# block 1

Figure 1. Track usage over the die (block 1).
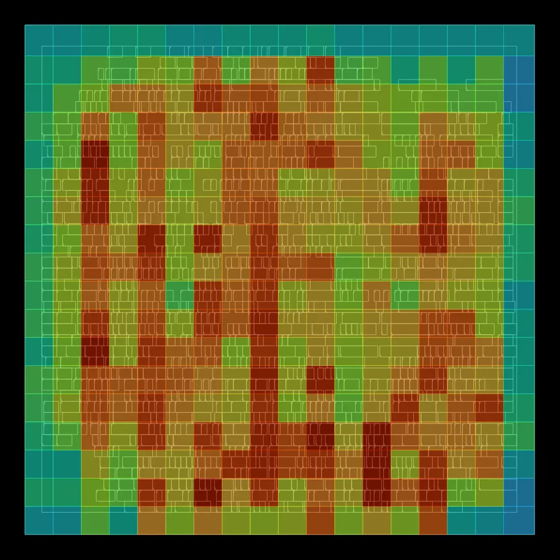

**config.mk**
```make
export PLATFORM = sky130hd
export DESIGN_NAME = br_resolve_unit
export DESIGN_NICKNAME = d
export VERILOG_FILES = /design/src/rtl/br_pkg.sv /design/src/rtl/br_cmp.sv /design/src/rtl/br_resolve_unit.sv
export SDC_FILE = /design/constraint.sdc
export NUM_CORES = 1
export LEC_CHECK = 0
export ABC_AREA = 1
export CAP_MARGIN = 20
export CORE_MARGIN = 4
export CORE_UTILIZATION = 53
export DETAILED_ROUTE_END_ITERATION = 8
export HOLD_SLACK_MARGIN = 0.1
export PLACE_DENSITY = 0.95
export RECOVER_POWER = 100
export SYNTH_ARGS = -nofsm -noshare
export SYNTH_HDL_FRONTEND = slang
export SYNTH_SLANG_ARGS = --single-unit
```
**constraint.sdc**
```tcl
create_clock -name clk -period 2.9 [get_ports clk]
set_input_delay 0.29 -clock clk [delete_from_list [all_inputs] [get_ports clk]]
set_output_delay 0.29 -clock clk [all_outputs]
set_load 0.01 [all_outputs]
```
**src/rtl/br_pkg.sv**
```systemverilog
// Shared definitions for the branch resolve unit: RV32I branch funct3 codes,
// PC increment and default widths.
package br_pkg;

   localparam int XLEN_DEF  = 32;
   localparam int CNT_W_DEF = 16;
   localparam int PC_INC    = 4;

   typedef enum logic [2:0] {
      BEQ  = 3'b000,
      BNE  = 3'b001,
      BLT  = 3'b100,
      BGE  = 3'b101,
      BLTU = 3'b110,
      BGEU = 3'b111
   } br_op_e;

endpackage

```
**src/rtl/br_cmp.sv**
```systemverilog
// Combinational operand comparator: equality, signed less-than and unsigned
// less-than of rs1 against rs2.
module br_cmp
   import br_pkg::*;
#(
   parameter int XLEN = XLEN_DEF
) (
   input  logic [XLEN-1:0] rs1,
   input  logic [XLEN-1:0] rs2,
   output logic            eq,
   output logic            lt,
   output logic            ltu
);

   assign eq  = (rs1 == rs2);
   assign lt  = ($signed(rs1) < $signed(rs2));
   assign ltu = (rs1 < rs2);

endmodule

```
**src/rtl/br_resolve_unit.sv**
```systemverilog
// Branch resolve unit: decodes the branch, computes direction and next PC,
// registers the result behind a valid/ready stage and keeps branch statistics.
module br_resolve_unit
   import br_pkg::*;
#(
   parameter int XLEN  = XLEN_DEF,
   parameter int CNT_W = CNT_W_DEF
) (
   input  logic             clk,
   input  logic             rst_n,
   input  logic             in_valid,
   output logic             in_ready,
   input  logic [2:0]       funct3,
   input  logic [XLEN-1:0]  rs1,
   input  logic [XLEN-1:0]  rs2,
   input  logic [XLEN-1:0]  pc,
   input  logic [XLEN-1:0]  imm,
   input  logic             pred_taken,
   output logic             out_valid,
   input  logic             out_ready,
   output logic             taken,
   output logic [XLEN-1:0]  target,
   output logic             mispredict,
   output logic             illegal,
   input  logic             clr_stats,
   output logic [CNT_W-1:0] br_count,
   output logic [CNT_W-1:0] mp_count
);

   localparam logic [CNT_W-1:0] CNT_MAX = '1;
   localparam logic [CNT_W-1:0] CNT_ONE = CNT_W'(1);

   logic            eq, lt, ltu;
   logic            d_taken, d_illegal, d_mispredict;
   logic [XLEN-1:0] d_target;
   logic            run_q;
   logic            accept, handshake;

   br_cmp #(.XLEN(XLEN)) u_cmp (
      .rs1 (rs1),
      .rs2 (rs2),
      .eq  (eq),
      .lt  (lt),
      .ltu (ltu)
   );

   // NOTE: every always_comb output gets a default first so no path can infer a latch.
   always_comb begin
      d_taken   = 1'b0;
      d_illegal = 1'b0;
      case (br_op_e'(funct3))
         BEQ:     d_taken = eq;
         BNE:     d_taken = !eq;
         BLT:     d_taken = lt;
         BGE:     d_taken = !lt;
         BLTU:    d_taken = ltu;
         BGEU:    d_taken = !ltu;
         default: d_illegal = 1'b1;
      endcase
   end

   assign d_target     = d_taken ? (pc + imm) : (pc + XLEN'(PC_INC));
   assign d_mispredict = !d_illegal && (d_taken ^ pred_taken);

   assign in_ready  = !out_valid || out_ready;
   assign handshake = out_valid && out_ready;
   assign accept    = in_valid && in_ready && run_q;

   // NOTE: run_q is 0 on the edge where rst_n releases, so that edge never accepts a request.
   always_ff @(posedge clk or negedge rst_n) begin
      if (!rst_n) run_q <= 1'b0;
      else        run_q <= 1'b1;
   end

   // NOTE: state registers use non-blocking assignments so every flop samples pre-edge values.
   always_ff @(posedge clk or negedge rst_n) begin
      if (!rst_n) begin
         out_valid  <= 1'b0;
         taken      <= 1'b0;
         target     <= '0;
         mispredict <= 1'b0;
         illegal    <= 1'b0;
      end else if (accept) begin
         out_valid  <= 1'b1;
         taken      <= d_taken;
         target     <= d_target;
         mispredict <= d_mispredict;
         illegal    <= d_illegal;
      end else if (handshake) begin
         out_valid  <= 1'b0;
      end
   end

   // Counters only see legal results leaving the stage; clear wins over increment.
   always_ff @(posedge clk or negedge rst_n) begin
      if (!rst_n) begin
         br_count <= '0;
         mp_count <= '0;
      end else if (clr_stats) begin
         br_count <= '0;
         mp_count <= '0;
      end else if (handshake && !illegal) begin
         if (br_count != CNT_MAX)              br_count <= br_count + CNT_ONE;
         if (mispredict && mp_count != CNT_MAX) mp_count <= mp_count + CNT_ONE;
      end
   end

endmodule

```
# block 2

<file path="config.mk">
export PLATFORM = sky130hd
export DESIGN_NAME = rgb2gray_seq
export DESIGN_NICKNAME = d
export VERILOG_FILES = /design/src/rtl/rgb2gray_seq_pkg.sv /design/src/rtl/rgb2gray_seq_pix_frac_mul.sv /design/src/rtl/rgb2gray_seq.sv
export SDC_FILE = /design/constraint.sdc
export NUM_CORES = 1
export LEC_CHECK = 0
export CAP_MARGIN = 20
export CORE_MARGIN = 5
export CORE_UTILIZATION = 61
export DETAILED_ROUTE_END_ITERATION = 12
export PLACE_DENSITY = 0.81
export SLEW_MARGIN = 20
export SYNTH_ARGS = -nofsm -noshare
export SYNTH_HDL_FRONTEND = slang
export SYNTH_SLANG_ARGS = --single-unit
</file>
<file path="constraint.sdc">
create_clock -name clk -period 11.86 [get_ports clk]
set_input_delay 1.779 -clock clk [delete_from_list [all_inputs] [get_ports clk]]
set_output_delay 1.779 -clock clk [all_outputs]
set_load 0.01 [all_outputs]
</file>
<file path="src/rtl/rgb2gray_seq_pkg.sv">
// rtl/rgb2gray_seq_pkg.sv - shared widths, BT.601 weights, FSM encoding and rounding helper
package rgb2gray_seq_pkg;

    localparam int PIX_W_DEF  = 8;
    localparam int FRAC_W_DEF = 16;

    localparam int COEF_R_DEF = 19595;
    localparam int COEF_G_DEF = 38470;
    localparam int COEF_B_DEF = 7471;

    typedef enum logic [2:0] {
        ST_IDLE  = 3'd0,
        ST_MUL_R = 3'd1,
        ST_MUL_G = 3'd2,
        ST_MUL_B = 3'd3,
        ST_HOLD  = 3'd4
    } state_t;

    // Half an output LSB in the UQ0.frac_w domain, added before truncation
    function automatic logic [31:0] round_half(input int frac_w);
        return 32'd1 << (frac_w - 1);
    endfunction

endpackage

</file>
<file path="src/rtl/rgb2gray_seq_pix_frac_mul.sv">
// rtl/rgb2gray_seq_pix_frac_mul.sv - combinational pixel by UQ0.FRAC_W fraction multiplier
module pix_frac_mul
    import rgb2gray_seq_pkg::*;
#(
    parameter int PIX_W  = PIX_W_DEF,
    parameter int FRAC_W = FRAC_W_DEF
) (
    input  logic [PIX_W-1:0]        i_pix,
    input  logic [FRAC_W-1:0]       i_frac,
    output logic [PIX_W+FRAC_W-1:0] o_prod
);

    assign o_prod = (PIX_W+FRAC_W)'(i_pix) * (PIX_W+FRAC_W)'(i_frac);

endmodule

</file>
<file path="src/rtl/rgb2gray_seq.sv">
// rtl/rgb2gray_seq.sv - streaming RGB to gray converter sharing one multiplier over three cycles
module rgb2gray_seq
    import rgb2gray_seq_pkg::*;
#(
    parameter int PIX_W  = PIX_W_DEF,
    parameter int FRAC_W = FRAC_W_DEF,
    parameter int COEF_R = COEF_R_DEF,
    parameter int COEF_G = COEF_G_DEF,
    parameter int COEF_B = COEF_B_DEF
) (
    input  logic             clk,
    input  logic             rst,
    input  logic             in_valid,
    output logic             in_ready,
    input  logic [PIX_W-1:0] in_r,
    input  logic [PIX_W-1:0] in_g,
    input  logic [PIX_W-1:0] in_b,
    input  logic             in_last,
    output logic             out_valid,
    input  logic             out_ready,
    output logic [PIX_W-1:0] out_gray,
    output logic             out_last
);

    localparam int PROD_W = PIX_W + FRAC_W;
    localparam int ACC_W  = PROD_W + 2;
    localparam logic [FRAC_W-1:0] CR  = FRAC_W'(COEF_R);
    localparam logic [FRAC_W-1:0] CG  = FRAC_W'(COEF_G);
    localparam logic [FRAC_W-1:0] CB  = FRAC_W'(COEF_B);
    localparam logic [ACC_W-1:0]  RND = ACC_W'(round_half(FRAC_W));

    state_t             r_state;
    logic [PIX_W-1:0]   r_r;
    logic [PIX_W-1:0]   r_g;
    logic [PIX_W-1:0]   r_b;
    logic               r_last;
    logic [ACC_W-1:0]   r_acc;

    logic [PIX_W-1:0]   w_pix;
    logic [FRAC_W-1:0]  w_coef;
    logic [PROD_W-1:0]  w_prod;
    logic [ACC_W-1:0]   w_sum;
    logic [ACC_W-1:0]   w_final;
    logic [PIX_W+1:0]   w_int;
    logic [PIX_W-1:0]   w_gray;

    // Operand select for the shared multiplier; blue is the MUL_B and idle default
    always_comb begin
        w_pix  = r_b;
        w_coef = CB;
        case (r_state)
            ST_MUL_R: begin
                w_pix  = r_r;
                w_coef = CR;
            end
            ST_MUL_G: begin
                w_pix  = r_g;
                w_coef = CG;
            end
            default: ;
        endcase
    end

    pix_frac_mul #(
        .PIX_W  (PIX_W),
        .FRAC_W (FRAC_W)
    ) u_mul (
        .i_pix  (w_pix),
        .i_frac (w_coef),
        .o_prod (w_prod)
    );

    assign w_sum   = r_acc + ACC_W'(w_prod);
    assign w_final = w_sum + RND;
    assign w_int   = (PIX_W+2)'(w_final >> FRAC_W);
    // Only reachable when the coefficients sum above 1.0
    assign w_gray  = (|w_int[PIX_W+1:PIX_W]) ? {PIX_W{1'b1}} : w_int[PIX_W-1:0];

    assign in_ready = (r_state == ST_IDLE);

    always_ff @(posedge clk) begin
        if (rst) begin
            r_state   <= ST_IDLE;
            r_r       <= '0;
            r_g       <= '0;
            r_b       <= '0;
            r_last    <= 1'b0;
            r_acc     <= '0;
            out_valid <= 1'b0;
            out_gray  <= '0;
            out_last  <= 1'b0;
        end else begin
            case (r_state)
                ST_IDLE: begin
                    if (in_valid) begin
                        r_r     <= in_r;
                        r_g     <= in_g;
                        r_b     <= in_b;
                        r_last  <= in_last;
                        r_acc   <= '0;
                        r_state <= ST_MUL_R;
                    end
                end
                ST_MUL_R: begin
                    r_acc   <= ACC_W'(w_prod);
                    r_state <= ST_MUL_G;
                end
                ST_MUL_G: begin
                    r_acc   <= w_sum;
                    r_state <= ST_MUL_B;
                end
                ST_MUL_B: begin
                    out_gray  <= w_gray;
                    out_last  <= r_last;
                    out_valid <= 1'b1;
                    r_state   <= ST_HOLD;
                end
                ST_HOLD: begin
                    if (out_ready) begin
                        out_valid <= 1'b0;
                        r_state   <= ST_IDLE;
                    end
                end
                default: r_state <= ST_IDLE;
            endcase
        end
    end

endmodule

</file>

==> screenshots <==
Signal wires on met4.
Bar = 20 um.
Plate I
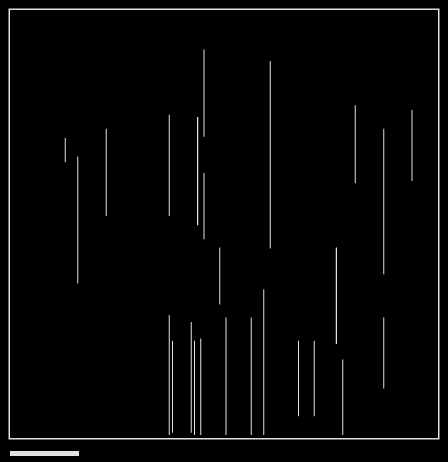
Plate II
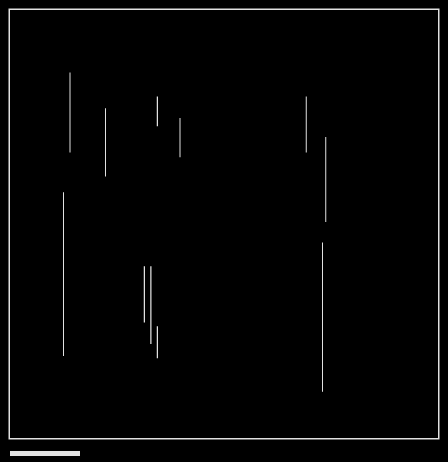
Plate I is block 1.
Plate II is block 2.

Key to Plate I:
wire length on this layer = 701 um
main direction = vertical

Figure 2. Metal 2 (block 1).
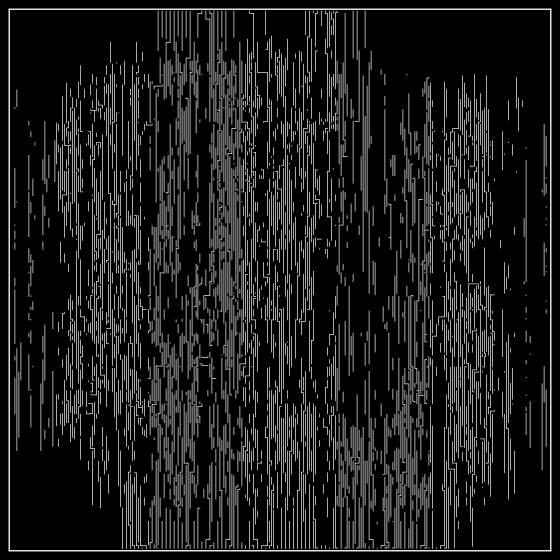
nets with wire on the layer = 1269
longest straight run = 45.2 um
wire length on this layer = 11100 um
routed wire length: 23090 um
via count: 8256
met2 usage in global routing: 51.53%

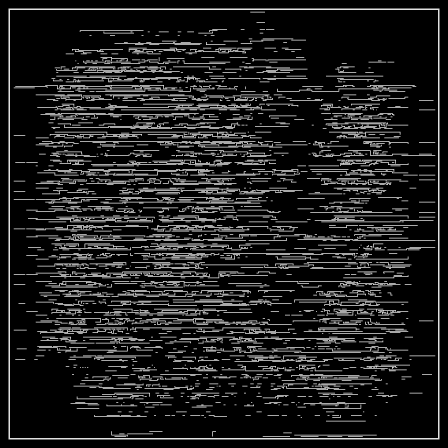
Figure 3: block 1, the metal 1 layer.
nets with wire on the layer = 1421
wire length on this layer = 9380 um
main direction = horizontal
share of all routed wire = 41%
longest straight run = 29.0 um

## Picture notes: Figure 1
met1 Use GR: 37.66%
fin util: 73.55%

==> Slide: Implementation Results, block 1 <==
Implementation Results

Outcome
  – Outcome: finished with violations
  – Failing checks: capacitance limit, slew limit

Global route
  – Global-route wire length before repair: 38350 um
  – Global router's overall resource usage: 29.35%

Synth
  – Unique cell type count in the Yosys netlist: 43
  – Dominant cell type by area after synthesis: sky130_fd_sc_hd__dfrtp_1
  – Synth flops: 69
  – Chip Area, Yosys: 7238 sq um

Finish
  – Syn-to-layout area delta: 35.09%
  – Signal buffers share of area: 22.48%
  – Flip-flop count of the largest register, all copies and words added: 32
  – Logic area: 4693 sq um
  – Most numerous logic cell after layout: sky130_fd_sc_hd__nand2_1

Hold path
  – Cells on Worst Hold Path: 2

CTS
  – Number of buffers created by CTS: 9

Timing
  – Max-slew violation total from the final report: 70

Setup path
  – Slack of the worst reg-to-reg path: 0.27 ns

Detailed routing
  – Iteration tally of the first detailed-router pass: 5

Floorplanning
  – Floorplan core density: 54.44%

Power and ir drop
  – Int Power: 2.440 mW

Job
  – Max-cap violation count: 1
block 1: layer usage:
metal | GRT usage, % | share of wire, % | vias up
li1 | - | - | 4053
met2 | 51.53 | 48 | 413
met1 | 37.66 | 41 | 3733
met3 | 4.074 | 8.1 | 57
met4 | 8.418 | 3.0 | 0
met5 | 0 | 0 | -
block 1: cells by family after synthesis:
| family | after synthesis | synth area share, % |
|---|---|---|
| flip-flops | 69 | 23.85 |
| other | 1 | 0.05181 |
| AND-OR/OR-AND | 139 | 11.05 |
| XOR/XNOR | 58 | 7.018 |
| AND/OR/NAND/NOR | 581 | 35.56 |
| adder cells (fa/ha/maj) | 67 | 11.69 |
| buffers and inverters | 197 | 10.79 |
block 1: stage by stage:
step / setup WS (ns) / TNS [ns] / area (sq um)
3_3_place_gp: 0.01631 / 0 / 9528
2_1_floorplan: 0.7982 / 0 / 7238
5_1_grt: 0.02948 / 0 / 9778
4_1_cts: 0.2790 / 0 / 9822
6_report: 0.2631 / 0 / 9778
3_5_place_dp: -0.05304 / -0.06397 / 9528
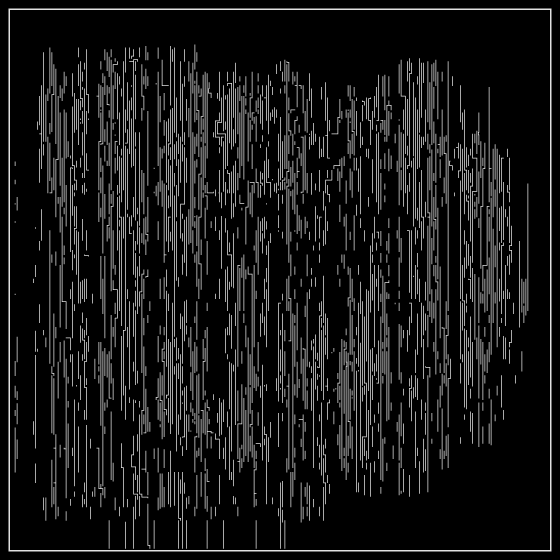
Figure 4: block 2, metal 2.
share of all routed wire = 49%
longest straight run = 56.1 um
main direction = vertical
met2 usage in global routing: 44.77%
routed wire length: 18050 um
via count: 6388

==> Slide: Implementation Results, block 2 <==
Implementation Results

Synth
  – EDFF count, synth: 0
  – Share of async-settable or async-resettable flops after synthesis: 0%

Finish
  – Seq/total area: 15.20%
  – Leading cell kind: multi-input combinational cells
  – # diodes: 0

Floorplanning
  – Number of core rows: 40
  – DIE WIDTH: 121.6 um

Timing
  – Setup-violating endpoint count in the final report: 0
  – Total Neg Setup Slack: 0 ns
  – Cycle use final: 80.94%

Outcome
  – Outcome: finished clean

CTS
  – Post-CTS Setup Repair Bufs: 0
  – Clock network latency to the later pin of the worst-skew pair: 0.34 ns
  – Clock tree from TritonCTS: built

Power and ir drop
  – Power density of the placed cells: 153.1 nW/um^2

Place
  – IO buf count: 39

Setup path
  – R2R Path End: out_gray[3]$_SDFFE_PP0P_
  – Crit-path most repeated cell: sky130_fd_sc_hd__fa_1

Detailed routing
  – Iteration tally of the first detailed-router pass: 6
-- block 2: where the power goes --
part / switching, mW / total [mW] / leakage [nW] / internal (mW)
Clock: 0.100 / 0.280 / 0.155 / 0.180
Sequential: 0.0152 / 0.252 / 0.521 / 0.237
Combinational: 0.463 / 0.758 / 3.54 / 0.295
-- block 2: per-layer routing --
metal | vias up | wire [um] | global-route usage (%)
met3 | 26 | 1055 | 6.128
met5 | - | 0 | 0
li1 | 3113 | - | -
met1 | 3057 | 7994 | 33.15
met2 | 192 | 8762 | 44.77
met4 | 0 | 234 | 6.092
-- block 2: worst reg2reg max path: cells and delay by family (launching register included) --
kind | cells | cell delay (ns)
adders and majority gates | 6 | 2.89
and+or+nand+nor | 9 | 2.53
muxes | 1 | 0.29
xor gates and xnor gates | 2 | 0.74
AOI/OAI and AO/OA | 10 | 2.34
DFF | 1 | 0.53
buffers and inverters | 2 | 0.10
-- block 2: per-stage QoR --
| step | hold WS [ns] | instances |
|---|---|---|
| after floorplan | 0.4317 | 910 |
| after global placement | 0.4404 | 1086 |
| after detailed placement | 0.4485 | 1086 |
| after CTS | 0.4559 | 1102 |
| after global routing | 0.4709 | 1103 |
| final | 0.4526 | 1103 |

# block 3

--- src/rtl/vending_machine_param.sv ---
// vending_machine_param
// Coin-operated vending controller with a configurable price, stock tracking and
// serial change/refund (one change_pulse per returned 5-unit coin).
// Optional build macro VEND_SALES_COUNT_EN adds a saturating 16-bit sales counter
// output (sales_count); the default build leaves it out entirely.

module vending_machine_param #(
    parameter int PRICE_UNITS = 3,
    parameter int CREDIT_W    = 4,
    parameter int STOCK_W     = 8,
    parameter int STOCK_INIT  = 10
) (
    input  logic                clk,
    input  logic                rst_n,
    input  logic                coin_valid,
    input  logic [1:0]          coin_code,
    input  logic                cancel,
    input  logic                restock,
    output logic                coin_accept,
    output logic                coin_reject,
    output logic                vend,
    output logic                change_pulse,
    output logic                busy,
    output logic                sold_out,
    output logic [CREDIT_W-1:0] credit,
    output logic [STOCK_W-1:0]  stock
`ifdef VEND_SALES_COUNT_EN
    ,
    output logic [15:0]         sales_count
`endif
);

    // Price and constants sized to the datapath so every compare/subtract is width-matched.
    localparam logic [CREDIT_W:0]   PRICE_EXT  = (CREDIT_W+1)'(PRICE_UNITS);
    localparam logic [CREDIT_W-1:0] PRICE_C    = CREDIT_W'(PRICE_UNITS);
    localparam logic [CREDIT_W-1:0] CREDIT_ONE = CREDIT_W'(1);
    localparam logic [CREDIT_W-1:0] CREDIT_ZERO = CREDIT_W'(0);
    localparam logic [STOCK_W-1:0]  STOCK_LOAD = STOCK_W'(STOCK_INIT);
    localparam logic [STOCK_W-1:0]  STOCK_ONE  = STOCK_W'(1);
    localparam logic [STOCK_W-1:0]  STOCK_ZERO = STOCK_W'(0);

    typedef enum logic [2:0] {
        ST_IDLE    = 3'd0,
        ST_COLLECT = 3'd1,
        ST_VEND    = 3'd2,
        ST_CHANGE  = 3'd3,
        ST_REFUND  = 3'd4
    } state_t;

    // Coin code to credit units; code 00 is worth nothing and is always rejected.
    function automatic logic [CREDIT_W:0] coin_units(input logic [1:0] code);
        logic [CREDIT_W:0] units;
        case (code)
            2'b01:   units = (CREDIT_W+1)'(1);
            2'b10:   units = (CREDIT_W+1)'(2);
            2'b11:   units = (CREDIT_W+1)'(4);
            default: units = (CREDIT_W+1)'(0);
        endcase
        return units;
    endfunction

    state_t                r_state;
    state_t                w_state_next;
    logic [CREDIT_W-1:0]   r_credit;
    logic [CREDIT_W-1:0]   w_credit_next;
    logic [STOCK_W-1:0]    r_stock;
    logic [STOCK_W-1:0]    w_stock_next;
    logic                  r_coin_accept;
    logic                  r_coin_reject;
    logic                  r_vend;
    logic                  r_change_pulse;
    logic                  w_accept_next;
    logic                  w_reject_next;
    logic                  w_vend_next;
    logic                  w_change_next;
    logic                  w_busy;
    logic                  w_sold_out;
    logic                  w_coin_ok;
    logic [CREDIT_W:0]     w_sum;
    logic [CREDIT_W-1:0]   w_remainder;

    // Status decoded only from registered state and stock.
    assign w_busy      = (r_state == ST_VEND) || (r_state == ST_CHANGE) || (r_state == ST_REFUND);
    assign w_sold_out  = (r_stock == STOCK_ZERO);
    assign w_coin_ok   = (coin_code != 2'b00) && !w_sold_out && !cancel;
    assign w_sum       = {1'b0, r_credit} + coin_units(coin_code);
    assign w_remainder = r_credit - PRICE_C;

    // Pulse outputs are registered from the state being entered so they line up with it.
    assign w_vend_next   = (w_state_next == ST_VEND);
    assign w_change_next = (w_state_next == ST_CHANGE) || (w_state_next == ST_REFUND);

    // State register.
    always_ff @(posedge clk or negedge rst_n) begin
        if (!rst_n) begin
            r_state <= ST_IDLE;
        end else begin
            r_state <= w_state_next;
        end
    end

    // Next-state, credit/stock update and output pulse decisions.
    always_comb begin
        w_state_next  = r_state;
        w_credit_next = r_credit;
        w_stock_next  = r_stock;
        w_accept_next = 1'b0;
        w_reject_next = 1'b0;
        case (r_state)
            ST_IDLE, ST_COLLECT: begin
                if (coin_valid) begin
                    if (w_coin_ok) begin
                        w_accept_next = 1'b1;
                        w_credit_next = w_sum[CREDIT_W-1:0];
                        if (w_sum >= PRICE_EXT) begin
                            w_state_next = ST_VEND;
                        end else begin
                            w_state_next = ST_COLLECT;
                        end
                    end else begin
                        // A coin offered with cancel is bounced, then prior credit is refunded.
                        w_reject_next = 1'b1;
                        if (cancel && (r_state == ST_COLLECT)) begin
                            w_state_next = ST_REFUND;
                        end else begin
                            w_state_next = r_state;
                        end
                    end
                end else if (cancel && (r_state == ST_COLLECT)) begin
                    w_state_next = ST_REFUND;
                end else begin
                    w_state_next = r_state;
                end
                // Restock only outside busy states, so it never collides with the VEND decrement.
                if (restock) begin
                    w_stock_next = STOCK_LOAD;
                end else begin
                    w_stock_next = r_stock;
                end
            end
            ST_VEND: begin
                w_reject_next = coin_valid;
                w_stock_next  = r_stock - STOCK_ONE;
                w_credit_next = w_remainder;
                if (w_remainder != CREDIT_ZERO) begin
                    w_state_next = ST_CHANGE;
                end else begin
                    w_state_next = ST_IDLE;
                end
            end
            ST_CHANGE, ST_REFUND: begin
                w_reject_next = coin_valid;
                // One unit returned per cycle; leave on the 1 -> 0 edge.
                if (r_credit <= CREDIT_ONE) begin
                    w_credit_next = CREDIT_ZERO;
                    w_state_next  = ST_IDLE;
                end else begin
                    w_credit_next = r_credit - CREDIT_ONE;
                    w_state_next  = r_state;
                end
            end
            default: begin
                w_credit_next = CREDIT_ZERO;
                w_state_next  = ST_IDLE;
            end
        endcase
    end

    // Credit, stock and registered output pulses.
    always_ff @(posedge clk or negedge rst_n) begin
        if (!rst_n) begin
            r_credit       <= CREDIT_ZERO;
            r_stock        <= STOCK_LOAD;
            r_coin_accept  <= 1'b0;
            r_coin_reject  <= 1'b0;
            r_vend         <= 1'b0;
            r_change_pulse <= 1'b0;
        end else begin
            r_credit       <= w_credit_next;
            r_stock        <= w_stock_next;
            r_coin_accept  <= w_accept_next;
            r_coin_reject  <= w_reject_next;
            r_vend         <= w_vend_next;
            r_change_pulse <= w_change_next;
        end
    end

`ifdef VEND_SALES_COUNT_EN
    logic [15:0] r_sales_count;

    // Saturating count of VEND cycles; restock leaves it alone.
    always_ff @(posedge clk or negedge rst_n) begin
        if (!rst_n) begin
            r_sales_count <= 16'h0000;
        end else if ((r_state == ST_VEND) && (r_sales_count != 16'hFFFF)) begin
            r_sales_count <= r_sales_count + 16'h0001;
        end else begin
            r_sales_count <= r_sales_count;
        end
    end

    assign sales_count = r_sales_count;
`endif

    assign coin_accept  = r_coin_accept;
    assign coin_reject  = r_coin_reject;
    assign vend         = r_vend;
    assign change_pulse = r_change_pulse;
    assign busy         = w_busy;
    assign sold_out     = w_sold_out;
    assign credit       = r_credit;
    assign stock        = r_stock;

endmodule
--- config.mk ---
export PLATFORM = sky130hd
export DESIGN_NAME = vending_machine_param
export DESIGN_NICKNAME = d
export VERILOG_FILES = /design/src/rtl/vending_machine_param.sv
export SDC_FILE = /design/constraint.sdc
export NUM_CORES = 1
export LEC_CHECK = 0
export CAP_MARGIN = 20
export CORE_MARGIN = 5
export CORE_UTILIZATION = 46
export CTS_CLUSTER_SIZE = 12
export DETAILED_ROUTE_END_ITERATION = 10
export HOLD_SLACK_MARGIN = 0.02
export PLACE_DENSITY = 0.84
export SLEW_MARGIN = 20
export SYNTH_ARGS = -nofsm -noshare
export SYNTH_HDL_FRONTEND = slang
export SYNTH_SLANG_ARGS = --single-unit
--- constraint.sdc ---
create_clock -name clk -period 1.8 [get_ports clk]
set_input_delay 0.36 -clock clk [delete_from_list [all_inputs] [get_ports clk]]
set_output_delay 0.36 -clock clk [all_outputs]
set_load 0.05 [all_outputs]
# block 4

**src/rtl/spi_ram_pkg.sv**
```systemverilog
// Shared types and constants for the SPI-slave RAM front end.
package spi_ram_pkg;

    localparam int WORD_W = 10;
    localparam int DATA_W = 8;

    localparam logic [1:0] WR_ADDR = 2'b00;
    localparam logic [1:0] WR_DATA = 2'b01;
    localparam logic [1:0] RD_ADDR = 2'b10;
    localparam logic [1:0] RD_DATA = 2'b11;

    // One-hot encoding keeps next-state decode to single-bit tests.
    typedef enum logic [4:0] {
        IDLE      = 5'b00001,
        CHK_CMD   = 5'b00010,
        WRITE     = 5'b00100,
        READ_ADD  = 5'b01000,
        READ_DATA = 5'b10000
    } state_t;

endpackage

```
**src/rtl/spi_miso_serializer.sv**
```systemverilog
// Loads the RAM read byte on the first tx_valid while armed and shifts it out MSB first.
module spi_miso_serializer #(
    parameter int DATA_W = spi_ram_pkg::DATA_W
) (
    input  logic              clk,
    input  logic              rst_n,
    input  logic              i_clear,
    input  logic              i_arm,
    input  logic [DATA_W-1:0] i_tx_data,
    input  logic              i_tx_valid,
    output logic              o_miso,
    output logic              o_done
);

    localparam int CNT_W = (DATA_W > 1) ? $clog2(DATA_W) : 1;
    localparam logic [CNT_W-1:0] LAST = CNT_W'(DATA_W - 1);

    logic [DATA_W-1:0] r_shift;
    logic [CNT_W-1:0]  r_cnt;
    logic              r_active;
    logic              r_loaded;
    logic              r_miso;

    assign o_done = r_active && (r_cnt == LAST);
    assign o_miso = r_miso;

    always_ff @(posedge clk or negedge rst_n) begin
        if (!rst_n) begin
            r_shift  <= '0;
            r_cnt    <= '0;
            r_active <= 1'b0;
            r_loaded <= 1'b0;
            r_miso   <= 1'b0;
        end else if (i_clear) begin
            r_shift  <= '0;
            r_cnt    <= '0;
            r_active <= 1'b0;
            r_loaded <= 1'b0;
            r_miso   <= 1'b0;
        end else if (i_arm && !r_loaded && i_tx_valid) begin
            // MSB goes straight to the pin; the rest waits in the shifter.
            r_loaded <= 1'b1;
            r_active <= 1'b1;
            r_cnt    <= '0;
            r_miso   <= i_tx_data[DATA_W-1];
            r_shift  <= {i_tx_data[DATA_W-2:0], 1'b0};
        end else if (r_active) begin
            if (o_done) begin
                r_active <= 1'b0;
                r_miso   <= 1'b0;
            end else begin
                r_miso  <= r_shift[DATA_W-1];
                r_shift <= {r_shift[DATA_W-2:0], 1'b0};
                r_cnt   <= r_cnt + 1'b1;
            end
        end
    end

endmodule

```
**src/rtl/spi_ram_slave_ctrl.sv**
```systemverilog
// SPI-slave front end: deserialises MOSI command words for the RAM and returns
// read bytes on MISO through spi_miso_serializer.
module spi_ram_slave_ctrl #(
    parameter int WORD_W = spi_ram_pkg::WORD_W,
    parameter int DATA_W = spi_ram_pkg::DATA_W
) (
    input  logic              clk,
    input  logic              rst_n,
    input  logic              SS_n,
    input  logic              MOSI,
    output logic              MISO,
    output logic [WORD_W-1:0] rx_data,
    output logic              rx_valid,
    input  logic [DATA_W-1:0] tx_data,
    input  logic              tx_valid
);

    import spi_ram_pkg::*;

    localparam int CNT_W = $clog2(WORD_W + 1);
    localparam logic [CNT_W-1:0] STROBE_AT = CNT_W'(WORD_W - 1);
    localparam logic [CNT_W-1:0] HOLD_AT   = CNT_W'(WORD_W);

    state_t            r_state;
    state_t            w_next_state;
    logic [CNT_W-1:0]  r_cnt;
    logic [WORD_W-1:0] r_rx_data;
    logic              r_rx_valid;
    logic              r_rd_addr_done;
    logic              w_shifting;
    logic              w_strobe;
    logic              w_arm;
    logic              w_tx_done;

    assign w_shifting = (r_state inside {WRITE, READ_ADD, READ_DATA}) && !SS_n;
    assign w_strobe   = w_shifting && (r_cnt == STROBE_AT);
    assign w_arm      = (r_state == READ_DATA) && (r_cnt == HOLD_AT) && !SS_n;

    always_ff @(posedge clk or negedge rst_n) begin
        if (!rst_n) r_state <= IDLE;
        else        r_state <= w_next_state;
    end

    always_comb begin
        w_next_state = r_state;
        if (SS_n) begin
            w_next_state = IDLE;
        end else begin
            case (r_state)
                IDLE:    w_next_state = CHK_CMD;
                // Reads are steered by the flag, not the second command bit.
                CHK_CMD: begin
                    if (MOSI == WR_ADDR[1]) w_next_state = WRITE;
                    else if (r_rd_addr_done) w_next_state = READ_DATA;
                    else                     w_next_state = READ_ADD;
                end
                WRITE, READ_ADD, READ_DATA: w_next_state = r_state;
                default: w_next_state = IDLE;
            endcase
        end
    end

    // r_cnt: 0..STROBE_AT-1 while shifting, STROBE_AT on the strobe cycle, HOLD_AT once the frame is done.
    always_ff @(posedge clk or negedge rst_n) begin
        if (!rst_n) begin
            r_cnt          <= '0;
            r_rx_data      <= '0;
            r_rx_valid     <= 1'b0;
            r_rd_addr_done <= 1'b0;
        end else begin
            r_rx_valid <= w_strobe;
            if (SS_n) begin
                r_cnt <= '0;
            end else if (r_state == CHK_CMD) begin
                r_rx_data[WORD_W-1] <= MOSI;
                r_cnt               <= '0;
            end else if (w_shifting && (r_cnt < STROBE_AT)) begin
                r_rx_data[WORD_W-2:0] <= {r_rx_data[WORD_W-3:0], MOSI};
                r_cnt                 <= r_cnt + 1'b1;
            end else if (w_strobe) begin
                r_cnt <= HOLD_AT;
            end

            if (w_strobe && (r_state == READ_ADD)) r_rd_addr_done <= 1'b1;
            else if (w_tx_done)                    r_rd_addr_done <= 1'b0;
        end
    end

    spi_miso_serializer #(
        .DATA_W (DATA_W)
    ) u_miso (
        .clk        (clk),
        .rst_n      (rst_n),
        .i_clear    (SS_n),
        .i_arm      (w_arm),
        .i_tx_data  (tx_data),
        .i_tx_valid (tx_valid),
        .o_miso     (MISO),
        .o_done     (w_tx_done)
    );

    assign rx_data  = r_rx_data;
    assign rx_valid = r_rx_valid;

endmodule
```
**config.mk**
```make
export PLATFORM = sky130hd
export DESIGN_NAME = spi_ram_slave_ctrl
export DESIGN_NICKNAME = d
export VERILOG_FILES = /design/src/rtl/spi_ram_pkg.sv /design/src/rtl/spi_miso_serializer.sv /design/src/rtl/spi_ram_slave_ctrl.sv
export SDC_FILE = /design/constraint.sdc
export NUM_CORES = 1
export LEC_CHECK = 0
export CORE_AREA = 2 2 63 65
export CTS_CLUSTER_SIZE = 30
export DETAILED_ROUTE_END_ITERATION = 16
export DIE_AREA = 0 0 65 67
export PLACE_DENSITY = 0.79
export SYNTH_ARGS = -nofsm -noshare
export SYNTH_HDL_FRONTEND = slang
export SYNTH_SLANG_ARGS = --single-unit
```
**constraint.sdc**
```tcl
create_clock -name clk -period 1.8 [get_ports clk]
set_input_delay 0.54 -clock clk [delete_from_list [all_inputs] [get_ports clk]]
set_output_delay 0.54 -clock clk [all_outputs]
set_load 0.02 [all_outputs]
```
# block 5

## src/rtl/ram_arb_pkg.sv

```systemverilog
`default_nettype none
// ============================================================================
// Module : ram_arb_pkg
// Shared FSM states, requester indices and default widths for the RAM arbiter.
// Rev    : 1.0
// ============================================================================
package ram_arb_pkg;

    typedef enum logic [1:0] {
        IDLE   = 2'd0,
        ACCESS = 2'd1,
        RESP   = 2'd2
    } state_t;

    localparam int REQ_CPU    = 0;
    localparam int REQ_DMA    = 1;

    localparam int DEF_ADDR_W = 8;
    localparam int DEF_DATA_W = 8;

endpackage

`default_nettype wire

```

## src/rtl/ram_arb_pick.sv

```systemverilog
`default_nettype none
// ============================================================================
// Module : ram_arb_pick
// Combinational winner select: fixed CPU priority, or round-robin on a tie
// when RAM_ARB_RR_EN is defined.
// Rev    : 1.0
// ============================================================================
module ram_arb_pick
    import ram_arb_pkg::*;
(
    input  logic [1:0] req,
`ifdef RAM_ARB_RR_EN
    input  logic       last_winner,
`endif
    output logic       winner
);

    always_comb begin
        winner = 1'(REQ_CPU);
        if (req[REQ_DMA] && !req[REQ_CPU]) begin
            winner = 1'(REQ_DMA);
        end
`ifdef RAM_ARB_RR_EN
        else if (req[REQ_DMA] && req[REQ_CPU]) begin
            // On a tie the requester that lost last time goes first.
            winner = ~last_winner;
        end
`endif
    end

endmodule

`default_nettype wire

```

## src/rtl/ram_arbiter.sv

```systemverilog
`default_nettype none
// ============================================================================
// Module : ram_arbiter
// Two-requester arbiter for a single-port RAM, one access per three cycles.
// Optional round-robin arbitration: define RAM_ARB_RR_EN.
// Rev    : 1.0
// ============================================================================
module ram_arbiter
    import ram_arb_pkg::*;
#(
    parameter int ADDR_W = DEF_ADDR_W,
    parameter int DATA_W = DEF_DATA_W
) (
    input  logic                clk,
    input  logic                reset,
    input  logic [1:0]          req,
    input  logic [1:0]          we,
    input  logic [2*ADDR_W-1:0] addr,
    input  logic [2*DATA_W-1:0] wdata,
    output logic [1:0]          ack,
    output logic [DATA_W-1:0]   rdata,
    output logic                busy,
    output logic [ADDR_W-1:0]   ram_addr,
    output logic [DATA_W-1:0]   ram_wdata,
    output logic                ram_we,
    input  logic [DATA_W-1:0]   ram_rdata
);

    state_t              r_state;
    state_t              w_next;
    logic                w_grant;
    logic                w_winner;
    logic                r_winner;
    logic                r_we;
    logic [DATA_W-1:0]   r_rdata;
    logic [ADDR_W-1:0]   w_sel_addr;
    logic [DATA_W-1:0]   w_sel_wdata;

    ram_arb_pick u_pick (
        .req         (req),
`ifdef RAM_ARB_RR_EN
        .last_winner (r_winner),
`endif
        .winner      (w_winner)
    );

    assign w_sel_addr  = w_winner ? addr[2*ADDR_W-1:ADDR_W]   : addr[ADDR_W-1:0];
    assign w_sel_wdata = w_winner ? wdata[2*DATA_W-1:DATA_W] : wdata[DATA_W-1:0];

    always_ff @(posedge clk or posedge reset) begin
        if (reset) begin
            r_state <= IDLE;
        end else begin
            r_state <= w_next;
        end
    end

    // ram_addr/ram_wdata double as the latched request so they hold between accesses.
    always_ff @(posedge clk or posedge reset) begin
        if (reset) begin
            r_winner  <= 1'b1;
            r_we      <= 1'b0;
            ram_addr  <= '0;
            ram_wdata <= '0;
            r_rdata   <= '0;
        end else begin
            if (w_grant) begin
                r_winner  <= w_winner;
                r_we      <= we[w_winner];
                ram_addr  <= w_sel_addr;
                ram_wdata <= w_sel_wdata;
            end
            if (r_state == RESP) begin
                r_rdata <= ram_rdata;
            end
        end
    end

    always_comb begin
        w_next  = r_state;
        w_grant = 1'b0;
        ack     = 2'b00;
        ram_we  = 1'b0;
        rdata   = r_rdata;
        busy    = (r_state != IDLE);
        case (r_state)
            IDLE: begin
                if (|req) begin
                    w_grant = 1'b1;
                    w_next  = ACCESS;
                end
            end
            ACCESS: begin
                ram_we = r_we;
                w_next = RESP;
            end
            RESP: begin
                ack[r_winner] = 1'b1;
                rdata         = ram_rdata;
                w_next        = IDLE;
            end
            default: begin
                w_next = IDLE;
            end
        endcase
    end

endmodule

`default_nettype wire

```

## config.mk

```make
export PLATFORM = sky130hd
export DESIGN_NAME = ram_arbiter
export DESIGN_NICKNAME = d
export VERILOG_FILES = /design/src/rtl/ram_arb_pkg.sv /design/src/rtl/ram_arb_pick.sv /design/src/rtl/ram_arbiter.sv
export SDC_FILE = /design/constraint.sdc
export NUM_CORES = 1
export LEC_CHECK = 0
export CORE_ASPECT_RATIO = 1.1
export CORE_MARGIN = 2
export CORE_UTILIZATION = 41
export DETAILED_ROUTE_END_ITERATION = 6
export PLACE_DENSITY = 0.92
export RECOVER_POWER = 50
export SYNTH_ARGS = -nofsm -noshare
export SYNTH_HDL_FRONTEND = slang
export SYNTH_SLANG_ARGS = --single-unit
```

## constraint.sdc

```tcl
create_clock -name clk -period 2.14 [get_ports clk]
set_input_delay 0.428 -clock clk [delete_from_list [all_inputs] [get_ports clk]]
set_output_delay 0.428 -clock clk [all_outputs]
set_load 0.005 [all_outputs]
```

Figure 5. Track usage over the die (block 5).
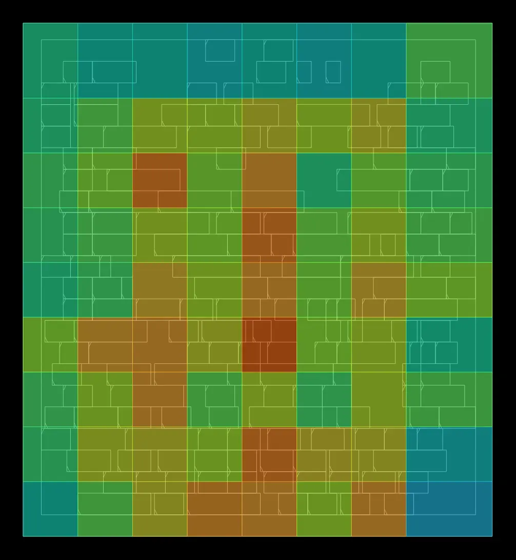
GR Util met3: 3.194%
mean routed wirelength per cell: 14.77 um
fin util: 67.46%
met2 usage in global routing: 33.33%
busiest layer in global routing: met2

==> Slide: Implementation Results, block 5 <==
Implementation Results

Synth
  – Chip Area, Yosys: 1371 sq um
  – EDFF count, synth: 0
  – Fraction of the mapped netlist area in compound gates: 1.277%
  – Area fraction in full adders, half adders and majority gates: 0%
  – Share of async-settable or async-resettable flops after synthesis: 100.0%

Hold path
  – Cells on Worst Hold Path: 1

Detailed routing
  – Via count: 962
  – Violation count after the first detailed-routing iteration: 9

Setup path
  – Number of cell instances on the worst register-to-register path: 4
  – Critical path startpoint category: flop
  – Req. time, crit path: 1.71 ns
  – Critical R2R Launch: r_state[1]$_DFFE_PP0P_

Power and ir drop
  – Sequential power share: 34.8%
  – Switching power share of the total: 27.05%

CTS
  – Count of hold-fix buffers inserted at cts: 0
  – Clock sink total: 28

Global route
  – Via count of the first global-routing pass: 1090
  – Global router's overall resource usage: 16.62%

Timing
  – Worst slew margin relative to its limit: 1.640%
  – Cycle use final: 95.90%
  – Max-slew violation total from the final report: 0

Place
  – Placer congestion estimate: 0.6637

Outcome
  – Outcome: finished clean

Floorplanning
  – Floorplan core density: 41.86%
  – Vert. Die Dim: 64.66 um

Job
  – Stage-log warning count: 27
[block 5: critical path, stage by stage, from the launching register on]
cell and delay (ns):
sky130_fd_sc_hd__dfrtp_1 0.42, sky130_fd_sc_hd__nor2b_1 0.11, sky130_fd_sc_hd__buf_4 0.16, sky130_fd_sc_hd__mux2_2 0.35, sky130_fd_sc_hd__dlygate4sd2_1 0.27
[block 5: area by class of cell]
cell class | count | area (sq um) | share of cell area (%)
timing repair buffer | 81 | 792.0 | 35.84
sequential | 28 | 701.9 | 31.77
multi-input combinational | 52 | 610.6 | 27.63
tap | 36 | 45.04 | 2.039
clock inverter | 1 | 30.03 | 1.359
clock buffer | 3 | 22.52 | 1.019
inverter | 2 | 7.507 | 0.3398
[block 5: metrics by stage]
stage | hold slack, ns | std cells | utilization [%] | area, sq um
3_5_place_dp | 0.4438 | 196 | 65.78 | 2155
4_1_cts | 0.4462 | 200 | 67.07 | 2197
2_1_floorplan | 0.4255 | 87 | - | 1371
3_3_place_gp | 0.4394 | 196 | 65.78 | 2155
6_report | 0.4652 | 203 | 67.46 | 2210
5_1_grt | 0.4852 | 203 | 67.46 | 2210
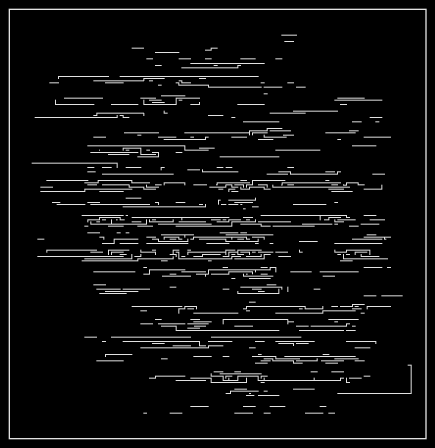
Figure 6: block 4, the metal 1 layer.
longest straight run = 21.6 um
main direction = horizontal
wire length on this layer = 1450 um

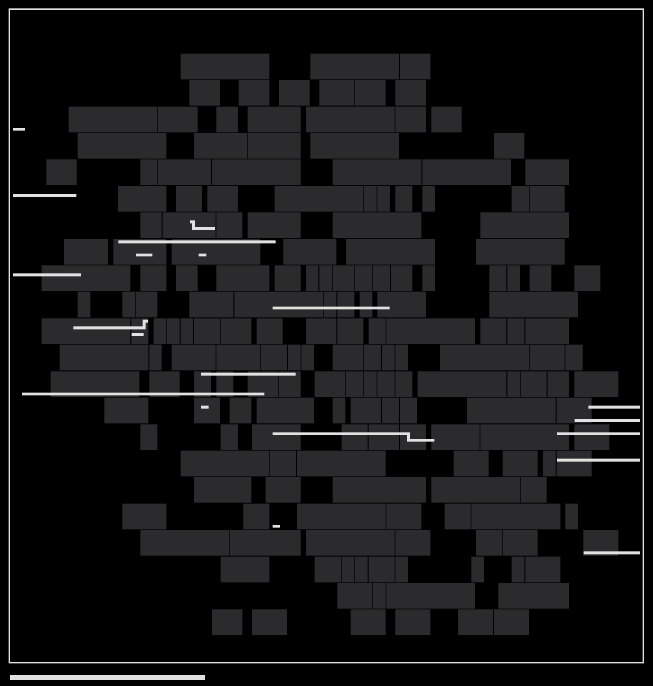
Figure 7: block 4, M3 wires.
Bar = 20 um.
share of all routed wire = 4.0%
main direction = horizontal
via count: 1257
routed wire length: 3514 um
GR Util met3: 5.743%

==> Slide: Implementation Results, block 4 <==
Implementation Results

Outcome
  – Outcome: finished clean

Finish
  – Most frequent logic cells in the routed design: sky130_fd_sc_hd__dfrtp_1, sky130_fd_sc_hd__nand2_1, sky130_fd_sc_hd__inv_1
  – Signal buffers: 34
  – Fin util: 59.65%
  – Non-clk invs: 12
  – Clock network contribution to total cell area: 3.839%

Floorplanning
  – Number of core rows: 22

Detailed routing
  – Mean routed wirelength per cell: 15.08 um

Hold path
  – Cells on Worst Hold Path: 1

Synth
  – Yosys warning total: 0
  – Top post-synthesis cells by count: sky130_fd_sc_hd__dfrtp_1, sky130_fd_sc_hd__nand2_1, sky130_fd_sc_hd__inv_1
  – Floorplan net count: 170
  – Share of async-settable or async-resettable flops after synthesis: 100.0%
  – Chip Area, Yosys: 1683 sq um

Place
  – Number of instances in the placed design: 224
  – Placer congestion estimate: 0.7769
  – Half-perimeter wire length after placement: 2537 um

Setup path
  – Critical path peak fanout: 7
  – Critical R2R Launch: r_state[2]$_DFFE_PN0P_
  – Worst setup path startpoint: r_state[2]$_DFFE_PN0P_
  – R2R Path End: rx_data[4]$_DFFE_PN0P_

Global route
  – Busiest layer in global routing: met2
  – Global-route wire length before repair: 5789 um

CTS
  – Master cell of the clock root buffer: sky130_fd_sc_hd__clkbuf_8
  – Count of hold-fix buffers inserted at cts: 0

Timing
  – Hold Slack: 0.4760 ns
  – Max-slew violation total from the final report: 0
  – Unrepaired setup endpoints after global routing: no
  – Minimum clock period: 1.711 ns
  – Cycle use final: 95.03%

Power and ir drop
  – Sequential power share: 53.3%
==> block 4: per-layer routing <==
layer	wire length, um	vias to the layer above
li1	-	604
met1	1448	620
met2	1853	24
met3	139	9
met4	72	0
met5	0	-
==> block 4: timing repair <==
item	4_1_cts	5_1_grt
pin swaps	2	0
resized	14	4
setup endpoints to repair	21	11
gates cloned	1	0
==> block 4: power groups by stage <==
stage          registers [mW]  clock network, mW  logic [mW]
2_1_floorplan           0.886                  0       0.129
3_3_place_gp            0.882                  0       0.241
3_5_place_dp            0.886                  0       0.251
4_1_cts                 0.871              0.550       0.239
5_1_grt                 0.877              0.593       0.262
6_report                0.871              0.528       0.235
==> block 4: flip-flops by register name (all words and copies together) (netlist names) <==
name,cells
u_miso.r_shift,7
u_miso.r_loaded,1
r_rd_addr_done,1
u_miso.r_active,1
r_state,5
u_miso.o_miso,1
r_cnt,4
rx_valid,1
u_miso.r_cnt,3
rx_data,10
==> block 4: logic make-up after synthesis <==
family	synth area share [%]
muxes	12.57
and+or+nand+nor	11.52
buffers and inverters	5.279
xor gates and xnor gates	2.008
adders and majority gates	4.461
AOI/OAI and AO/OA	13.53
DFF	50.63
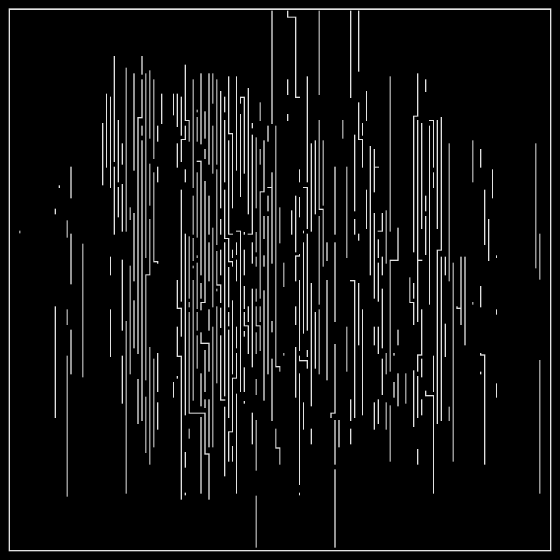
Figure 8: block 3, metal 2.
share of all routed wire = 52%
nets with wire on the layer = 190
wire length on this layer = 2030 um
via count: 1327
met2 usage in global routing: 34.87%
routed wire length: 3921 um

==> Slide: Implementation Results, block 3 <==
Implementation Results

Outcome
  – Outcome: finished with violations
  – Failing checks: setup timing

Detailed routing
  – Violation count after the first detailed-routing iteration: 89
  – Via density: 5.924

CTS
  – Buffers from clock root to sink, at most: 2
  – # resized after CTS: 19
  – H-tree depth reported by CTS: 1

Power and ir drop
  – Worst-case vdd ir drop: 1423 uV
  – Clk pwr share: 5.7%

Timing
  – Setup-violating endpoint count in the final report: 6
  – Max Freq: 476.5 MHz
  – Setup slack after layout: -0.2988 ns

Setup path
  – Critical path startpoint category: flop
  – Class of the most critical setup path: flop to output port

Finish
  – Sequential cell area: 488.0 sq um
  – Fraction of area in multi-input gates: 45.54%

Synth
  – Most frequent cell after synthesis: sky130_fd_sc_hd__dfrtp_1
  – Main logic family after synthesis: simple AND/OR/NAND/NOR gates
  – Avg Synthesized Cell Area: 9.184 sq um
  – Yosys warning total: 0
  – Top post-synthesis cells by count: sky130_fd_sc_hd__dfrtp_1, sky130_fd_sc_hd__nand2_1, sky130_fd_sc_hd__nor2_1
  – Area fraction in full adders, half adders and majority gates: 9.275%

Global route
  – Via count of the first global-routing pass: 1337

Floorplanning
  – Vert. Die Dim: 63.06 um

Place
  – Half-perimeter wire length after placement: 2601 um
-- block 3: layer usage --
metal	GRT usage, %	routed length [um]
met1	22.76	1537
met2	34.87	2029
met3	3.730	216
met4	9.019	138
met5	0	0
-- block 3: power groups by stage --
stage | combinational [mW] | sequential, mW | clock (mW)
after floorplan | 1.17 | 1.13 | 0
after global placement | 2.34 | 0.761 | 0
after detailed placement | 2.42 | 0.767 | 0
after CTS | 2.58 | 0.757 | 0.226
after global routing | 3.22 | 0.774 | 0.243
final | 2.97 | 0.759 | 0.227
-- block 3: state kept, by name, indices dropped and copies added, names as in the netlist --
register / flops
change_pulse: 1
r_state: 3
stock: 8
coin_reject: 1
vend: 1
coin_accept: 1
credit: 4
-- block 3: worst paths after layout --
kind / to / slack, ns / cells after the start
max: sold_out / -0.30 / 6
min: stock[6]$_DFFE_PN0P_ / 0.38 / 2
max reg2reg: credit[3]$_DFFE_PN0P_ / -0.20 / 9
min reg2reg: stock[7]$_DFFE_PN0P_ / 0.54 / 1
max in group asynchronous: stock[3]$_DFFE_PN1P_ / 1.15 / 2
min in group clk: stock[7]$_DFFE_PN0P_ / 0.54 / 1

# block 6

Figure 9. Sequential cells colored by netlist name (block 6).
Bar = 20 um. Other sequential cells in the stronger gray, the rest of the logic in the fainter gray.
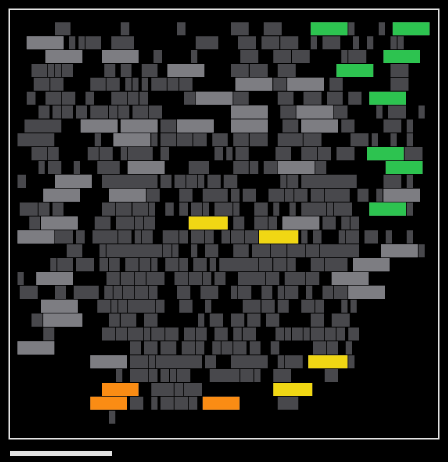

`src/rtl/i2c_pkg.sv`:
```
// Shared I2C definitions: target FSM state encoding, ACK/NACK bit levels
// and the default bus address of the emulated ADT7420.
package i2c_pkg;

    typedef enum logic [3:0] {
        ST_IDLE      = 4'd0,
        ST_ADDR      = 4'd1,
        ST_ADDR_ACK  = 4'd2,
        ST_SUB       = 4'd3,
        ST_SUB_ACK   = 4'd4,
        ST_WDATA     = 4'd5,
        ST_WDATA_ACK = 4'd6,
        ST_RDATA     = 4'd7,
        ST_RACK      = 4'd8,
        ST_WAIT_STOP = 4'd9
    } i2c_state_t;

    localparam logic       I2C_ACK          = 1'b0;
    localparam logic       I2C_NACK         = 1'b1;
    localparam logic [6:0] I2C_DEFAULT_ADDR = 7'h4B;
    localparam logic [6:0] I2C_GENERAL_CALL = 7'h00;

endpackage

```
`src/rtl/i2c_bus_sync.sv`:
```
// Synchronizes the asynchronous SCL/SDA bus levels and derives single-cycle
// edge and START/STOP condition pulses.
//   i_clk, reset         : system clock, synchronous active-high reset
//   scl_i, sda_i         : raw bus levels
//   scl_rise, scl_fall   : one-cycle pulses on synchronized SCL edges
//   sda_s                : synchronized SDA level
//   start_det, stop_det  : one-cycle pulses, SDA fall / rise while SCL high
module i2c_bus_sync #(
    parameter int SYNC_STAGES = 2
) (
    input  logic i_clk,
    input  logic reset,
    input  logic scl_i,
    input  logic sda_i,
    output logic scl_rise,
    output logic scl_fall,
    output logic sda_s,
    output logic start_det,
    output logic stop_det
);

    logic [SYNC_STAGES-1:0] scl_sync;
    logic [SYNC_STAGES-1:0] sda_sync;
    logic                   scl_d;
    logic                   sda_d;
    logic                   scl_s;

    // Idle bus is high; resetting to 1 keeps spurious edges away at reset release.
    always_ff @(posedge i_clk) begin
        if (reset) begin
            scl_sync <= '1;
            sda_sync <= '1;
            scl_d    <= 1'b1;
            sda_d    <= 1'b1;
        end else begin
            scl_sync <= {scl_sync[SYNC_STAGES-2:0], scl_i};
            sda_sync <= {sda_sync[SYNC_STAGES-2:0], sda_i};
            scl_d    <= scl_sync[SYNC_STAGES-1];
            sda_d    <= sda_sync[SYNC_STAGES-1];
        end
    end

    assign scl_s     = scl_sync[SYNC_STAGES-1];
    assign sda_s     = sda_sync[SYNC_STAGES-1];
    assign scl_rise  = scl_s & ~scl_d;
    assign scl_fall  = ~scl_s & scl_d;
    assign start_det = scl_s & sda_d & ~sda_s;
    assign stop_det  = scl_s & ~sda_d & sda_s;

endmodule

```
`src/rtl/i2c_slave_regs.sv`:
```
// I2C target exposing an 8-bit-addressed register window to local logic.
// Supports single/sequential writes, combined-format reads and an
// auto-incrementing register pointer.
//   i_clk, reset   : system clock, synchronous active-high reset
//   scl_i, sda_i   : asynchronous bus levels
//   sda_oe         : 1 = pull SDA low
//   reg_addr       : register pointer
//   reg_wr_en      : one-cycle write strobe with reg_wr_data
//   reg_rd_en      : one-cycle read request; reg_rd_data valid one cycle later
//   busy           : addressed and transfer in progress
//   start_det      : pulse on START / repeated START
//   stop_det       : pulse on STOP
module i2c_slave_regs
    import i2c_pkg::*;
#(
    parameter logic [6:0] SLAVE_ADDR  = I2C_DEFAULT_ADDR,
    parameter int         SYNC_STAGES = 2
) (
    input  logic       i_clk,
    input  logic       reset,
    input  logic       scl_i,
    input  logic       sda_i,
    output logic       sda_oe,
    output logic [7:0] reg_addr,
    output logic       reg_wr_en,
    output logic [7:0] reg_wr_data,
    output logic       reg_rd_en,
    input  logic [7:0] reg_rd_data,
    output logic       busy,
    output logic       start_det,
    output logic       stop_det
);

    logic       scl_rise;
    logic       scl_fall;
    logic       sda_s;
    logic       start_p;
    logic       stop_p;

    i2c_state_t state;
    logic [2:0] bit_cnt;
    logic [7:0] shift_reg;
    logic       rw;
    logic       sub_seen;    // sub-address already received in this transaction
    logic       ack_rose;    // ACK clock has risen while we hold SDA low
    logic       rd_first;    // next SCL fall drives bit 7 of the prefetched byte
    logic       rd_capture;  // reg_rd_data is valid this cycle

    i2c_bus_sync #(
        .SYNC_STAGES(SYNC_STAGES)
    ) u_sync (
        .i_clk    (i_clk),
        .reset    (reset),
        .scl_i    (scl_i),
        .sda_i    (sda_i),
        .scl_rise (scl_rise),
        .scl_fall (scl_fall),
        .sda_s    (sda_s),
        .start_det(start_p),
        .stop_det (stop_p)
    );

    always_ff @(posedge i_clk) begin
        if (reset) begin
            state       <= ST_IDLE;
            bit_cnt     <= 3'd7;
            shift_reg   <= '0;
            rw          <= 1'b0;
            sub_seen    <= 1'b0;
            ack_rose    <= 1'b0;
            rd_first    <= 1'b0;
            rd_capture  <= 1'b0;
            sda_oe      <= 1'b0;
            reg_addr    <= '0;
            reg_wr_en   <= 1'b0;
            reg_wr_data <= '0;
            reg_rd_en   <= 1'b0;
            busy        <= 1'b0;
            start_det   <= 1'b0;
            stop_det    <= 1'b0;
        end else begin
            reg_wr_en  <= 1'b0;
            reg_rd_en  <= 1'b0;
            start_det  <= start_p;
            stop_det   <= stop_p;
            rd_capture <= reg_rd_en;
            if (rd_capture) shift_reg <= reg_rd_data;
            // Pointer advances the cycle after the write strobe.
            if (reg_wr_en) reg_addr <= reg_addr + 8'd1;

            // Bus conditions take priority over any bit handling this cycle.
            if (stop_p) begin
                state    <= ST_IDLE;
                sda_oe   <= 1'b0;
                busy     <= 1'b0;
                sub_seen <= 1'b0;
                ack_rose <= 1'b0;
                rd_first <= 1'b0;
                bit_cnt  <= 3'd7;
            end else if (start_p) begin
                state    <= ST_ADDR;
                sda_oe   <= 1'b0;
                ack_rose <= 1'b0;
                rd_first <= 1'b0;
                bit_cnt  <= 3'd7;
                if (state == ST_IDLE) sub_seen <= 1'b0;
            end else begin
                case (state)
                    ST_IDLE, ST_WAIT_STOP: ;

                    ST_ADDR, ST_SUB, ST_WDATA: begin
                        if (scl_rise) begin
                            shift_reg <= {shift_reg[6:0], sda_s};
                            if (bit_cnt == 3'd0) begin
                                bit_cnt <= 3'd7;
                                if (state == ST_ADDR) begin
                                    if (shift_reg[6:0] == SLAVE_ADDR &&
                                        shift_reg[6:0] != I2C_GENERAL_CALL) begin
                                        state <= ST_ADDR_ACK;
                                        busy  <= 1'b1;
                                        rw    <= sda_s;
                                    end else begin
                                        state <= ST_WAIT_STOP;
                                        busy  <= 1'b0;
                                    end
                                end else if (state == ST_SUB) begin
                                    reg_addr <= {shift_reg[6:0], sda_s};
                                    sub_seen <= 1'b1;
                                    state    <= ST_SUB_ACK;
                                end else begin
                                    reg_wr_en   <= 1'b1;
                                    reg_wr_data <= {shift_reg[6:0], sda_s};
                                    state       <= ST_WDATA_ACK;
                                end
                            end else begin
                                bit_cnt <= bit_cnt - 3'd1;
                            end
                        end
                    end

                    // SDA held low from the fall after bit 0 to the fall after
                    // the ACK clock. A read leaves early at the ACK rise so the
                    // prefetch lines up; RDATA's first fall then replaces the ACK.
                    ST_ADDR_ACK, ST_SUB_ACK, ST_WDATA_ACK: begin
                        if (scl_fall && !ack_rose) begin
                            sda_oe <= 1'b1;
                        end else if (scl_rise) begin
                            if (state == ST_ADDR_ACK && rw) begin
                                reg_rd_en <= 1'b1;
                                rd_first  <= 1'b1;
                                state     <= ST_RDATA;
                            end else begin
                                ack_rose <= 1'b1;
                            end
                        end else if (scl_fall) begin
                            sda_oe   <= 1'b0;
                            ack_rose <= 1'b0;
                            bit_cnt  <= 3'd7;
                            if (state == ST_ADDR_ACK && !sub_seen) state <= ST_SUB;
                            else                                  state <= ST_WDATA;
                        end
                    end

                    ST_RDATA: begin
                        if (scl_fall) begin
                            if (rd_first) begin
                                sda_oe   <= ~shift_reg[7];
                                rd_first <= 1'b0;
                                bit_cnt  <= 3'd7;
                            end else if (bit_cnt == 3'd0) begin
                                sda_oe <= 1'b0;
                                state  <= ST_RACK;
                            end else begin
                                sda_oe    <= ~shift_reg[6];
                                shift_reg <= {shift_reg[6:0], 1'b0};
                                bit_cnt   <= bit_cnt - 3'd1;
                            end
                        end
                    end

                    ST_RACK: begin
                        if (scl_rise) begin
                            if (sda_s == I2C_ACK) begin
                                reg_addr  <= reg_addr + 8'd1;
                                reg_rd_en <= 1'b1;
                                rd_first  <= 1'b1;
                                state     <= ST_RDATA;
                            end else begin
                                busy  <= 1'b0;
                                state <= ST_WAIT_STOP;
                            end
                        end
                    end

                    default: state <= ST_IDLE;
                endcase
            end
        end
    end

endmodule
```
`config.mk`:
```
export PLATFORM = sky130hd
export DESIGN_NAME = i2c_slave_regs
export DESIGN_NICKNAME = d
export VERILOG_FILES = /design/src/rtl/i2c_pkg.sv /design/src/rtl/i2c_bus_sync.sv /design/src/rtl/i2c_slave_regs.sv
export SDC_FILE = /design/constraint.sdc
export NUM_CORES = 1
export LEC_CHECK = 0
export CAP_MARGIN = 30
export CORE_UTILIZATION = 40
export DETAILED_ROUTE_END_ITERATION = 16
export HOLD_SLACK_MARGIN = 0.05
export MAX_ROUTING_LAYER = met4
export PLACE_DENSITY = 0.6
export RECOVER_POWER = 100
export SYNTH_ARGS = -nofsm -noshare
export SYNTH_HDL_FRONTEND = slang
export SYNTH_HIERARCHICAL = 1
export SYNTH_SLANG_ARGS = --single-unit
export TNS_END_PERCENT = 30
```
`constraint.sdc`:
```
create_clock -name i_clk -period 1.9 [get_ports i_clk]
set_input_delay 0.57 -clock i_clk [delete_from_list [all_inputs] [get_ports i_clk]]
set_output_delay 0.57 -clock i_clk [all_outputs]
set_load 0.05 [all_outputs]
```
# block 7

**config.mk**
```make
export PLATFORM = sky130hd
export DESIGN_NAME = serial_word_tx_flat
export DESIGN_NICKNAME = d
export VERILOG_FILES = /design/src/rtl/serial_word_tx_if.sv /design/src/rtl/serial_word_tx.sv /design/src/flat_wrapper.sv
export SDC_FILE = /design/constraint.sdc
export NUM_CORES = 1
export LEC_CHECK = 0
export CAP_MARGIN = 20
export CORE_UTILIZATION = 50
export DETAILED_ROUTE_END_ITERATION = 12
export PLACE_DENSITY_LB_ADDON = 0.12
export SKIP_LAST_GASP = 1
export SLEW_MARGIN = 5
export SYNTH_ARGS = -nofsm -noshare
export SYNTH_HDL_FRONTEND = slang
export SYNTH_SLANG_ARGS = --single-unit
```
**constraint.sdc**
```tcl
create_clock -name clk -period 1.7 [get_ports clk]
set_input_delay 0.255 -clock clk [delete_from_list [all_inputs] [get_ports clk]]
set_output_delay 0.255 -clock clk [all_outputs]
set_load 0.05 [all_outputs]
```
**src/rtl/serial_word_tx_if.sv**
```systemverilog
`default_nettype none
// ------------------------------------------------------------------
// serial_word_tx_if : word handshake in, serial bit stream out
// Revision: 1.0
// ------------------------------------------------------------------
interface serial_word_tx_if #(
  parameter int LEN = 8
) ();
  logic [LEN-1:0] in_data;
  logic           in_valid;
  logic           in_ready;
  logic           sdo;
  logic           sen_n;
  logic           word_done;
  logic           busy;

  modport master (
    output in_data, in_valid,
    input  in_ready, sdo, sen_n, word_done, busy
  );

  modport slave (
    input  in_data, in_valid,
    output in_ready, sdo, sen_n, word_done, busy
  );
endinterface
`default_nettype wire

```
**src/rtl/serial_word_tx.sv**
```systemverilog
`default_nettype none
// ------------------------------------------------------------------
// serial_word_tx : parallel word to serial bit line, one-word holding register
// Revision: 1.0
// ------------------------------------------------------------------
module serial_word_tx #(
  parameter int LEN       = 8,
  parameter int MSB_FIRST = 1,
  parameter int GAP       = 0
) (
  input  logic             clk,
  input  logic             rst,
  serial_word_tx_if.slave  bus
);
  localparam int              CW     = $clog2(LEN);
  localparam int              C_SBIT = (MSB_FIRST != 0) ? LEN - 1 : 0;
  localparam logic [CW-1:0]   C_LAST = CW'(LEN - 1);
  localparam logic [3:0]      C_GAP  = 4'(GAP);

  typedef enum logic [1:0] {
    ST_IDLE  = 2'd0,
    ST_SHIFT = 2'd1,
    ST_GAP   = 2'd2
  } state_t;

  state_t          r_state;
  state_t          w_state_nxt;
  logic [LEN-1:0]  r_hold;
  logic            r_hold_full;
  logic [LEN-1:0]  r_shreg;
  logic [CW-1:0]   r_cnt;
  logic [3:0]      r_gap_cnt;
  logic            w_load;
  logic            w_start_gap;
  logic            w_last;

  assign w_last = (r_state == ST_SHIFT) && (r_cnt == C_LAST);

  always_ff @(posedge clk) begin
    if (rst) begin
      r_state <= ST_IDLE;
    end else begin
      r_state <= w_state_nxt;
    end
  end

  always_comb begin
    w_state_nxt = r_state;
    w_load      = 1'b0;
    w_start_gap = 1'b0;
    case (r_state)
      ST_IDLE: begin
        if (r_hold_full) begin
          w_load      = 1'b1;
          w_state_nxt = ST_SHIFT;
        end
      end
      ST_SHIFT: begin
        if (w_last) begin
          if (GAP > 0) begin
            w_start_gap = 1'b1;
            w_state_nxt = ST_GAP;
          end else if (r_hold_full) begin
            w_load = 1'b1;
          end else begin
            w_state_nxt = ST_IDLE;
          end
        end
      end
      ST_GAP: begin
        if (r_gap_cnt <= 4'd1) begin
          if (r_hold_full) begin
            w_load      = 1'b1;
            w_state_nxt = ST_SHIFT;
          end else begin
            w_state_nxt = ST_IDLE;
          end
        end
      end
      default: w_state_nxt = ST_IDLE;
    endcase
  end

  // A reload empties the holding register, so in_ready is still low at that
  // edge and an accept can never coincide with a load.
  always_ff @(posedge clk) begin
    if (rst) begin
      r_hold      <= '0;
      r_hold_full <= 1'b0;
      r_shreg     <= '0;
      r_cnt       <= '0;
      r_gap_cnt   <= 4'd0;
    end else begin
      if (w_load) begin
        r_shreg     <= r_hold;
        r_cnt       <= '0;
        r_hold_full <= 1'b0;
      end else begin
        if (r_state == ST_SHIFT) begin
          if (MSB_FIRST != 0) begin
            r_shreg <= {r_shreg[LEN-2:0], 1'b0};
          end else begin
            r_shreg <= {1'b0, r_shreg[LEN-1:1]};
          end
          r_cnt <= w_last ? '0 : r_cnt + CW'(1);
        end
        if (bus.in_valid && !r_hold_full) begin
          r_hold      <= bus.in_data;
          r_hold_full <= 1'b1;
        end
      end
      if (w_start_gap) begin
        r_gap_cnt <= C_GAP;
      end else if (r_state == ST_GAP) begin
        r_gap_cnt <= r_gap_cnt - 4'd1;
      end
    end
  end

  // Serial outputs decode only state/shreg/cnt flops, never the in_* inputs.
  assign bus.in_ready  = !r_hold_full;
  assign bus.sen_n     = (r_state != ST_SHIFT);
  assign bus.sdo       = (r_state == ST_SHIFT) && r_shreg[C_SBIT];
  assign bus.word_done = w_last;
  assign bus.busy      = (r_state != ST_IDLE) || r_hold_full;

endmodule
`default_nettype wire

```
**src/flat_wrapper.sv**
```systemverilog
// flat-port wrapper written by rule: the top's interface ports become plain ports
module serial_word_tx_flat 
#(
  parameter int LEN       = 8,
  parameter int MSB_FIRST = 1,
  parameter int GAP       = 0
)
  (clk, rst, bus_in_data, bus_in_valid, bus_in_ready, bus_sdo, bus_sen_n, bus_word_done, bus_busy);
  serial_word_tx_if #(.LEN(LEN)) bus_i ();
  input  logic clk;
  input  logic rst;
  input wire logic [$bits(bus_i.in_data)-1:0] bus_in_data;
  input wire logic [$bits(bus_i.in_valid)-1:0] bus_in_valid;
  output wire logic [$bits(bus_i.in_ready)-1:0] bus_in_ready;
  output wire logic [$bits(bus_i.sdo)-1:0] bus_sdo;
  output wire logic [$bits(bus_i.sen_n)-1:0] bus_sen_n;
  output wire logic [$bits(bus_i.word_done)-1:0] bus_word_done;
  output wire logic [$bits(bus_i.busy)-1:0] bus_busy;
  assign bus_i.in_data = bus_in_data;
  assign bus_i.in_valid = bus_in_valid;
  assign bus_in_ready = bus_i.in_ready;
  assign bus_sdo = bus_i.sdo;
  assign bus_sen_n = bus_i.sen_n;
  assign bus_word_done = bus_i.word_done;
  assign bus_busy = bus_i.busy;
  serial_word_tx #(.LEN(LEN), .MSB_FIRST(MSB_FIRST), .GAP(GAP)) u_core (.clk(clk), .rst(rst), .bus(bus_i));
endmodule
```
# block 8

**config.mk**
```make
export PLATFORM = sky130hd
export DESIGN_NAME = csd_scan_ctrl
export DESIGN_NICKNAME = d
export VERILOG_FILES = /design/src/rtl/csd_scan_ctrl.sv
export SDC_FILE = /design/constraint.sdc
export NUM_CORES = 1
export LEC_CHECK = 0
export CAP_MARGIN = 20
export CELL_PAD_IN_SITES_DETAIL_PLACEMENT = 1
export CELL_PAD_IN_SITES_GLOBAL_PLACEMENT = 1
export CORE_MARGIN = 2
export CORE_UTILIZATION = 30
export DETAILED_ROUTE_END_ITERATION = 16
export PLACE_DENSITY_LB_ADDON = 0.15
export RECOVER_POWER = 25
export SLEW_MARGIN = 10
export SYNTH_ARGS = -nofsm -noshare
export SYNTH_HDL_FRONTEND = slang
export SYNTH_SLANG_ARGS = --single-unit
```
**constraint.sdc**
```tcl
create_clock -name clk -period 2.9 [get_ports clk]
set_clock_uncertainty 0.15 [all_clocks]
set_input_delay 0.435 -clock clk [delete_from_list [all_inputs] [get_ports clk]]
set_output_delay 0.435 -clock clk [all_outputs]
set_load 0.02 [all_outputs]
```
**src/rtl/csd_scan_ctrl.sv**
```systemverilog
// csd_scan_ctrl: scan sequencer for the CSD datapath.
// Walks all 16 memory entries on a go pulse and counts entries that read 8'h01.
// While idle, host read/write requests pass straight through to the memory port.
// Ports:
//   clk, reset (async active-low)            clock and reset
//   go, abort                                start a scan / cancel a running scan
//   host_we, host_re                         host memory requests, honoured in IDLE only
//   Zi, Zcsd                                 datapath flags (index < 15, dataOut == 8'h01)
//   start, weCsd, reCsd                      address select and memory enables
//   Load, enable                             index counter clear / increment
//   loadCnt, enCnt                           match counter clear / increment
//   busy, done                               scan in progress / one-cycle completion pulse
module csd_scan_ctrl #(
  parameter int RD_LAT = 1
) (
  input  logic clk,
  input  logic reset,
  input  logic go,
  input  logic abort,
  input  logic host_we,
  input  logic host_re,
  input  logic Zi,
  input  logic Zcsd,
  output logic start,
  output logic weCsd,
  output logic reCsd,
  output logic Load,
  output logic enable,
  output logic loadCnt,
  output logic enCnt,
  output logic busy,
  output logic done
);
  typedef enum logic [2:0] {IDLE, INIT, RD, WAIT, EVAL, DONE} state_t;
  state_t state, next;
  logic [2:0] wcnt;
  always_ff @(posedge clk or negedge reset)
    if (!reset) begin
      state <= IDLE;
      wcnt  <= '0;
    end else begin
      state <= next;
      wcnt  <= state == RD ? 3'd0 : state == WAIT ? wcnt + 3'd1 : wcnt;
    end
  // The IDLE pass-through is gated by reset so every output is 0 while reset is held.
  always_comb begin
    next    = state;
    start   = 1'b0;
    weCsd   = 1'b0;
    reCsd   = 1'b0;
    Load    = 1'b0;
    enable  = 1'b0;
    loadCnt = 1'b0;
    enCnt   = 1'b0;
    busy    = state != IDLE;
    done    = 1'b0;
    case (state)
      IDLE: begin
        weCsd = reset & host_we;
        reCsd = reset & host_re;
        next  = go ? INIT : IDLE;
      end
      INIT: begin
        start   = 1'b1;
        Load    = 1'b1;
        loadCnt = 1'b1;
        next    = RD;
      end
      RD: begin
        start = 1'b1;
        reCsd = 1'b1;
        next  = WAIT;
      end
      WAIT: begin
        start = 1'b1;
        reCsd = 1'b1;
        next  = wcnt == 3'(RD_LAT - 1) ? EVAL : WAIT;
      end
      EVAL: begin
        start  = 1'b1;
        enCnt  = Zcsd;
        enable = Zi;
        next   = Zi ? RD : DONE;
      end
      DONE: begin
        start = 1'b1;
        done  = 1'b1;
        next  = IDLE;
      end
      default: next = IDLE;
    endcase
    if (abort && state != IDLE) next = IDLE;
  end
endmodule

```
# block 9

==> src/rtl/div4_seq.sv <==
// Sequential unsigned 4-bit restoring divider that drives an external 4-bit
// adder/subtractor stage and resolves one quotient bit per cycle.
module div4_seq #(
    parameter logic [3:0] DBZ_QUOTIENT = 4'hF
) (
    input  logic       clk,
    input  logic       rst_n,
    input  logic       start,
    input  logic [3:0] dividend,
    input  logic [3:0] divisor,
    output logic       busy,
    output logic       done,
    output logic [3:0] quotient,
    output logic [3:0] remainder,
    output logic       div_by_zero,
    output logic [3:0] add_a,
    output logic [3:0] add_b,
    output logic       add_sub,
    input  logic [3:0] add_s,
    input  logic       add_cout
);

    typedef enum logic [1:0] {
        IDLE = 2'd0,
        CALC = 2'd1,
        DONE = 2'd2
    } state_t;

    state_t     state_r;
    state_t     state_s;
    logic [3:0] rem_r;
    logic [3:0] dvd_r;
    logic [3:0] dvs_r;
    logic [1:0] cnt_r;
    logic [3:0] sh_s;
    logic [3:0] rem_nx_s;
    logic       qbit_s;

    // Next-state decode and adder-stage drive; the stage answers within the cycle
    always_comb begin
        state_s  = state_r;
        add_a    = 4'd0;
        add_b    = 4'd0;
        add_sub  = 1'b0;
        sh_s     = {rem_r[2:0], dvd_r[3]};
        rem_nx_s = sh_s;
        qbit_s   = 1'b0;
        case (state_r)
            IDLE: begin
                if (start) begin
                    if (divisor == 4'd0) begin
                        state_s = DONE;
                    end else begin
                        state_s = CALC;
                    end
                end else begin
                    state_s = IDLE;
                end
            end
            CALC: begin
                add_a   = sh_s;
                add_b   = dvs_r;
                add_sub = 1'b1;
                // carry-out in subtract mode means no borrow, i.e. sh >= divisor
                if (add_cout) begin
                    qbit_s   = 1'b1;
                    rem_nx_s = add_s;
                end else begin
                    qbit_s   = 1'b0;
                    rem_nx_s = sh_s;
                end
                if (cnt_r == 2'd0) begin
                    state_s = DONE;
                end else begin
                    state_s = CALC;
                end
            end
            DONE: begin
                state_s = IDLE;
            end
            default: begin
                state_s = IDLE;
            end
        endcase
    end

    // State register and registered handshake flags
    always_ff @(posedge clk or negedge rst_n) begin
        if (!rst_n) begin
            state_r <= IDLE;
            busy    <= 1'b0;
            done    <= 1'b0;
        end else begin
            state_r <= state_s;
            busy    <= (state_s != IDLE);
            done    <= (state_s == DONE);
        end
    end

    // Working registers and result registers
    always_ff @(posedge clk or negedge rst_n) begin
        if (!rst_n) begin
            rem_r       <= 4'd0;
            dvd_r       <= 4'd0;
            dvs_r       <= 4'd0;
            cnt_r       <= 2'd0;
            quotient    <= 4'd0;
            remainder   <= 4'd0;
            div_by_zero <= 1'b0;
        end else begin
            case (state_r)
                IDLE: begin
                    if (start) begin
                        if (divisor == 4'd0) begin
                            quotient    <= DBZ_QUOTIENT;
                            remainder   <= dividend;
                            div_by_zero <= 1'b1;
                        end else begin
                            dvd_r       <= dividend;
                            dvs_r       <= divisor;
                            rem_r       <= 4'd0;
                            cnt_r       <= 2'd3;
                            div_by_zero <= 1'b0;
                        end
                    end
                end
                CALC: begin
                    rem_r <= rem_nx_s;
                    dvd_r <= {dvd_r[2:0], qbit_s};
                    cnt_r <= cnt_r - 2'd1;
                    if (cnt_r == 2'd0) begin
                        quotient  <= {dvd_r[2:0], qbit_s};
                        remainder <= rem_nx_s;
                    end
                end
                default: begin
                end
            endcase
        end
    end

endmodule

==> config.mk <==
export PLATFORM = sky130hd
export DESIGN_NAME = div4_seq
export DESIGN_NICKNAME = d
export VERILOG_FILES = /design/src/rtl/div4_seq.sv
export SDC_FILE = /design/constraint.sdc
export NUM_CORES = 1
export LEC_CHECK = 0
export ABC_CLOCK_PERIOD_IN_PS = 2000
export CORE_ASPECT_RATIO = 0.9
export CORE_MARGIN = 2
export CORE_UTILIZATION = 30
export DETAILED_ROUTE_END_ITERATION = 16
export GPL_TIMING_DRIVEN = 1
export REMOVE_ABC_BUFFERS = 1
export SYNTH_ARGS = -nofsm -noshare
export SYNTH_HDL_FRONTEND = slang
export SYNTH_SLANG_ARGS = --single-unit
==> constraint.sdc <==
create_clock -name clk -period 2 [get_ports clk]
set_input_delay 0.4 -clock clk [delete_from_list [all_inputs] [get_ports clk]]
set_output_delay 0.4 -clock clk [all_outputs]
set_load 0.1 [all_outputs]
Figure 10. Metal 2 (block 6).
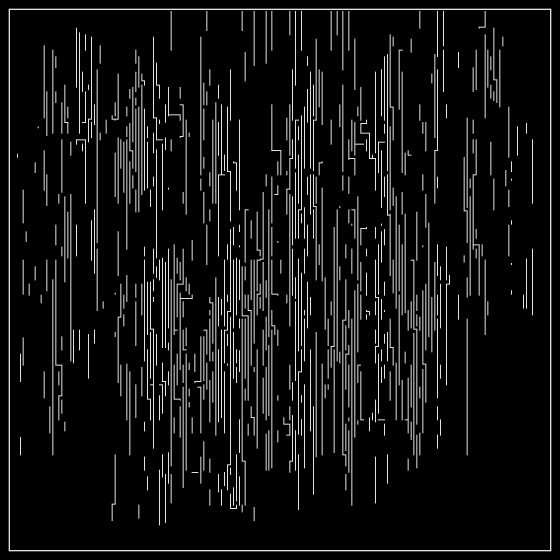
nets with wire on the layer = 339
share of all routed wire = 46%
via count: 2643
routed wire length: 7754 um
met2 usage in global routing: 35.84%

## Picture notes: Figure 9
reg_wr_data -> green  # sequential cells 8, where north-east
bit_cnt -> orange  # sequential cells 3
state -> yellow  # sequential cells 4
not colored = 33
fin util: 56.87%

==> Slide: Implementation Results, block 6 <==
Implementation Results

Outcome
  – Outcome: finished with violations
  – Failing checks: DRC, setup timing

Detailed routing
  – Iteration tally of the first detailed-router pass: 11
  – Violation count after the first detailed-routing iteration: 189
  – M1 WL: 3673 um
  – Number of remaining DRC errors: 4

CTS
  – Clock tree from TritonCTS: built
  – Count of hold-fix buffers inserted at cts: 0

Place
  – Placer congestion estimate: 0.9575
  – IO buf count: 33

Global route
  – Pin count of the biggest net entering global routing: 27
  – GR Util met3: 3.956%

Synth
  – Leading post-synthesis cells by cell area: sky130_fd_sc_hd__dfxtp_1, sky130_fd_sc_hd__mux2i_1, sky130_fd_sc_hd__nor2_1, sky130_fd_sc_hd__nor2b_1, sky130_fd_sc_hd__xnor2_1
  – Share of async-settable or async-resettable flops after synthesis: 0%
  – Top post-synthesis cells by count: sky130_fd_sc_hd__dfxtp_1, sky130_fd_sc_hd__nor2_1, sky130_fd_sc_hd__mux2i_1
  – EDFF count, synth: 0

Setup path
  – Endpoint arrival time on the critical path: 2.17 ns
  – R2R Path End: state[0]$_SDFFE_PP0P_
  – Req. time, crit path: 2.13 ns
  – Critical path startpoint category: input pin

Finish
  – Most frequent logic cells in the routed design: sky130_fd_sc_hd__buf_4, sky130_fd_sc_hd__dfxtp_1, sky130_fd_sc_hd__nor2_1
  – Final Cell Area: 3652 sq um

Floorplanning
  – # IOs: 34

Timing
  – Setup-violating endpoint count in the final report: 4
  – Setup slack after layout: -0.03203 ns
  – Actual transition at the worst max-transition pin: 0.6020 ns

Hold path
  – Endpoint with the worst hold slack: u_sync/scl_sync[1]$_SDFF_PP1_
block 6: per-stage QoR:
step / hold WS [ns] / TNS [ns]
floorplan: 0.3832 / 0
global placement: 0.3874 / -1.643
detailed placement: 0.3929 / -1.658
CTS: 0.4176 / 0
global route: 0.4534 / -0.8175
finish: 0.4124 / -0.07422
block 6: worst max-delay path, stage by stage:
cell                            delay [ns]
sky130_fd_sc_hd__dlygate4sd3_1        0.55
sky130_fd_sc_hd__or3_1                0.33
sky130_fd_sc_hd__nor4b_1              0.40
sky130_fd_sc_hd__nand3_1              0.13
sky130_fd_sc_hd__a31oi_1              0.17
block 6: area by class of cell:
class / instances / area, sq um / area share [%]
flip-flops and latches: 48 / 967.2 / 26.48
well taps: 77 / 96.34 / 2.638
inverters: 8 / 30.03 / 0.8222
clock inverters: 3 / 90.09 / 2.467
clock buffers: 5 / 68.82 / 1.884
repair buffers: 96 / 704.4 / 19.29
multi-input cells: 238 / 1695 / 46.42
block 6: what timing repair did:
item | CTS | global route
endpoints found under the setup margin | 6 | 31
setup buffers | 0 | 1
pin swaps | 0 | 4
gates resized | 3 | 22
endpoints found under the hold margin | 0 | 0
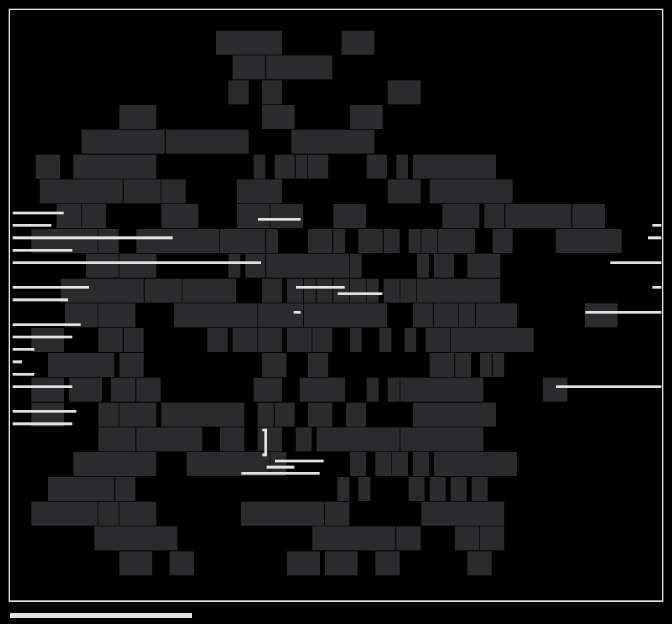
Figure 11: block 9, M3 wires.
Bar = 20 um.
share of all routed wire = 5.8%
nets with wire on the layer = 28
routed wire length: 2935 um
via count: 1010
GR Util met3: 2.799%

==> Slide: Implementation Results, block 9 <==
Implementation Results

Synth
  – Netlist area before placement: 1231 sq um
  – Avg Synthesized Cell Area: 10.61 sq um
  – Main logic family after synthesis: AND-OR/OR-AND gates
  – EDFF count, synth: 0

Global route
  – Busiest layer in global routing: met2

CTS
  – Count of hold-fix buffers inserted at cts: 0
  – Buffers from clock root to sink, at most: 2
  – Post-CTS Setup Repair Bufs: 0
  – Master cell of the clock root buffer: sky130_fd_sc_hd__clkbuf_8
  – Clock sink total: 26
  – Clock network latency to the later pin of the worst-skew pair: 0.27 ns

Timing
  – Max Freq: 524.5 MHz
  – Final Hold Viols: 0
  – Hold Slack: 0.4781 ns
  – Cycle use final: 95.33%

Floorplanning
  – Core Footprint: 4019 sq um
  – DIE WIDTH: 71.53 um

Detailed routing
  – Total length of routed met2 wires: 1369 um
  – Via density: 4.764
  – Detail Route met3 WL: 171 um

Setup path
  – Critical R2R Launch: cnt_r[0]$_DFFE_PN0P_
  – Class of the most critical setup path: flop to output port
  – Critical path peak fanout: 16
  – Req. time, crit path: 1.60 ns

Finish
  – Clock network contribution to total cell area: 2.993%
  – Fin util: 45.77%

Outcome
  – Outcome: finished clean

Hold path
  – Cells on Worst Hold Path: 1
  – Endpoint with the worst hold slack: cnt_r[0]$_DFFE_PN0P_
  – Start point of the worst min-delay path: cnt_r[0]$_DFFE_PN0P_

Place
  – Area after DPL: 1783 sq um
block 9: critical path, stage by stage, from the launching register on:
cell and delay [ns]:
sky130_fd_sc_hd__dfrtp_1 0.40, sky130_fd_sc_hd__nand2b_1 0.16, sky130_fd_sc_hd__clkinv_2 0.22, sky130_fd_sc_hd__and2_1 0.27, sky130_fd_sc_hd__buf_12 0.17
block 9: cell usage after synthesis, types with 2 or more instances:
master,count,share of area [%]
sky130_fd_sc_hd__dfrtp_1,26,53
sky130_fd_sc_hd__a21oi_1,14,5.7
sky130_fd_sc_hd__mux2_2,10,9.1
sky130_fd_sc_hd__nor2_1,9,2.7
sky130_fd_sc_hd__and2_1,8,4.1
sky130_fd_sc_hd__mux2i_1,6,4.9
sky130_fd_sc_hd__nand2_1,6,1.8
sky130_fd_sc_hd__o21ai_0,6,2.4
sky130_fd_sc_hd__inv_1,5,1.5
sky130_fd_sc_hd__a31oi_1,4,2.0
sky130_fd_sc_hd__clkbuf_1,3,0.91
sky130_fd_sc_hd__nand2b_1,3,1.5
sky130_fd_sc_hd__o22ai_1,3,1.5
sky130_fd_sc_hd__a211oi_1,2,1.2
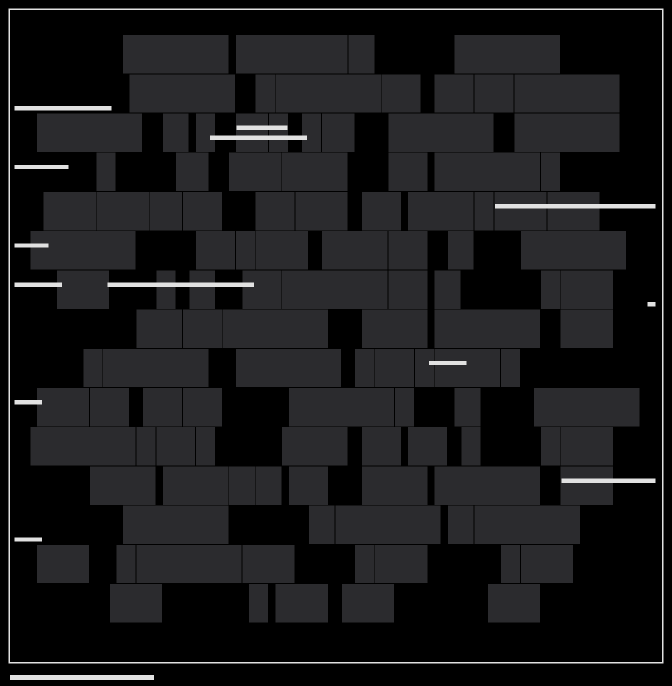
Figure 12: block 7, M3 wires.
Bar = 10 um.
nets with wire on the layer = 12
wire length on this layer = 57.3 um
longest straight run = 10.8 um
share of all routed wire = 3.5%
via count: 722
GR Util met3: 2.800%
routed wire length: 1642 um

==> Slide: Implementation Results, block 7 <==
Implementation Results

Outcome
  – Outcome: finished clean

CTS
  – Clock network latency to the later pin of the worst-skew pair: 0.30 ns
  – Buffers from clock root to sink, at most: 2

Timing
  – Clock Skews: 0.006884 ns
  – Setup-violating endpoint count in the final report: 0
  – Worst slew margin relative to its limit: 73.14%
  – Max-slew violation total from the final report: 0
  – Cycle use final: 95.66%

Setup path
  – Critical Path End Type: output port
  – Endpoint of the worst setup timing path: bus_word_done
  – Stages on worst setup path: 4

Synth
  – Dominant cell type by area after synthesis: sky130_fd_sc_hd__dfxtp_1
  – Unique cell type count in the Yosys netlist: 22
  – Avg Synthesized Cell Area: 9.736 sq um

Place
  – Number of instances in the placed design: 133
  – IO buf count: 15

Floorplanning
  – DIE WIDTH: 45.24 um
  – Number of core rows: 15

Detailed routing
  – Top Metal Used: met4

Hold path
  – Cells on Worst Hold Path: 2
==> block 7: sequential cells by signal, summed over array words and instances (netlist names) <==
name / count
u_core.r_cnt: 3
u_core.r_hold_full: 1
u_core.r_state: 1
u_core.r_shreg: 8
u_core.r_hold: 8
==> block 7: synthesized netlist by cell type, drive strengths merged (2+ instances only) <==
cell     n
a211oi   8
a31oi    2
and2     2
and3b    2
buf      6
dfxtp   21
ha       2
inv      2
mux2i    9
nor2    21
nor3     7
nor4     7
==> block 7: kinds of logic (layout without fill, tap and decap cells) <==
group	count (synthesis)	after routing	synth area share, %
AND/OR/NAND/NOR	42	42	27.44
flip-flops	21	21	44.98
AND-OR/OR-AND	12	12	9.237
buffers and inverters	10	27	6.022
multiplexers	9	9	9.639
adder cells (fa/ha/maj)	2	2	2.677
==> block 7: cell type report <==
class	instances	area (sq um)	area share (%)
tap	25	31.28	2.660
timing repair buffer	20	225.2	19.15
multi-input combinational	65	457.9	38.94
inverter	3	12.51	1.064
clock inverter	1	5.005	0.4255
sequential	21	421.7	35.85
clock buffer	3	22.52	1.915
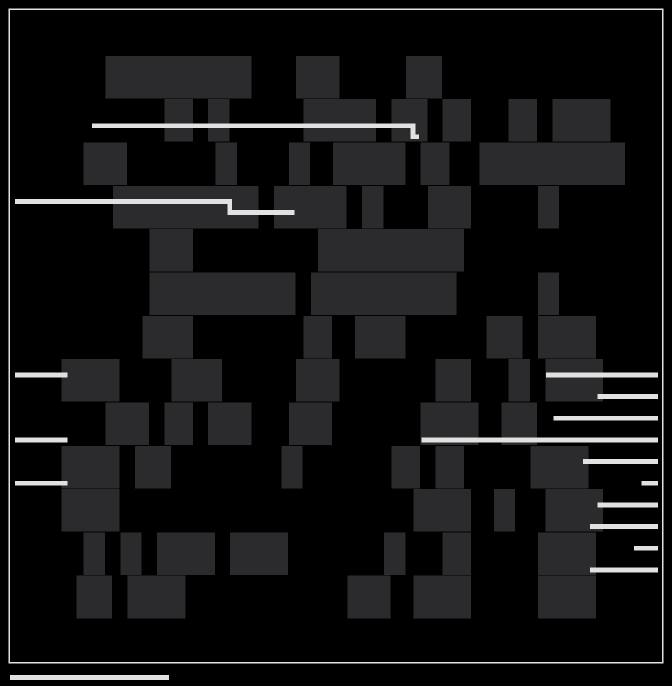
Figure 13: block 8, M3 wires.
Bar = 10 um.
main direction = horizontal
wire length on this layer = 96.6 um
nets with wire on the layer = 15
share of all routed wire = 9.8%
longest straight run = 20.0 um
routed wire length: 988 um
GR Util met3: 8.696%
via count: 393

==> Slide: Implementation Results, block 8 <==
Implementation Results

Floorplanning
  – # IOs: 17
  – DIE AREA: 1675 sq um
  – DIE WIDTH: 40.93 um
  – Vert. Die Dim: 40.93 um

Timing
  – Cycle use final: 84.95%
  – Hold Slack: 0.3634 ns
  – Total Neg Setup Slack: 0 ns

Finish
  – Fin nets: 77

Hold path
  – Worst hold path class: flop to flop
  – Endpoint with the worst hold slack: wcnt[1]$_DFFE_PN0N_

CTS
  – Count of hold-fix buffers inserted at cts: 0

Detailed routing
  – Total length of routed met2 wires: 449 um

Outcome
  – Outcome: finished clean

Synth
  – Post-synthesis simple-gate area fraction: 31.50%
  – Most used flip-flop cell after synthesis: sky130_fd_sc_hd__dfrtp_1

Setup path
  – Longest individual stage delay on the worst path: 0.60 ns
==> block 8: through the flow <==
stage / cells / instance area, sq um / util [%] / worst slack (ns)
CTS: 80 / 598.1 / 46.54 / 0.4246
global placement: 77 / 575.6 / 44.79 / 0.6086
global route: 80 / 594.3 / 46.25 / 0.2542
floorplan: 48 / 409.1 / - / 0.9778
finish: 80 / 594.3 / 46.25 / 0.4365
detailed placement: 77 / 575.6 / 44.79 / 0.5948
==> block 8: final cells by class <==
cell class                      instances  area [sq um]  share of cell area, %
Multi-Input combinational cell         34         220.2                  37.05
Sequential cell                         6         150.1                  25.26
Timing Repair Buffer                   17         163.9                  27.58
Tap cell                               15         18.77                  3.158
Clock buffer                            3         22.52                  3.789
Inverter                                5         18.77                  3.158

==> notes/layouts.md <==
Pictures saved along the way, in no particular order.

The metal 1 layer.
panel A
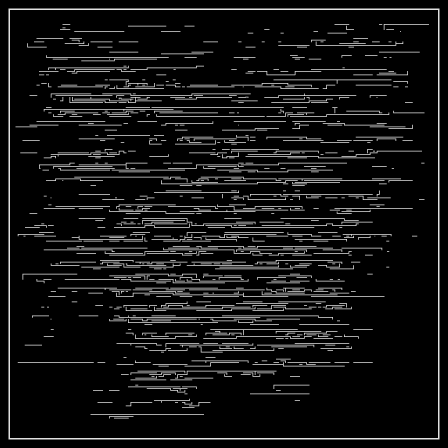
panel B
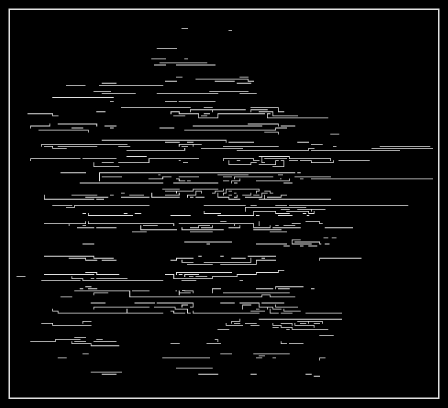
panel C
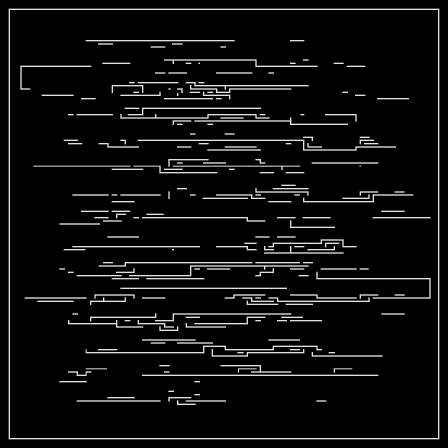
panel D
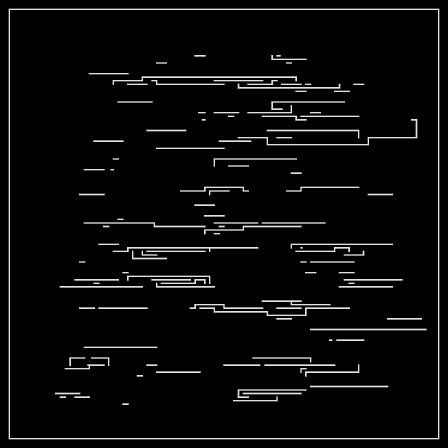
For block 9, see panel B.
For block 8, see panel D.
For block 7, see panel C.
For block 6, see panel A.

Key to panel A:
wire length on this layer = 3670 um
longest straight run = 27.6 um
main direction = horizontal
share of all routed wire = 47%


# block 10

Figure 14. Sequential cells colored by netlist name (block 10).
Bar = 50 um. Other sequential cells in the stronger gray, the rest of the logic in the fainter gray.
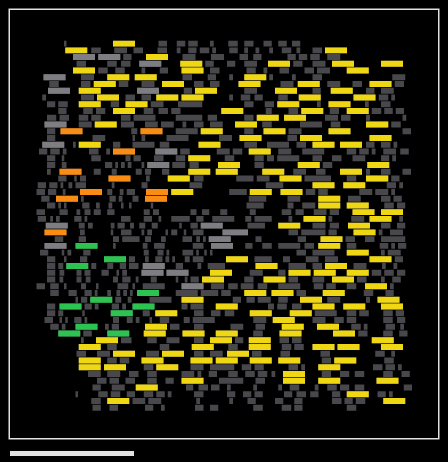

==> config.mk <==
export PLATFORM = sky130hd
export DESIGN_NAME = mem_dump
export DESIGN_NICKNAME = d
export VERILOG_FILES = /design/src/rtl/mem_dump_pkg.sv /design/src/rtl/dump_fifo2.sv /design/src/rtl/mem_dump.sv
export SDC_FILE = /design/constraint.sdc
export NUM_CORES = 1
export LEC_CHECK = 0
export CELL_PAD_IN_SITES_DETAIL_PLACEMENT = 1
export CELL_PAD_IN_SITES_GLOBAL_PLACEMENT = 1
export CORE_MARGIN = 10
export CORE_UTILIZATION = 38
export CTS_CLUSTER_DIAMETER = 120
export CTS_CLUSTER_SIZE = 40
export DETAILED_ROUTE_END_ITERATION = 8
export PLACE_DENSITY_LB_ADDON = 0.1
export RECOVER_POWER = 50
export SLEW_MARGIN = 0
export SYNTH_ARGS = -nofsm -noshare
export SYNTH_HDL_FRONTEND = slang
export SYNTH_SLANG_ARGS = --single-unit
==> constraint.sdc <==
create_clock -name clk -period 2.4 [get_ports clk]
set_clock_uncertainty 0.2 [all_clocks]
set_input_delay 0.48 -clock clk [delete_from_list [all_inputs] [get_ports clk]]
set_output_delay 0.48 -clock clk [all_outputs]
set_load 0.01 [all_outputs]
==> src/rtl/mem_dump_pkg.sv <==
// Shared memory-protocol constants for the drain engine and its buffer.
// Latency: n/a (constants only).
// Backpressure: n/a.
package mem_dump_pkg;

    localparam int memory_addr_width = 10;
    localparam int memory_data_width = 64;

    // memory_unit function encodings
    localparam logic [1:0] MEM_READ  = 2'b00;
    localparam logic [1:0] MEM_WRITE = 2'b01;

endpackage

==> src/rtl/dump_fifo2.sv <==
// Two-entry synchronous FIFO holding {addr, data} words for the dump stream.
// Latency: push visible at head the cycle after the push.
// Backpressure: push ignored when full unless a pop happens the same cycle.
//
// Ports: clk, rst_n (async active-low); push/push_dat write side;
//        pop read side; head_dat is the oldest entry; full/empty/count status.
module dump_fifo2 #(
    parameter int W = 8
) (
    input  logic         clk,
    input  logic         rst_n,
    input  logic         push,
    input  logic [W-1:0] push_dat,
    input  logic         pop,
    output logic [W-1:0] head_dat,
    output logic         full,
    output logic         empty,
    output logic [1:0]   count
);

    logic [W-1:0] slot [2];
    logic         wr_ptr;
    logic         rd_ptr;
    logic [1:0]   cnt;
    logic         do_push;
    logic         do_pop;

    assign empty    = (cnt == 2'd0);
    assign full     = (cnt == 2'd2);
    assign count    = cnt;
    assign head_dat = slot[rd_ptr];

    assign do_pop  = pop && !empty;
    // When full, a simultaneous pop frees the slot being written.
    assign do_push = push && (!full || do_pop);

    always_ff @(posedge clk or negedge rst_n) begin
        if (!rst_n) begin
            slot[0] <= '0;
            slot[1] <= '0;
            wr_ptr  <= 1'b0;
            rd_ptr  <= 1'b0;
            cnt     <= 2'd0;
        end else begin
            if (do_push) begin
                slot[wr_ptr] <= push_dat;
                wr_ptr       <= ~wr_ptr;
            end
            if (do_pop) begin
                rd_ptr <= ~rd_ptr;
            end
            case ({do_push, do_pop})
                2'b10:   cnt <= cnt + 2'd1;
                2'b01:   cnt <= cnt - 2'd1;
                default: cnt <= cnt;
            endcase
        end
    end

endmodule

==> src/rtl/mem_dump.sv <==
// Drains a contiguous memory range through a read-only memory port onto a valid/ready stream.
// Latency: start->first strobe 2 cycles; capture->out_valid 1 cycle; done 1 cycle after last handshake.
// Backpressure: 2-entry buffer; no new read is issued while the buffer is full.
//
// Ports: clk, rst_n (async active-low); start/base_addr/length command, busy/done status;
//        mem_ready/mem_execute/mem_func/address/read_data memory initiator;
//        out_valid/out_ready/out_data/out_addr output stream.
module mem_dump
    import mem_dump_pkg::*;
#(
    parameter int ADDR_W    = memory_addr_width,
    parameter int DATA_W    = memory_data_width,
    parameter int MAX_LEN_W = ADDR_W + 1
) (
    input  logic                 clk,
    input  logic                 rst_n,
    input  logic                 start,
    input  logic [ADDR_W-1:0]    base_addr,
    input  logic [MAX_LEN_W-1:0] length,
    output logic                 busy,
    output logic                 done,
    input  logic                 mem_ready,
    output logic                 mem_execute,
    output logic [1:0]           mem_func,
    output logic [ADDR_W-1:0]    address,
    input  logic [DATA_W-1:0]    read_data,
    output logic                 out_valid,
    input  logic                 out_ready,
    output logic [DATA_W-1:0]    out_data,
    output logic [ADDR_W-1:0]    out_addr
);

    localparam int ENTRY_W = ADDR_W + DATA_W;

    localparam logic [2:0] S_IDLE   = 3'd0;
    localparam logic [2:0] S_ISSUE  = 3'd1;
    localparam logic [2:0] S_WAIT   = 3'd2;
    localparam logic [2:0] S_DRAIN  = 3'd3;
    localparam logic [2:0] S_FINISH = 3'd4;

    logic [2:0]           state;
    logic [2:0]           state_nxt;
    logic [ADDR_W-1:0]    cur;
    logic [MAX_LEN_W-1:0] left;
    logic                 busy_q;
    logic                 done_q;
    logic                 exec_q;
    logic [ADDR_W-1:0]    addr_q;

    logic                 accept;
    logic                 capture;
    logic                 pop;
    logic                 fifo_full;
    logic                 fifo_empty;
    logic [1:0]           fifo_count;
    logic [ENTRY_W-1:0]   head;

    // FINISH is the done cycle; a start there is taken just like in IDLE.
    assign accept = start && ((state == S_IDLE) || (state == S_FINISH));

    // The memory still shows the stale mem_ready=1 during the strobe cycle,
    // so the return edge is only trusted once the strobe has gone.
    assign capture = (state == S_WAIT) && mem_ready && !exec_q;

    assign pop = out_valid && out_ready;

    always_comb begin
        state_nxt = state;
        case (state)
            S_IDLE, S_FINISH: begin
                state_nxt = S_IDLE;
                // Zero length passes through DRAIN with an empty buffer, giving
                // one busy cycle before the done cycle.
                if (accept) begin
                    state_nxt = (length == '0) ? S_DRAIN : S_ISSUE;
                end
            end
            S_ISSUE: begin
                // Reads are strictly one at a time, so here nothing is in
                // flight and a non-full buffer guarantees room for the reply.
                if (mem_ready && !fifo_full) begin
                    state_nxt = S_WAIT;
                end
            end
            S_WAIT: begin
                if (capture) begin
                    state_nxt = (left == MAX_LEN_W'(1)) ? S_DRAIN : S_ISSUE;
                end
            end
            S_DRAIN: begin
                // Leave as the last word is popped so done lands one cycle later.
                if (fifo_empty || ((fifo_count == 2'd1) && pop)) begin
                    state_nxt = S_FINISH;
                end
            end
            default: state_nxt = S_IDLE;
        endcase
    end

    always_ff @(posedge clk or negedge rst_n) begin
        if (!rst_n) begin
            state  <= S_IDLE;
            cur    <= '0;
            left   <= '0;
            busy_q <= 1'b0;
            done_q <= 1'b0;
            exec_q <= 1'b0;
            addr_q <= '0;
        end else begin
            state  <= state_nxt;
            busy_q <= (state_nxt == S_ISSUE) || (state_nxt == S_WAIT) || (state_nxt == S_DRAIN);
            done_q <= (state_nxt == S_FINISH);
            exec_q <= (state == S_ISSUE) && (state_nxt == S_WAIT);
            if ((state == S_ISSUE) && (state_nxt == S_WAIT)) begin
                addr_q <= cur;
            end
            if (accept) begin
                cur  <= base_addr;
                left <= length;
            end else if (capture) begin
                cur  <= cur + ADDR_W'(1);
                left <= left - MAX_LEN_W'(1);
            end
        end
    end

    dump_fifo2 #(
        .W (ENTRY_W)
    ) u_fifo (
        .clk      (clk),
        .rst_n    (rst_n),
        .push     (capture),
        .push_dat ({cur, read_data}),
        .pop      (pop),
        .head_dat (head),
        .full     (fifo_full),
        .empty    (fifo_empty),
        .count    (fifo_count)
    );

    assign busy        = busy_q;
    assign done        = done_q;
    assign mem_execute = exec_q;
    assign mem_func    = MEM_READ;
    assign address     = addr_q;
    assign out_valid   = !fifo_empty;
    assign out_addr    = head[ENTRY_W-1:DATA_W];
    assign out_data    = head[DATA_W-1:0];

endmodule

# block 11

===== config.mk =====
export PLATFORM = sky130hd
export DESIGN_NAME = pe_filter_feeder_flat
export DESIGN_NICKNAME = d
export VERILOG_FILES = /design/src/rtl/pe_filter_feeder_if.sv /design/src/rtl/pe_filter_feeder.sv /design/src/flat_wrapper.sv
export SDC_FILE = /design/constraint.sdc
export NUM_CORES = 1
export LEC_CHECK = 0
export ABC_AREA = 1
export CAP_MARGIN = 15
export CORE_AREA = 4 4 233 235
export CTS_CLUSTER_SIZE = 25
export DETAILED_ROUTE_END_ITERATION = 10
export DIE_AREA = 0 0 237 239
export GPL_TIMING_DRIVEN = 0
export PLACE_DENSITY = 0.47
export SETUP_SLACK_MARGIN = 0.4
export SLEW_MARGIN = 15
export SYNTH_ARGS = -nofsm -noshare
export SYNTH_HDL_FRONTEND = slang
export SYNTH_SLANG_ARGS = --single-unit

===== constraint.sdc =====
create_clock -name clk -period 2 [get_ports clk]
set_input_delay 0.4 -clock clk [delete_from_list [all_inputs] [get_ports clk]]
set_output_delay 0.4 -clock clk [all_outputs]
set_load 0.01 [all_outputs]

===== src/rtl/pe_filter_feeder_if.sv =====
// Filter feeder bus: set request, filter buffer read port and PE load port.
// master = feeder side, slave = buffer/PE/controller side.
interface pe_filter_feeder_if #(
    parameter int ADDR_W = 10,
    parameter int W_Tin  = 2,
    parameter int DATA_W = 288
);
    logic              i_start;
    logic [ADDR_W-1:0] i_base_addr;
    logic              i_swap_ok;
    logic              o_buf_rd_en;
    logic [ADDR_W-1:0] o_buf_rd_addr;
    logic [DATA_W-1:0] i_buf_rd_data;
    logic              o_load_filter;
    logic [W_Tin-1:0]  o_load_idx;
    logic [DATA_W-1:0] o_filter_data_flat;
    logic              o_change_filter;
    logic              o_busy;
    logic              o_done;

    modport master (
        input  i_start, i_base_addr, i_swap_ok, i_buf_rd_data,
        output o_buf_rd_en, o_buf_rd_addr, o_load_filter, o_load_idx,
        output o_filter_data_flat, o_change_filter, o_busy, o_done
    );

    modport slave (
        output i_start, i_base_addr, i_swap_ok, i_buf_rd_data,
        input  o_buf_rd_en, o_buf_rd_addr, o_load_filter, o_load_idx,
        input  o_filter_data_flat, o_change_filter, o_busy, o_done
    );
endinterface


===== src/rtl/pe_filter_feeder.sv =====
// Fetches Tin filter words from the filter buffer into the PE shadow
// registers, then pulses change_filter once the PE reports it is idle.
module pe_filter_feeder #(
    parameter int Tin       = 4,
    parameter int Tout      = 4,
    parameter int FILTER_DW = 72,
    parameter int W_Tin     = 2,
    parameter int ADDR_W    = 10
) (
    input logic                clk,
    input logic                rstn,
    pe_filter_feeder_if.master bus
);
    localparam int DW = Tout * FILTER_DW;
    localparam logic [W_Tin-1:0] LAST = W_Tin'(Tin - 1);

    typedef enum logic [1:0] {IDLE, FETCH, DRAIN, WAIT_SWAP} state_t;

    state_t            r_state;
    state_t            w_next;
    logic [ADDR_W-1:0] r_base;
    logic [W_Tin-1:0]  r_cnt;
    logic              r_p1_v;
    logic [W_Tin-1:0]  r_p1_idx;
    logic              r_load;
    logic [W_Tin-1:0]  r_load_idx;
    logic [DW-1:0]     r_data;

    logic w_start;
    logic w_fetch;
    logic w_last_ld;
    logic w_swap;

    assign w_start   = (r_state == IDLE) && bus.i_start;
    assign w_fetch   = (r_state == FETCH);
    assign w_last_ld = r_load && (r_load_idx == LAST);
    assign w_swap    = (r_state == WAIT_SWAP) && bus.i_swap_ok;

    // State register
    always_ff @(posedge clk or negedge rstn) begin
        if (!rstn) r_state <= IDLE;
        else       r_state <= w_next;
    end

    // Next-state logic; i_start outside IDLE is simply dropped
    always_comb begin
        w_next = r_state;
        unique case (r_state)
            IDLE:      if (bus.i_start)      w_next = FETCH;
            FETCH:     if (r_cnt == LAST)    w_next = DRAIN;
            DRAIN:     if (w_last_ld)        w_next = WAIT_SWAP;
            WAIT_SWAP: if (bus.i_swap_ok)    w_next = IDLE;
            default:                         w_next = IDLE;
        endcase
    end

    // Latch the set base address and step the read index
    always_ff @(posedge clk or negedge rstn) begin
        if (!rstn) begin
            r_base <= '0;
            r_cnt  <= '0;
        end else if (w_start) begin
            r_base <= bus.i_base_addr;
            r_cnt  <= '0;
        end else if (w_fetch) begin
            r_cnt  <= r_cnt + W_Tin'(1);
        end
    end

    // Two-stage load pipe: read tag, then capture returning data
    always_ff @(posedge clk or negedge rstn) begin
        if (!rstn) begin
            r_p1_v     <= 1'b0;
            r_p1_idx   <= '0;
            r_load     <= 1'b0;
            r_load_idx <= '0;
            r_data     <= '0;
        end else begin
            r_p1_v   <= w_fetch;
            r_p1_idx <= r_cnt;
            r_load   <= r_p1_v;
            if (r_p1_v) begin
                r_load_idx <= r_p1_idx;
                r_data     <= bus.i_buf_rd_data;
            end
        end
    end

    assign bus.o_buf_rd_en        = w_fetch;
    assign bus.o_buf_rd_addr      = w_fetch ? (r_base + ADDR_W'(r_cnt)) : '0;
    assign bus.o_load_filter      = r_load;
    assign bus.o_load_idx         = r_load_idx;
    assign bus.o_filter_data_flat = r_data;
    assign bus.o_change_filter    = w_swap;
    assign bus.o_done             = w_swap;
    assign bus.o_busy             = (r_state != IDLE);
endmodule


===== src/flat_wrapper.sv =====
// flat-port wrapper written by rule: the top's interface ports become plain ports
module pe_filter_feeder_flat 
#(
    parameter int Tin       = 4,
    parameter int Tout      = 4,
    parameter int FILTER_DW = 72,
    parameter int W_Tin     = 2,
    parameter int ADDR_W    = 10
)
  (clk, rstn, bus_i_start, bus_i_base_addr, bus_i_swap_ok, bus_i_buf_rd_data, bus_o_buf_rd_en, bus_o_buf_rd_addr, bus_o_load_filter, bus_o_load_idx, bus_o_filter_data_flat, bus_o_change_filter, bus_o_busy, bus_o_done);
  pe_filter_feeder_if #(.ADDR_W(ADDR_W), .W_Tin(W_Tin), .DATA_W((4 * 72))) bus_i ();
  input logic clk;
  input logic rstn;
  input wire logic [$bits(bus_i.i_start)-1:0] bus_i_start;
  input wire logic [$bits(bus_i.i_base_addr)-1:0] bus_i_base_addr;
  input wire logic [$bits(bus_i.i_swap_ok)-1:0] bus_i_swap_ok;
  input wire logic [$bits(bus_i.i_buf_rd_data)-1:0] bus_i_buf_rd_data;
  output wire logic [$bits(bus_i.o_buf_rd_en)-1:0] bus_o_buf_rd_en;
  output wire logic [$bits(bus_i.o_buf_rd_addr)-1:0] bus_o_buf_rd_addr;
  output wire logic [$bits(bus_i.o_load_filter)-1:0] bus_o_load_filter;
  output wire logic [$bits(bus_i.o_load_idx)-1:0] bus_o_load_idx;
  output wire logic [$bits(bus_i.o_filter_data_flat)-1:0] bus_o_filter_data_flat;
  output wire logic [$bits(bus_i.o_change_filter)-1:0] bus_o_change_filter;
  output wire logic [$bits(bus_i.o_busy)-1:0] bus_o_busy;
  output wire logic [$bits(bus_i.o_done)-1:0] bus_o_done;
  assign bus_i.i_start = bus_i_start;
  assign bus_i.i_base_addr = bus_i_base_addr;
  assign bus_i.i_swap_ok = bus_i_swap_ok;
  assign bus_i.i_buf_rd_data = bus_i_buf_rd_data;
  assign bus_o_buf_rd_en = bus_i.o_buf_rd_en;
  assign bus_o_buf_rd_addr = bus_i.o_buf_rd_addr;
  assign bus_o_load_filter = bus_i.o_load_filter;
  assign bus_o_load_idx = bus_i.o_load_idx;
  assign bus_o_filter_data_flat = bus_i.o_filter_data_flat;
  assign bus_o_change_filter = bus_i.o_change_filter;
  assign bus_o_busy = bus_i.o_busy;
  assign bus_o_done = bus_i.o_done;
  pe_filter_feeder #(.Tin(Tin), .Tout(Tout), .FILTER_DW(FILTER_DW), .W_Tin(W_Tin), .ADDR_W(ADDR_W)) u_core (.clk(clk), .rstn(rstn), .bus(bus_i));
endmodule


==> screenshots <==
Metal 2.
shot_01.png
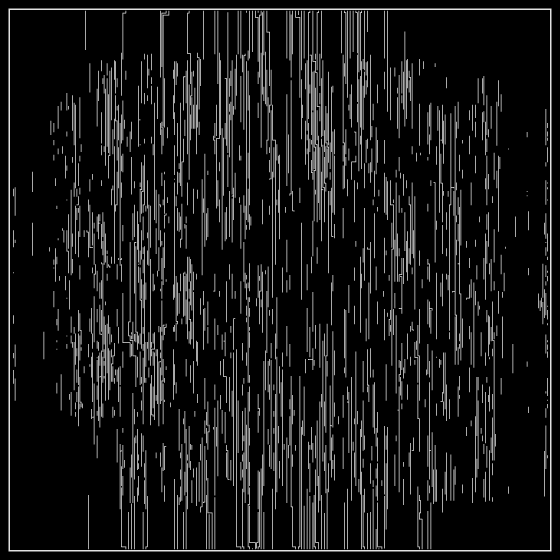
shot_02.png
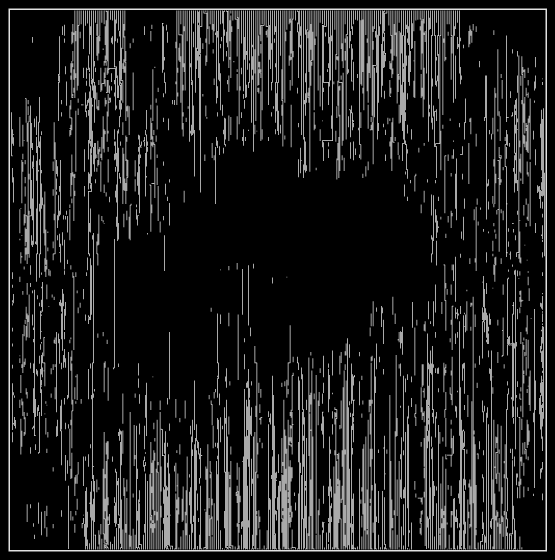
| picture | from |
|---|---|
| shot_02.png | block 11 |
| shot_01.png | block 10 |

Key to shot_01.png:
share of all routed wire = 52%
wire length on this layer = 12400 um
longest straight run = 66.8 um
nets with wire on the layer = 861

Figure 15. The metal 1 layer (block 11).
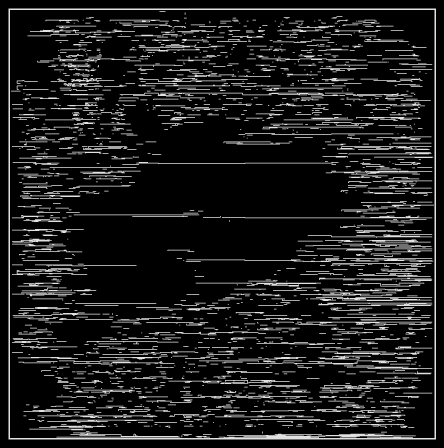
wire length on this layer = 17000 um
share of all routed wire = 38%
main direction = horizontal

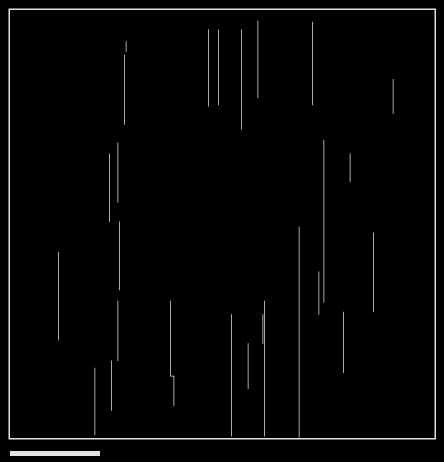
Figure 16: block 11, signal wires on met4.
Bar = 50 um.
main direction = vertical
share of all routed wire = 2.5%
wire length on this layer = 1120 um
longest straight run = 118 um
via count: 8610
routed wire length: 44900 um

==> Slide: Implementation Results, block 11 <==
Implementation Results

Outcome
  – Outcome: finished with violations
  – Failing checks: hold timing, setup timing

Synth
  – Area fraction in full adders, half adders and majority gates: 0.9887%
  – Floorplan net count: 1044
  – Chip Area, Yosys: 12150 sq um

Setup path
  – Critical R2R Launch: u_core.r_state[0]$_DFFE_PN0P_
  – Crit-path most repeated cell: sky130_fd_sc_hd__nand2_1
  – R2R Path End: u_core.r_base[7]$_DFFE_PN0P_

Timing
  – Setup-violating endpoint count in the final report: 10
  – Final Hold Viols: 69
  – Hold Slack: -0.1599 ns
  – Setup slack after layout: -0.4472 ns

Detailed routing
  – Top Metal Used: met5
  – Violation count after the first detailed-routing iteration: 243

Finish
  – Post-route insts no fill: 2118
  – Syn-to-layout area delta: 62.08%
  – Logic area: 4250 sq um
  – Fin nets: 1710

Place
  – Setup slack after placement: -0.3198 ns
  – Half-perimeter wire length after placement: 34840 um

CTS
  – Clock input transition at the sequential cells of the worst setup and hold paths: 0.06 ns

Job
  – Stage-log warning count: 35
  – Max-cap violation count: 0

Hold path
  – Worst hold path class: input pin to async pin

Floorplanning
  – DIE AREA: 56640 sq um

Power and ir drop
  – Combinational power: 15.7 mW
[block 11: worst min-delay path by stage]
stage	to	cells past startpoint	slack, ns	start
2_1_floorplan	u_core.bus.o_filter_data_flat[0]$_DFFE_PN0P_	0	0.10	rstn
3_3_place_gp	u_core.bus.o_load_filter$_DFF_PN0_	0	0.40	u_core.r_p1_v$_DFF_PN0_
5_1_grt	u_core.bus.o_filter_data_flat[204]$_DFFE_PN0P_	1	-0.15	rstn
3_5_place_dp	u_core.bus.o_load_filter$_DFF_PN0_	0	0.41	u_core.r_p1_v$_DFF_PN0_
6_report	u_core.bus.o_filter_data_flat[192]$_DFFE_PN0P_	1	-0.16	rstn
4_1_cts	u_core.bus.o_filter_data_flat[192]$_DFFE_PN0P_	1	-0.19	rstn
[block 11: cell type report]
cell class / instances / share of cell area (%)
inverters: 16 / 0.3685
flip-flops and latches: 308 / 39.15
plain buffers: 35 / 1.500
clock buffers: 57 / 5.655
clock inverters: 10 / 0.5655
multi-input cells: 374 / 21.58
diodes: 5 / 0.06354
repair buffers: 625 / 26.74
well taps: 688 / 4.372
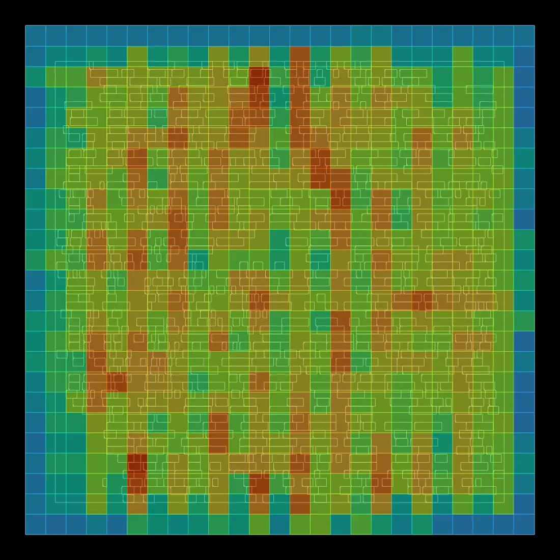
Figure 17: block 10, track usage over the die.
fin util: 51.18%
busiest layer in global routing: met2
global router's overall resource usage: 15.96%
met2 usage in global routing: 28.16%
met1 Use GR: 19.69%

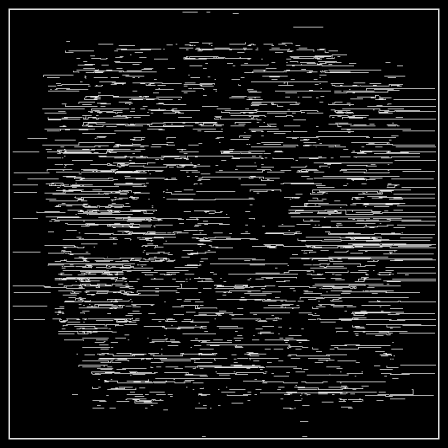
Figure 18: block 10, the metal 1 layer.
wire length on this layer = 10700 um
share of all routed wire = 44%
nets with wire on the layer = 843
main direction = horizontal
longest straight run = 58.4 um
via count: 5685
routed wire length: 23970 um

## Picture notes: Figure 14
cur -> orange  # sequential cells 10, where west
u_fifo.slot -> yellow  # sequential cells 148
left -> green  # sequential cells 11
Sequential cell area: 4733 sq um
Seq/total area: 40.60%
power drawn by the sequential cells: 5.68 mW

==> Slide: Implementation Results, block 10 <==
Implementation Results

Outcome
  – Outcome: finished with violations
  – Failing checks: setup timing

Power and ir drop
  – Sequential power share: 36.0%
  – Combinational power: 7.29 mW
  – Pwr Total: 15.77 mW
  – Switching power share of the total: 33.22%
  – Pleak: 5.384 nW

Global route
  – GR Overflow Total: 0
  – Pin count of the biggest net entering global routing: 55
  – Initial antenna violation count: 0

Timing
  – Setup-violating endpoint count in the final report: 14
  – Max Freq: 409.8 MHz
  – Cycle use final: 101.7%
  – Max-slew violation total from the final report: 0
  – Setup slack after layout: -0.04032 ns

Detailed routing
  – Total length of routed met2 wires: 12420 um
  – Via density: 5.000
  – Detail Route met3 WL: 783 um
  – Mean routed wirelength per cell: 21.08 um

Hold path
  – Endpoint with the worst hold slack: u_fifo.slot[98]$_DFFE_PN0P_

Setup path
  – Critical path startpoint category: flop
  – Worst setup path startpoint: u_fifo.rd_ptr$_DFFE_PN0P_
  – Critical path peak fanout: 6

Synth
  – Most frequent cell after synthesis: sky130_fd_sc_hd__dfrtp_1
  – Netlist area before placement: 8858 sq um
  – Most used flip-flop cell after synthesis: sky130_fd_sc_hd__dfrtp_1
  – Main logic family after synthesis: multiplexers
  – Proportion of synthesized chip area in sequential cells: 53.39%
  – Avg Synthesized Cell Area: 14.67 sq um
  – Area fraction in full adders, half adders and majority gates: 0.9887%
  – Share of async-settable or async-resettable flops after synthesis: 100.0%
  – Post-synth top area share: 53.39%
  – Yosys Instances: 604

CTS
  – Clock network latency to the later pin of the worst-skew pair: 0.42 ns
  – Master cell of the clock root buffer: sky130_fd_sc_hd__clkbuf_16
  – Clock sink total: 189

Job
  – Max-cap violation count: 0
  – Stage-log warning count: 31

Floorplanning
  – Floorplan core density: 38.89%
  – Core Footprint: 22780 sq um
  – Vert. Die Dim: 172.7 um

Place
  – Half-perimeter wire length after placement: 17230 um
-- block 10: metrics by stage --
stage	instance area, sq um	hold WS [ns]	setup WS [ns]	utilization [%]
final	11660	0.2842	-0.04032	51.18
after global routing	11660	0.3194	-0.09721	51.18
after CTS	11750	0.2920	-0.07117	51.60
after floorplan	8862	-0.01559	0.1254	-
after global placement	11200	0.2635	-0.2183	49.16
after detailed placement	11200	0.2749	-0.2536	49.16
-- block 10: final cells by class --
class,instances,area share (%)
Tap cell,313,3.359
Clock buffer,19,3.799
Sequential cell,189,40.60
Inverter,9,0.2898
Multi-Input combinational cell,371,32.56
Clock inverter,11,1.148
Timing Repair Buffer,225,18.24
-- block 10: timing repair --
action,4_1_cts,5_1_grt
setup buffers,6,0
hold buffers,1,0
setup endpoints to repair,75,20
cloned,4,0
hold endpoints to repair,49,0
resized,319,1
-- block 10: state kept, by name (all words and copies together), names as in the netlist --
register,count
u_fifo.rd_ptr,1
u_fifo.count,2
done,1
u_fifo.slot,148
cur,10
left,11
u_fifo.wr_ptr,1
address,10
busy,1
mem_execute,1
state,3


==> notes/layouts.md <==
Pictures saved along the way, in no particular order.

Sequential cells colored by netlist name.
(a)
Bar = 20 um. Other sequential cells in the stronger gray, the rest of the logic in the fainter gray.
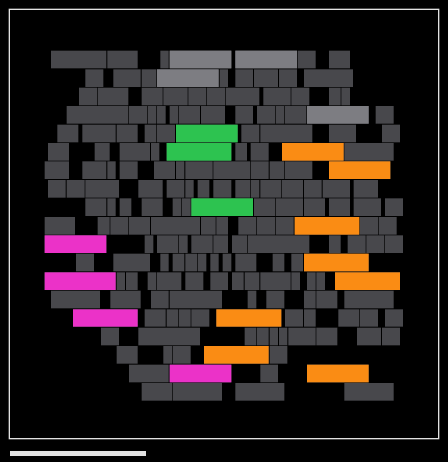
(b)
Bar = 20 um. Other sequential cells in the stronger gray, the rest of the logic in the fainter gray.
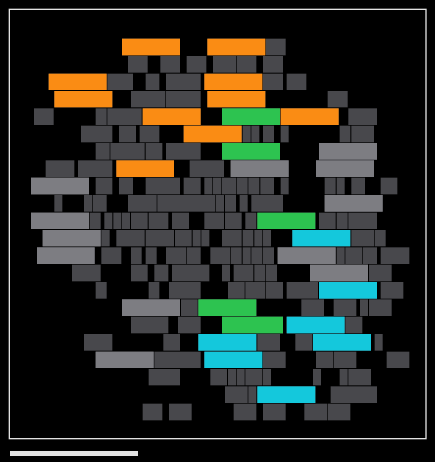
(c)
Bar = 20 um. Other sequential cells in the stronger gray, the rest of the logic in the fainter gray.
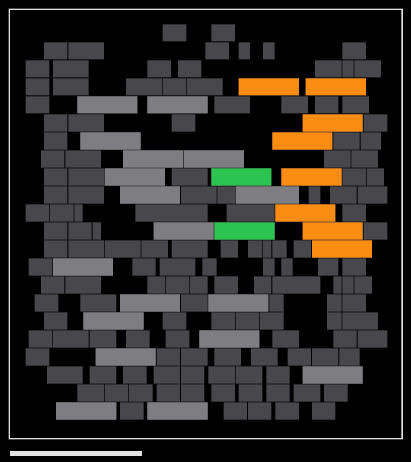
(d)
Bar = 10 um. Other sequential cells in the stronger gray, the rest of the logic in the fainter gray.
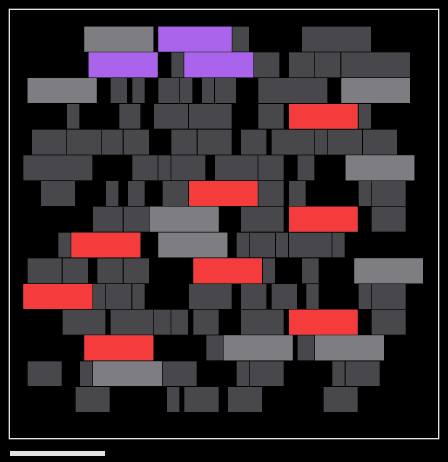
(e)
Bar = 20 um. Other sequential cells in the stronger gray, the rest of the logic in the fainter gray.
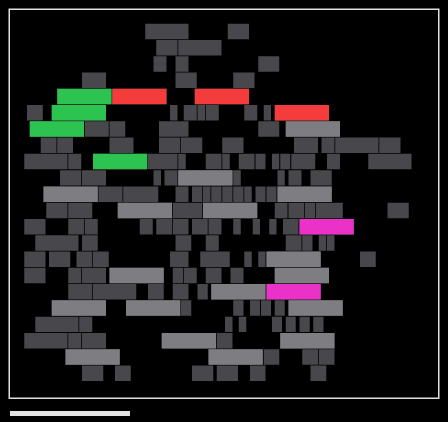
block 3: (a)
block 5: (c)
block 4: (b)
block 7: (d)
block 9: (e)
The one with the fewest cells is (d).
The one with the smallest die is (d).

Key to (d):
u_core.r_cnt -> purple  # sequential cells 3
u_core.r_shreg -> red  # sequential cells 8


==> layout pictures side by side <==
The metal 1 layer.
picture 1
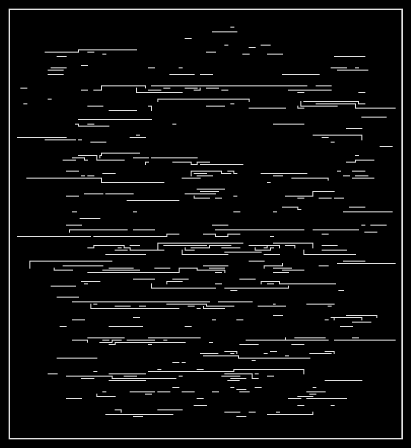
picture 2
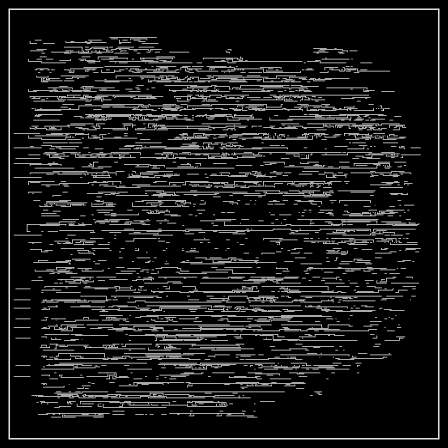
picture 3
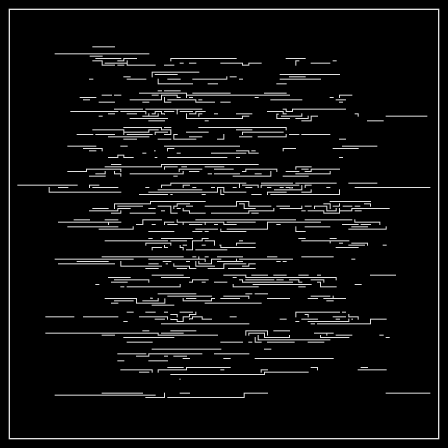
block 5: picture 1
block 2: picture 2
block 3: picture 3

Power is estimated from default activity; no workload was simulated.
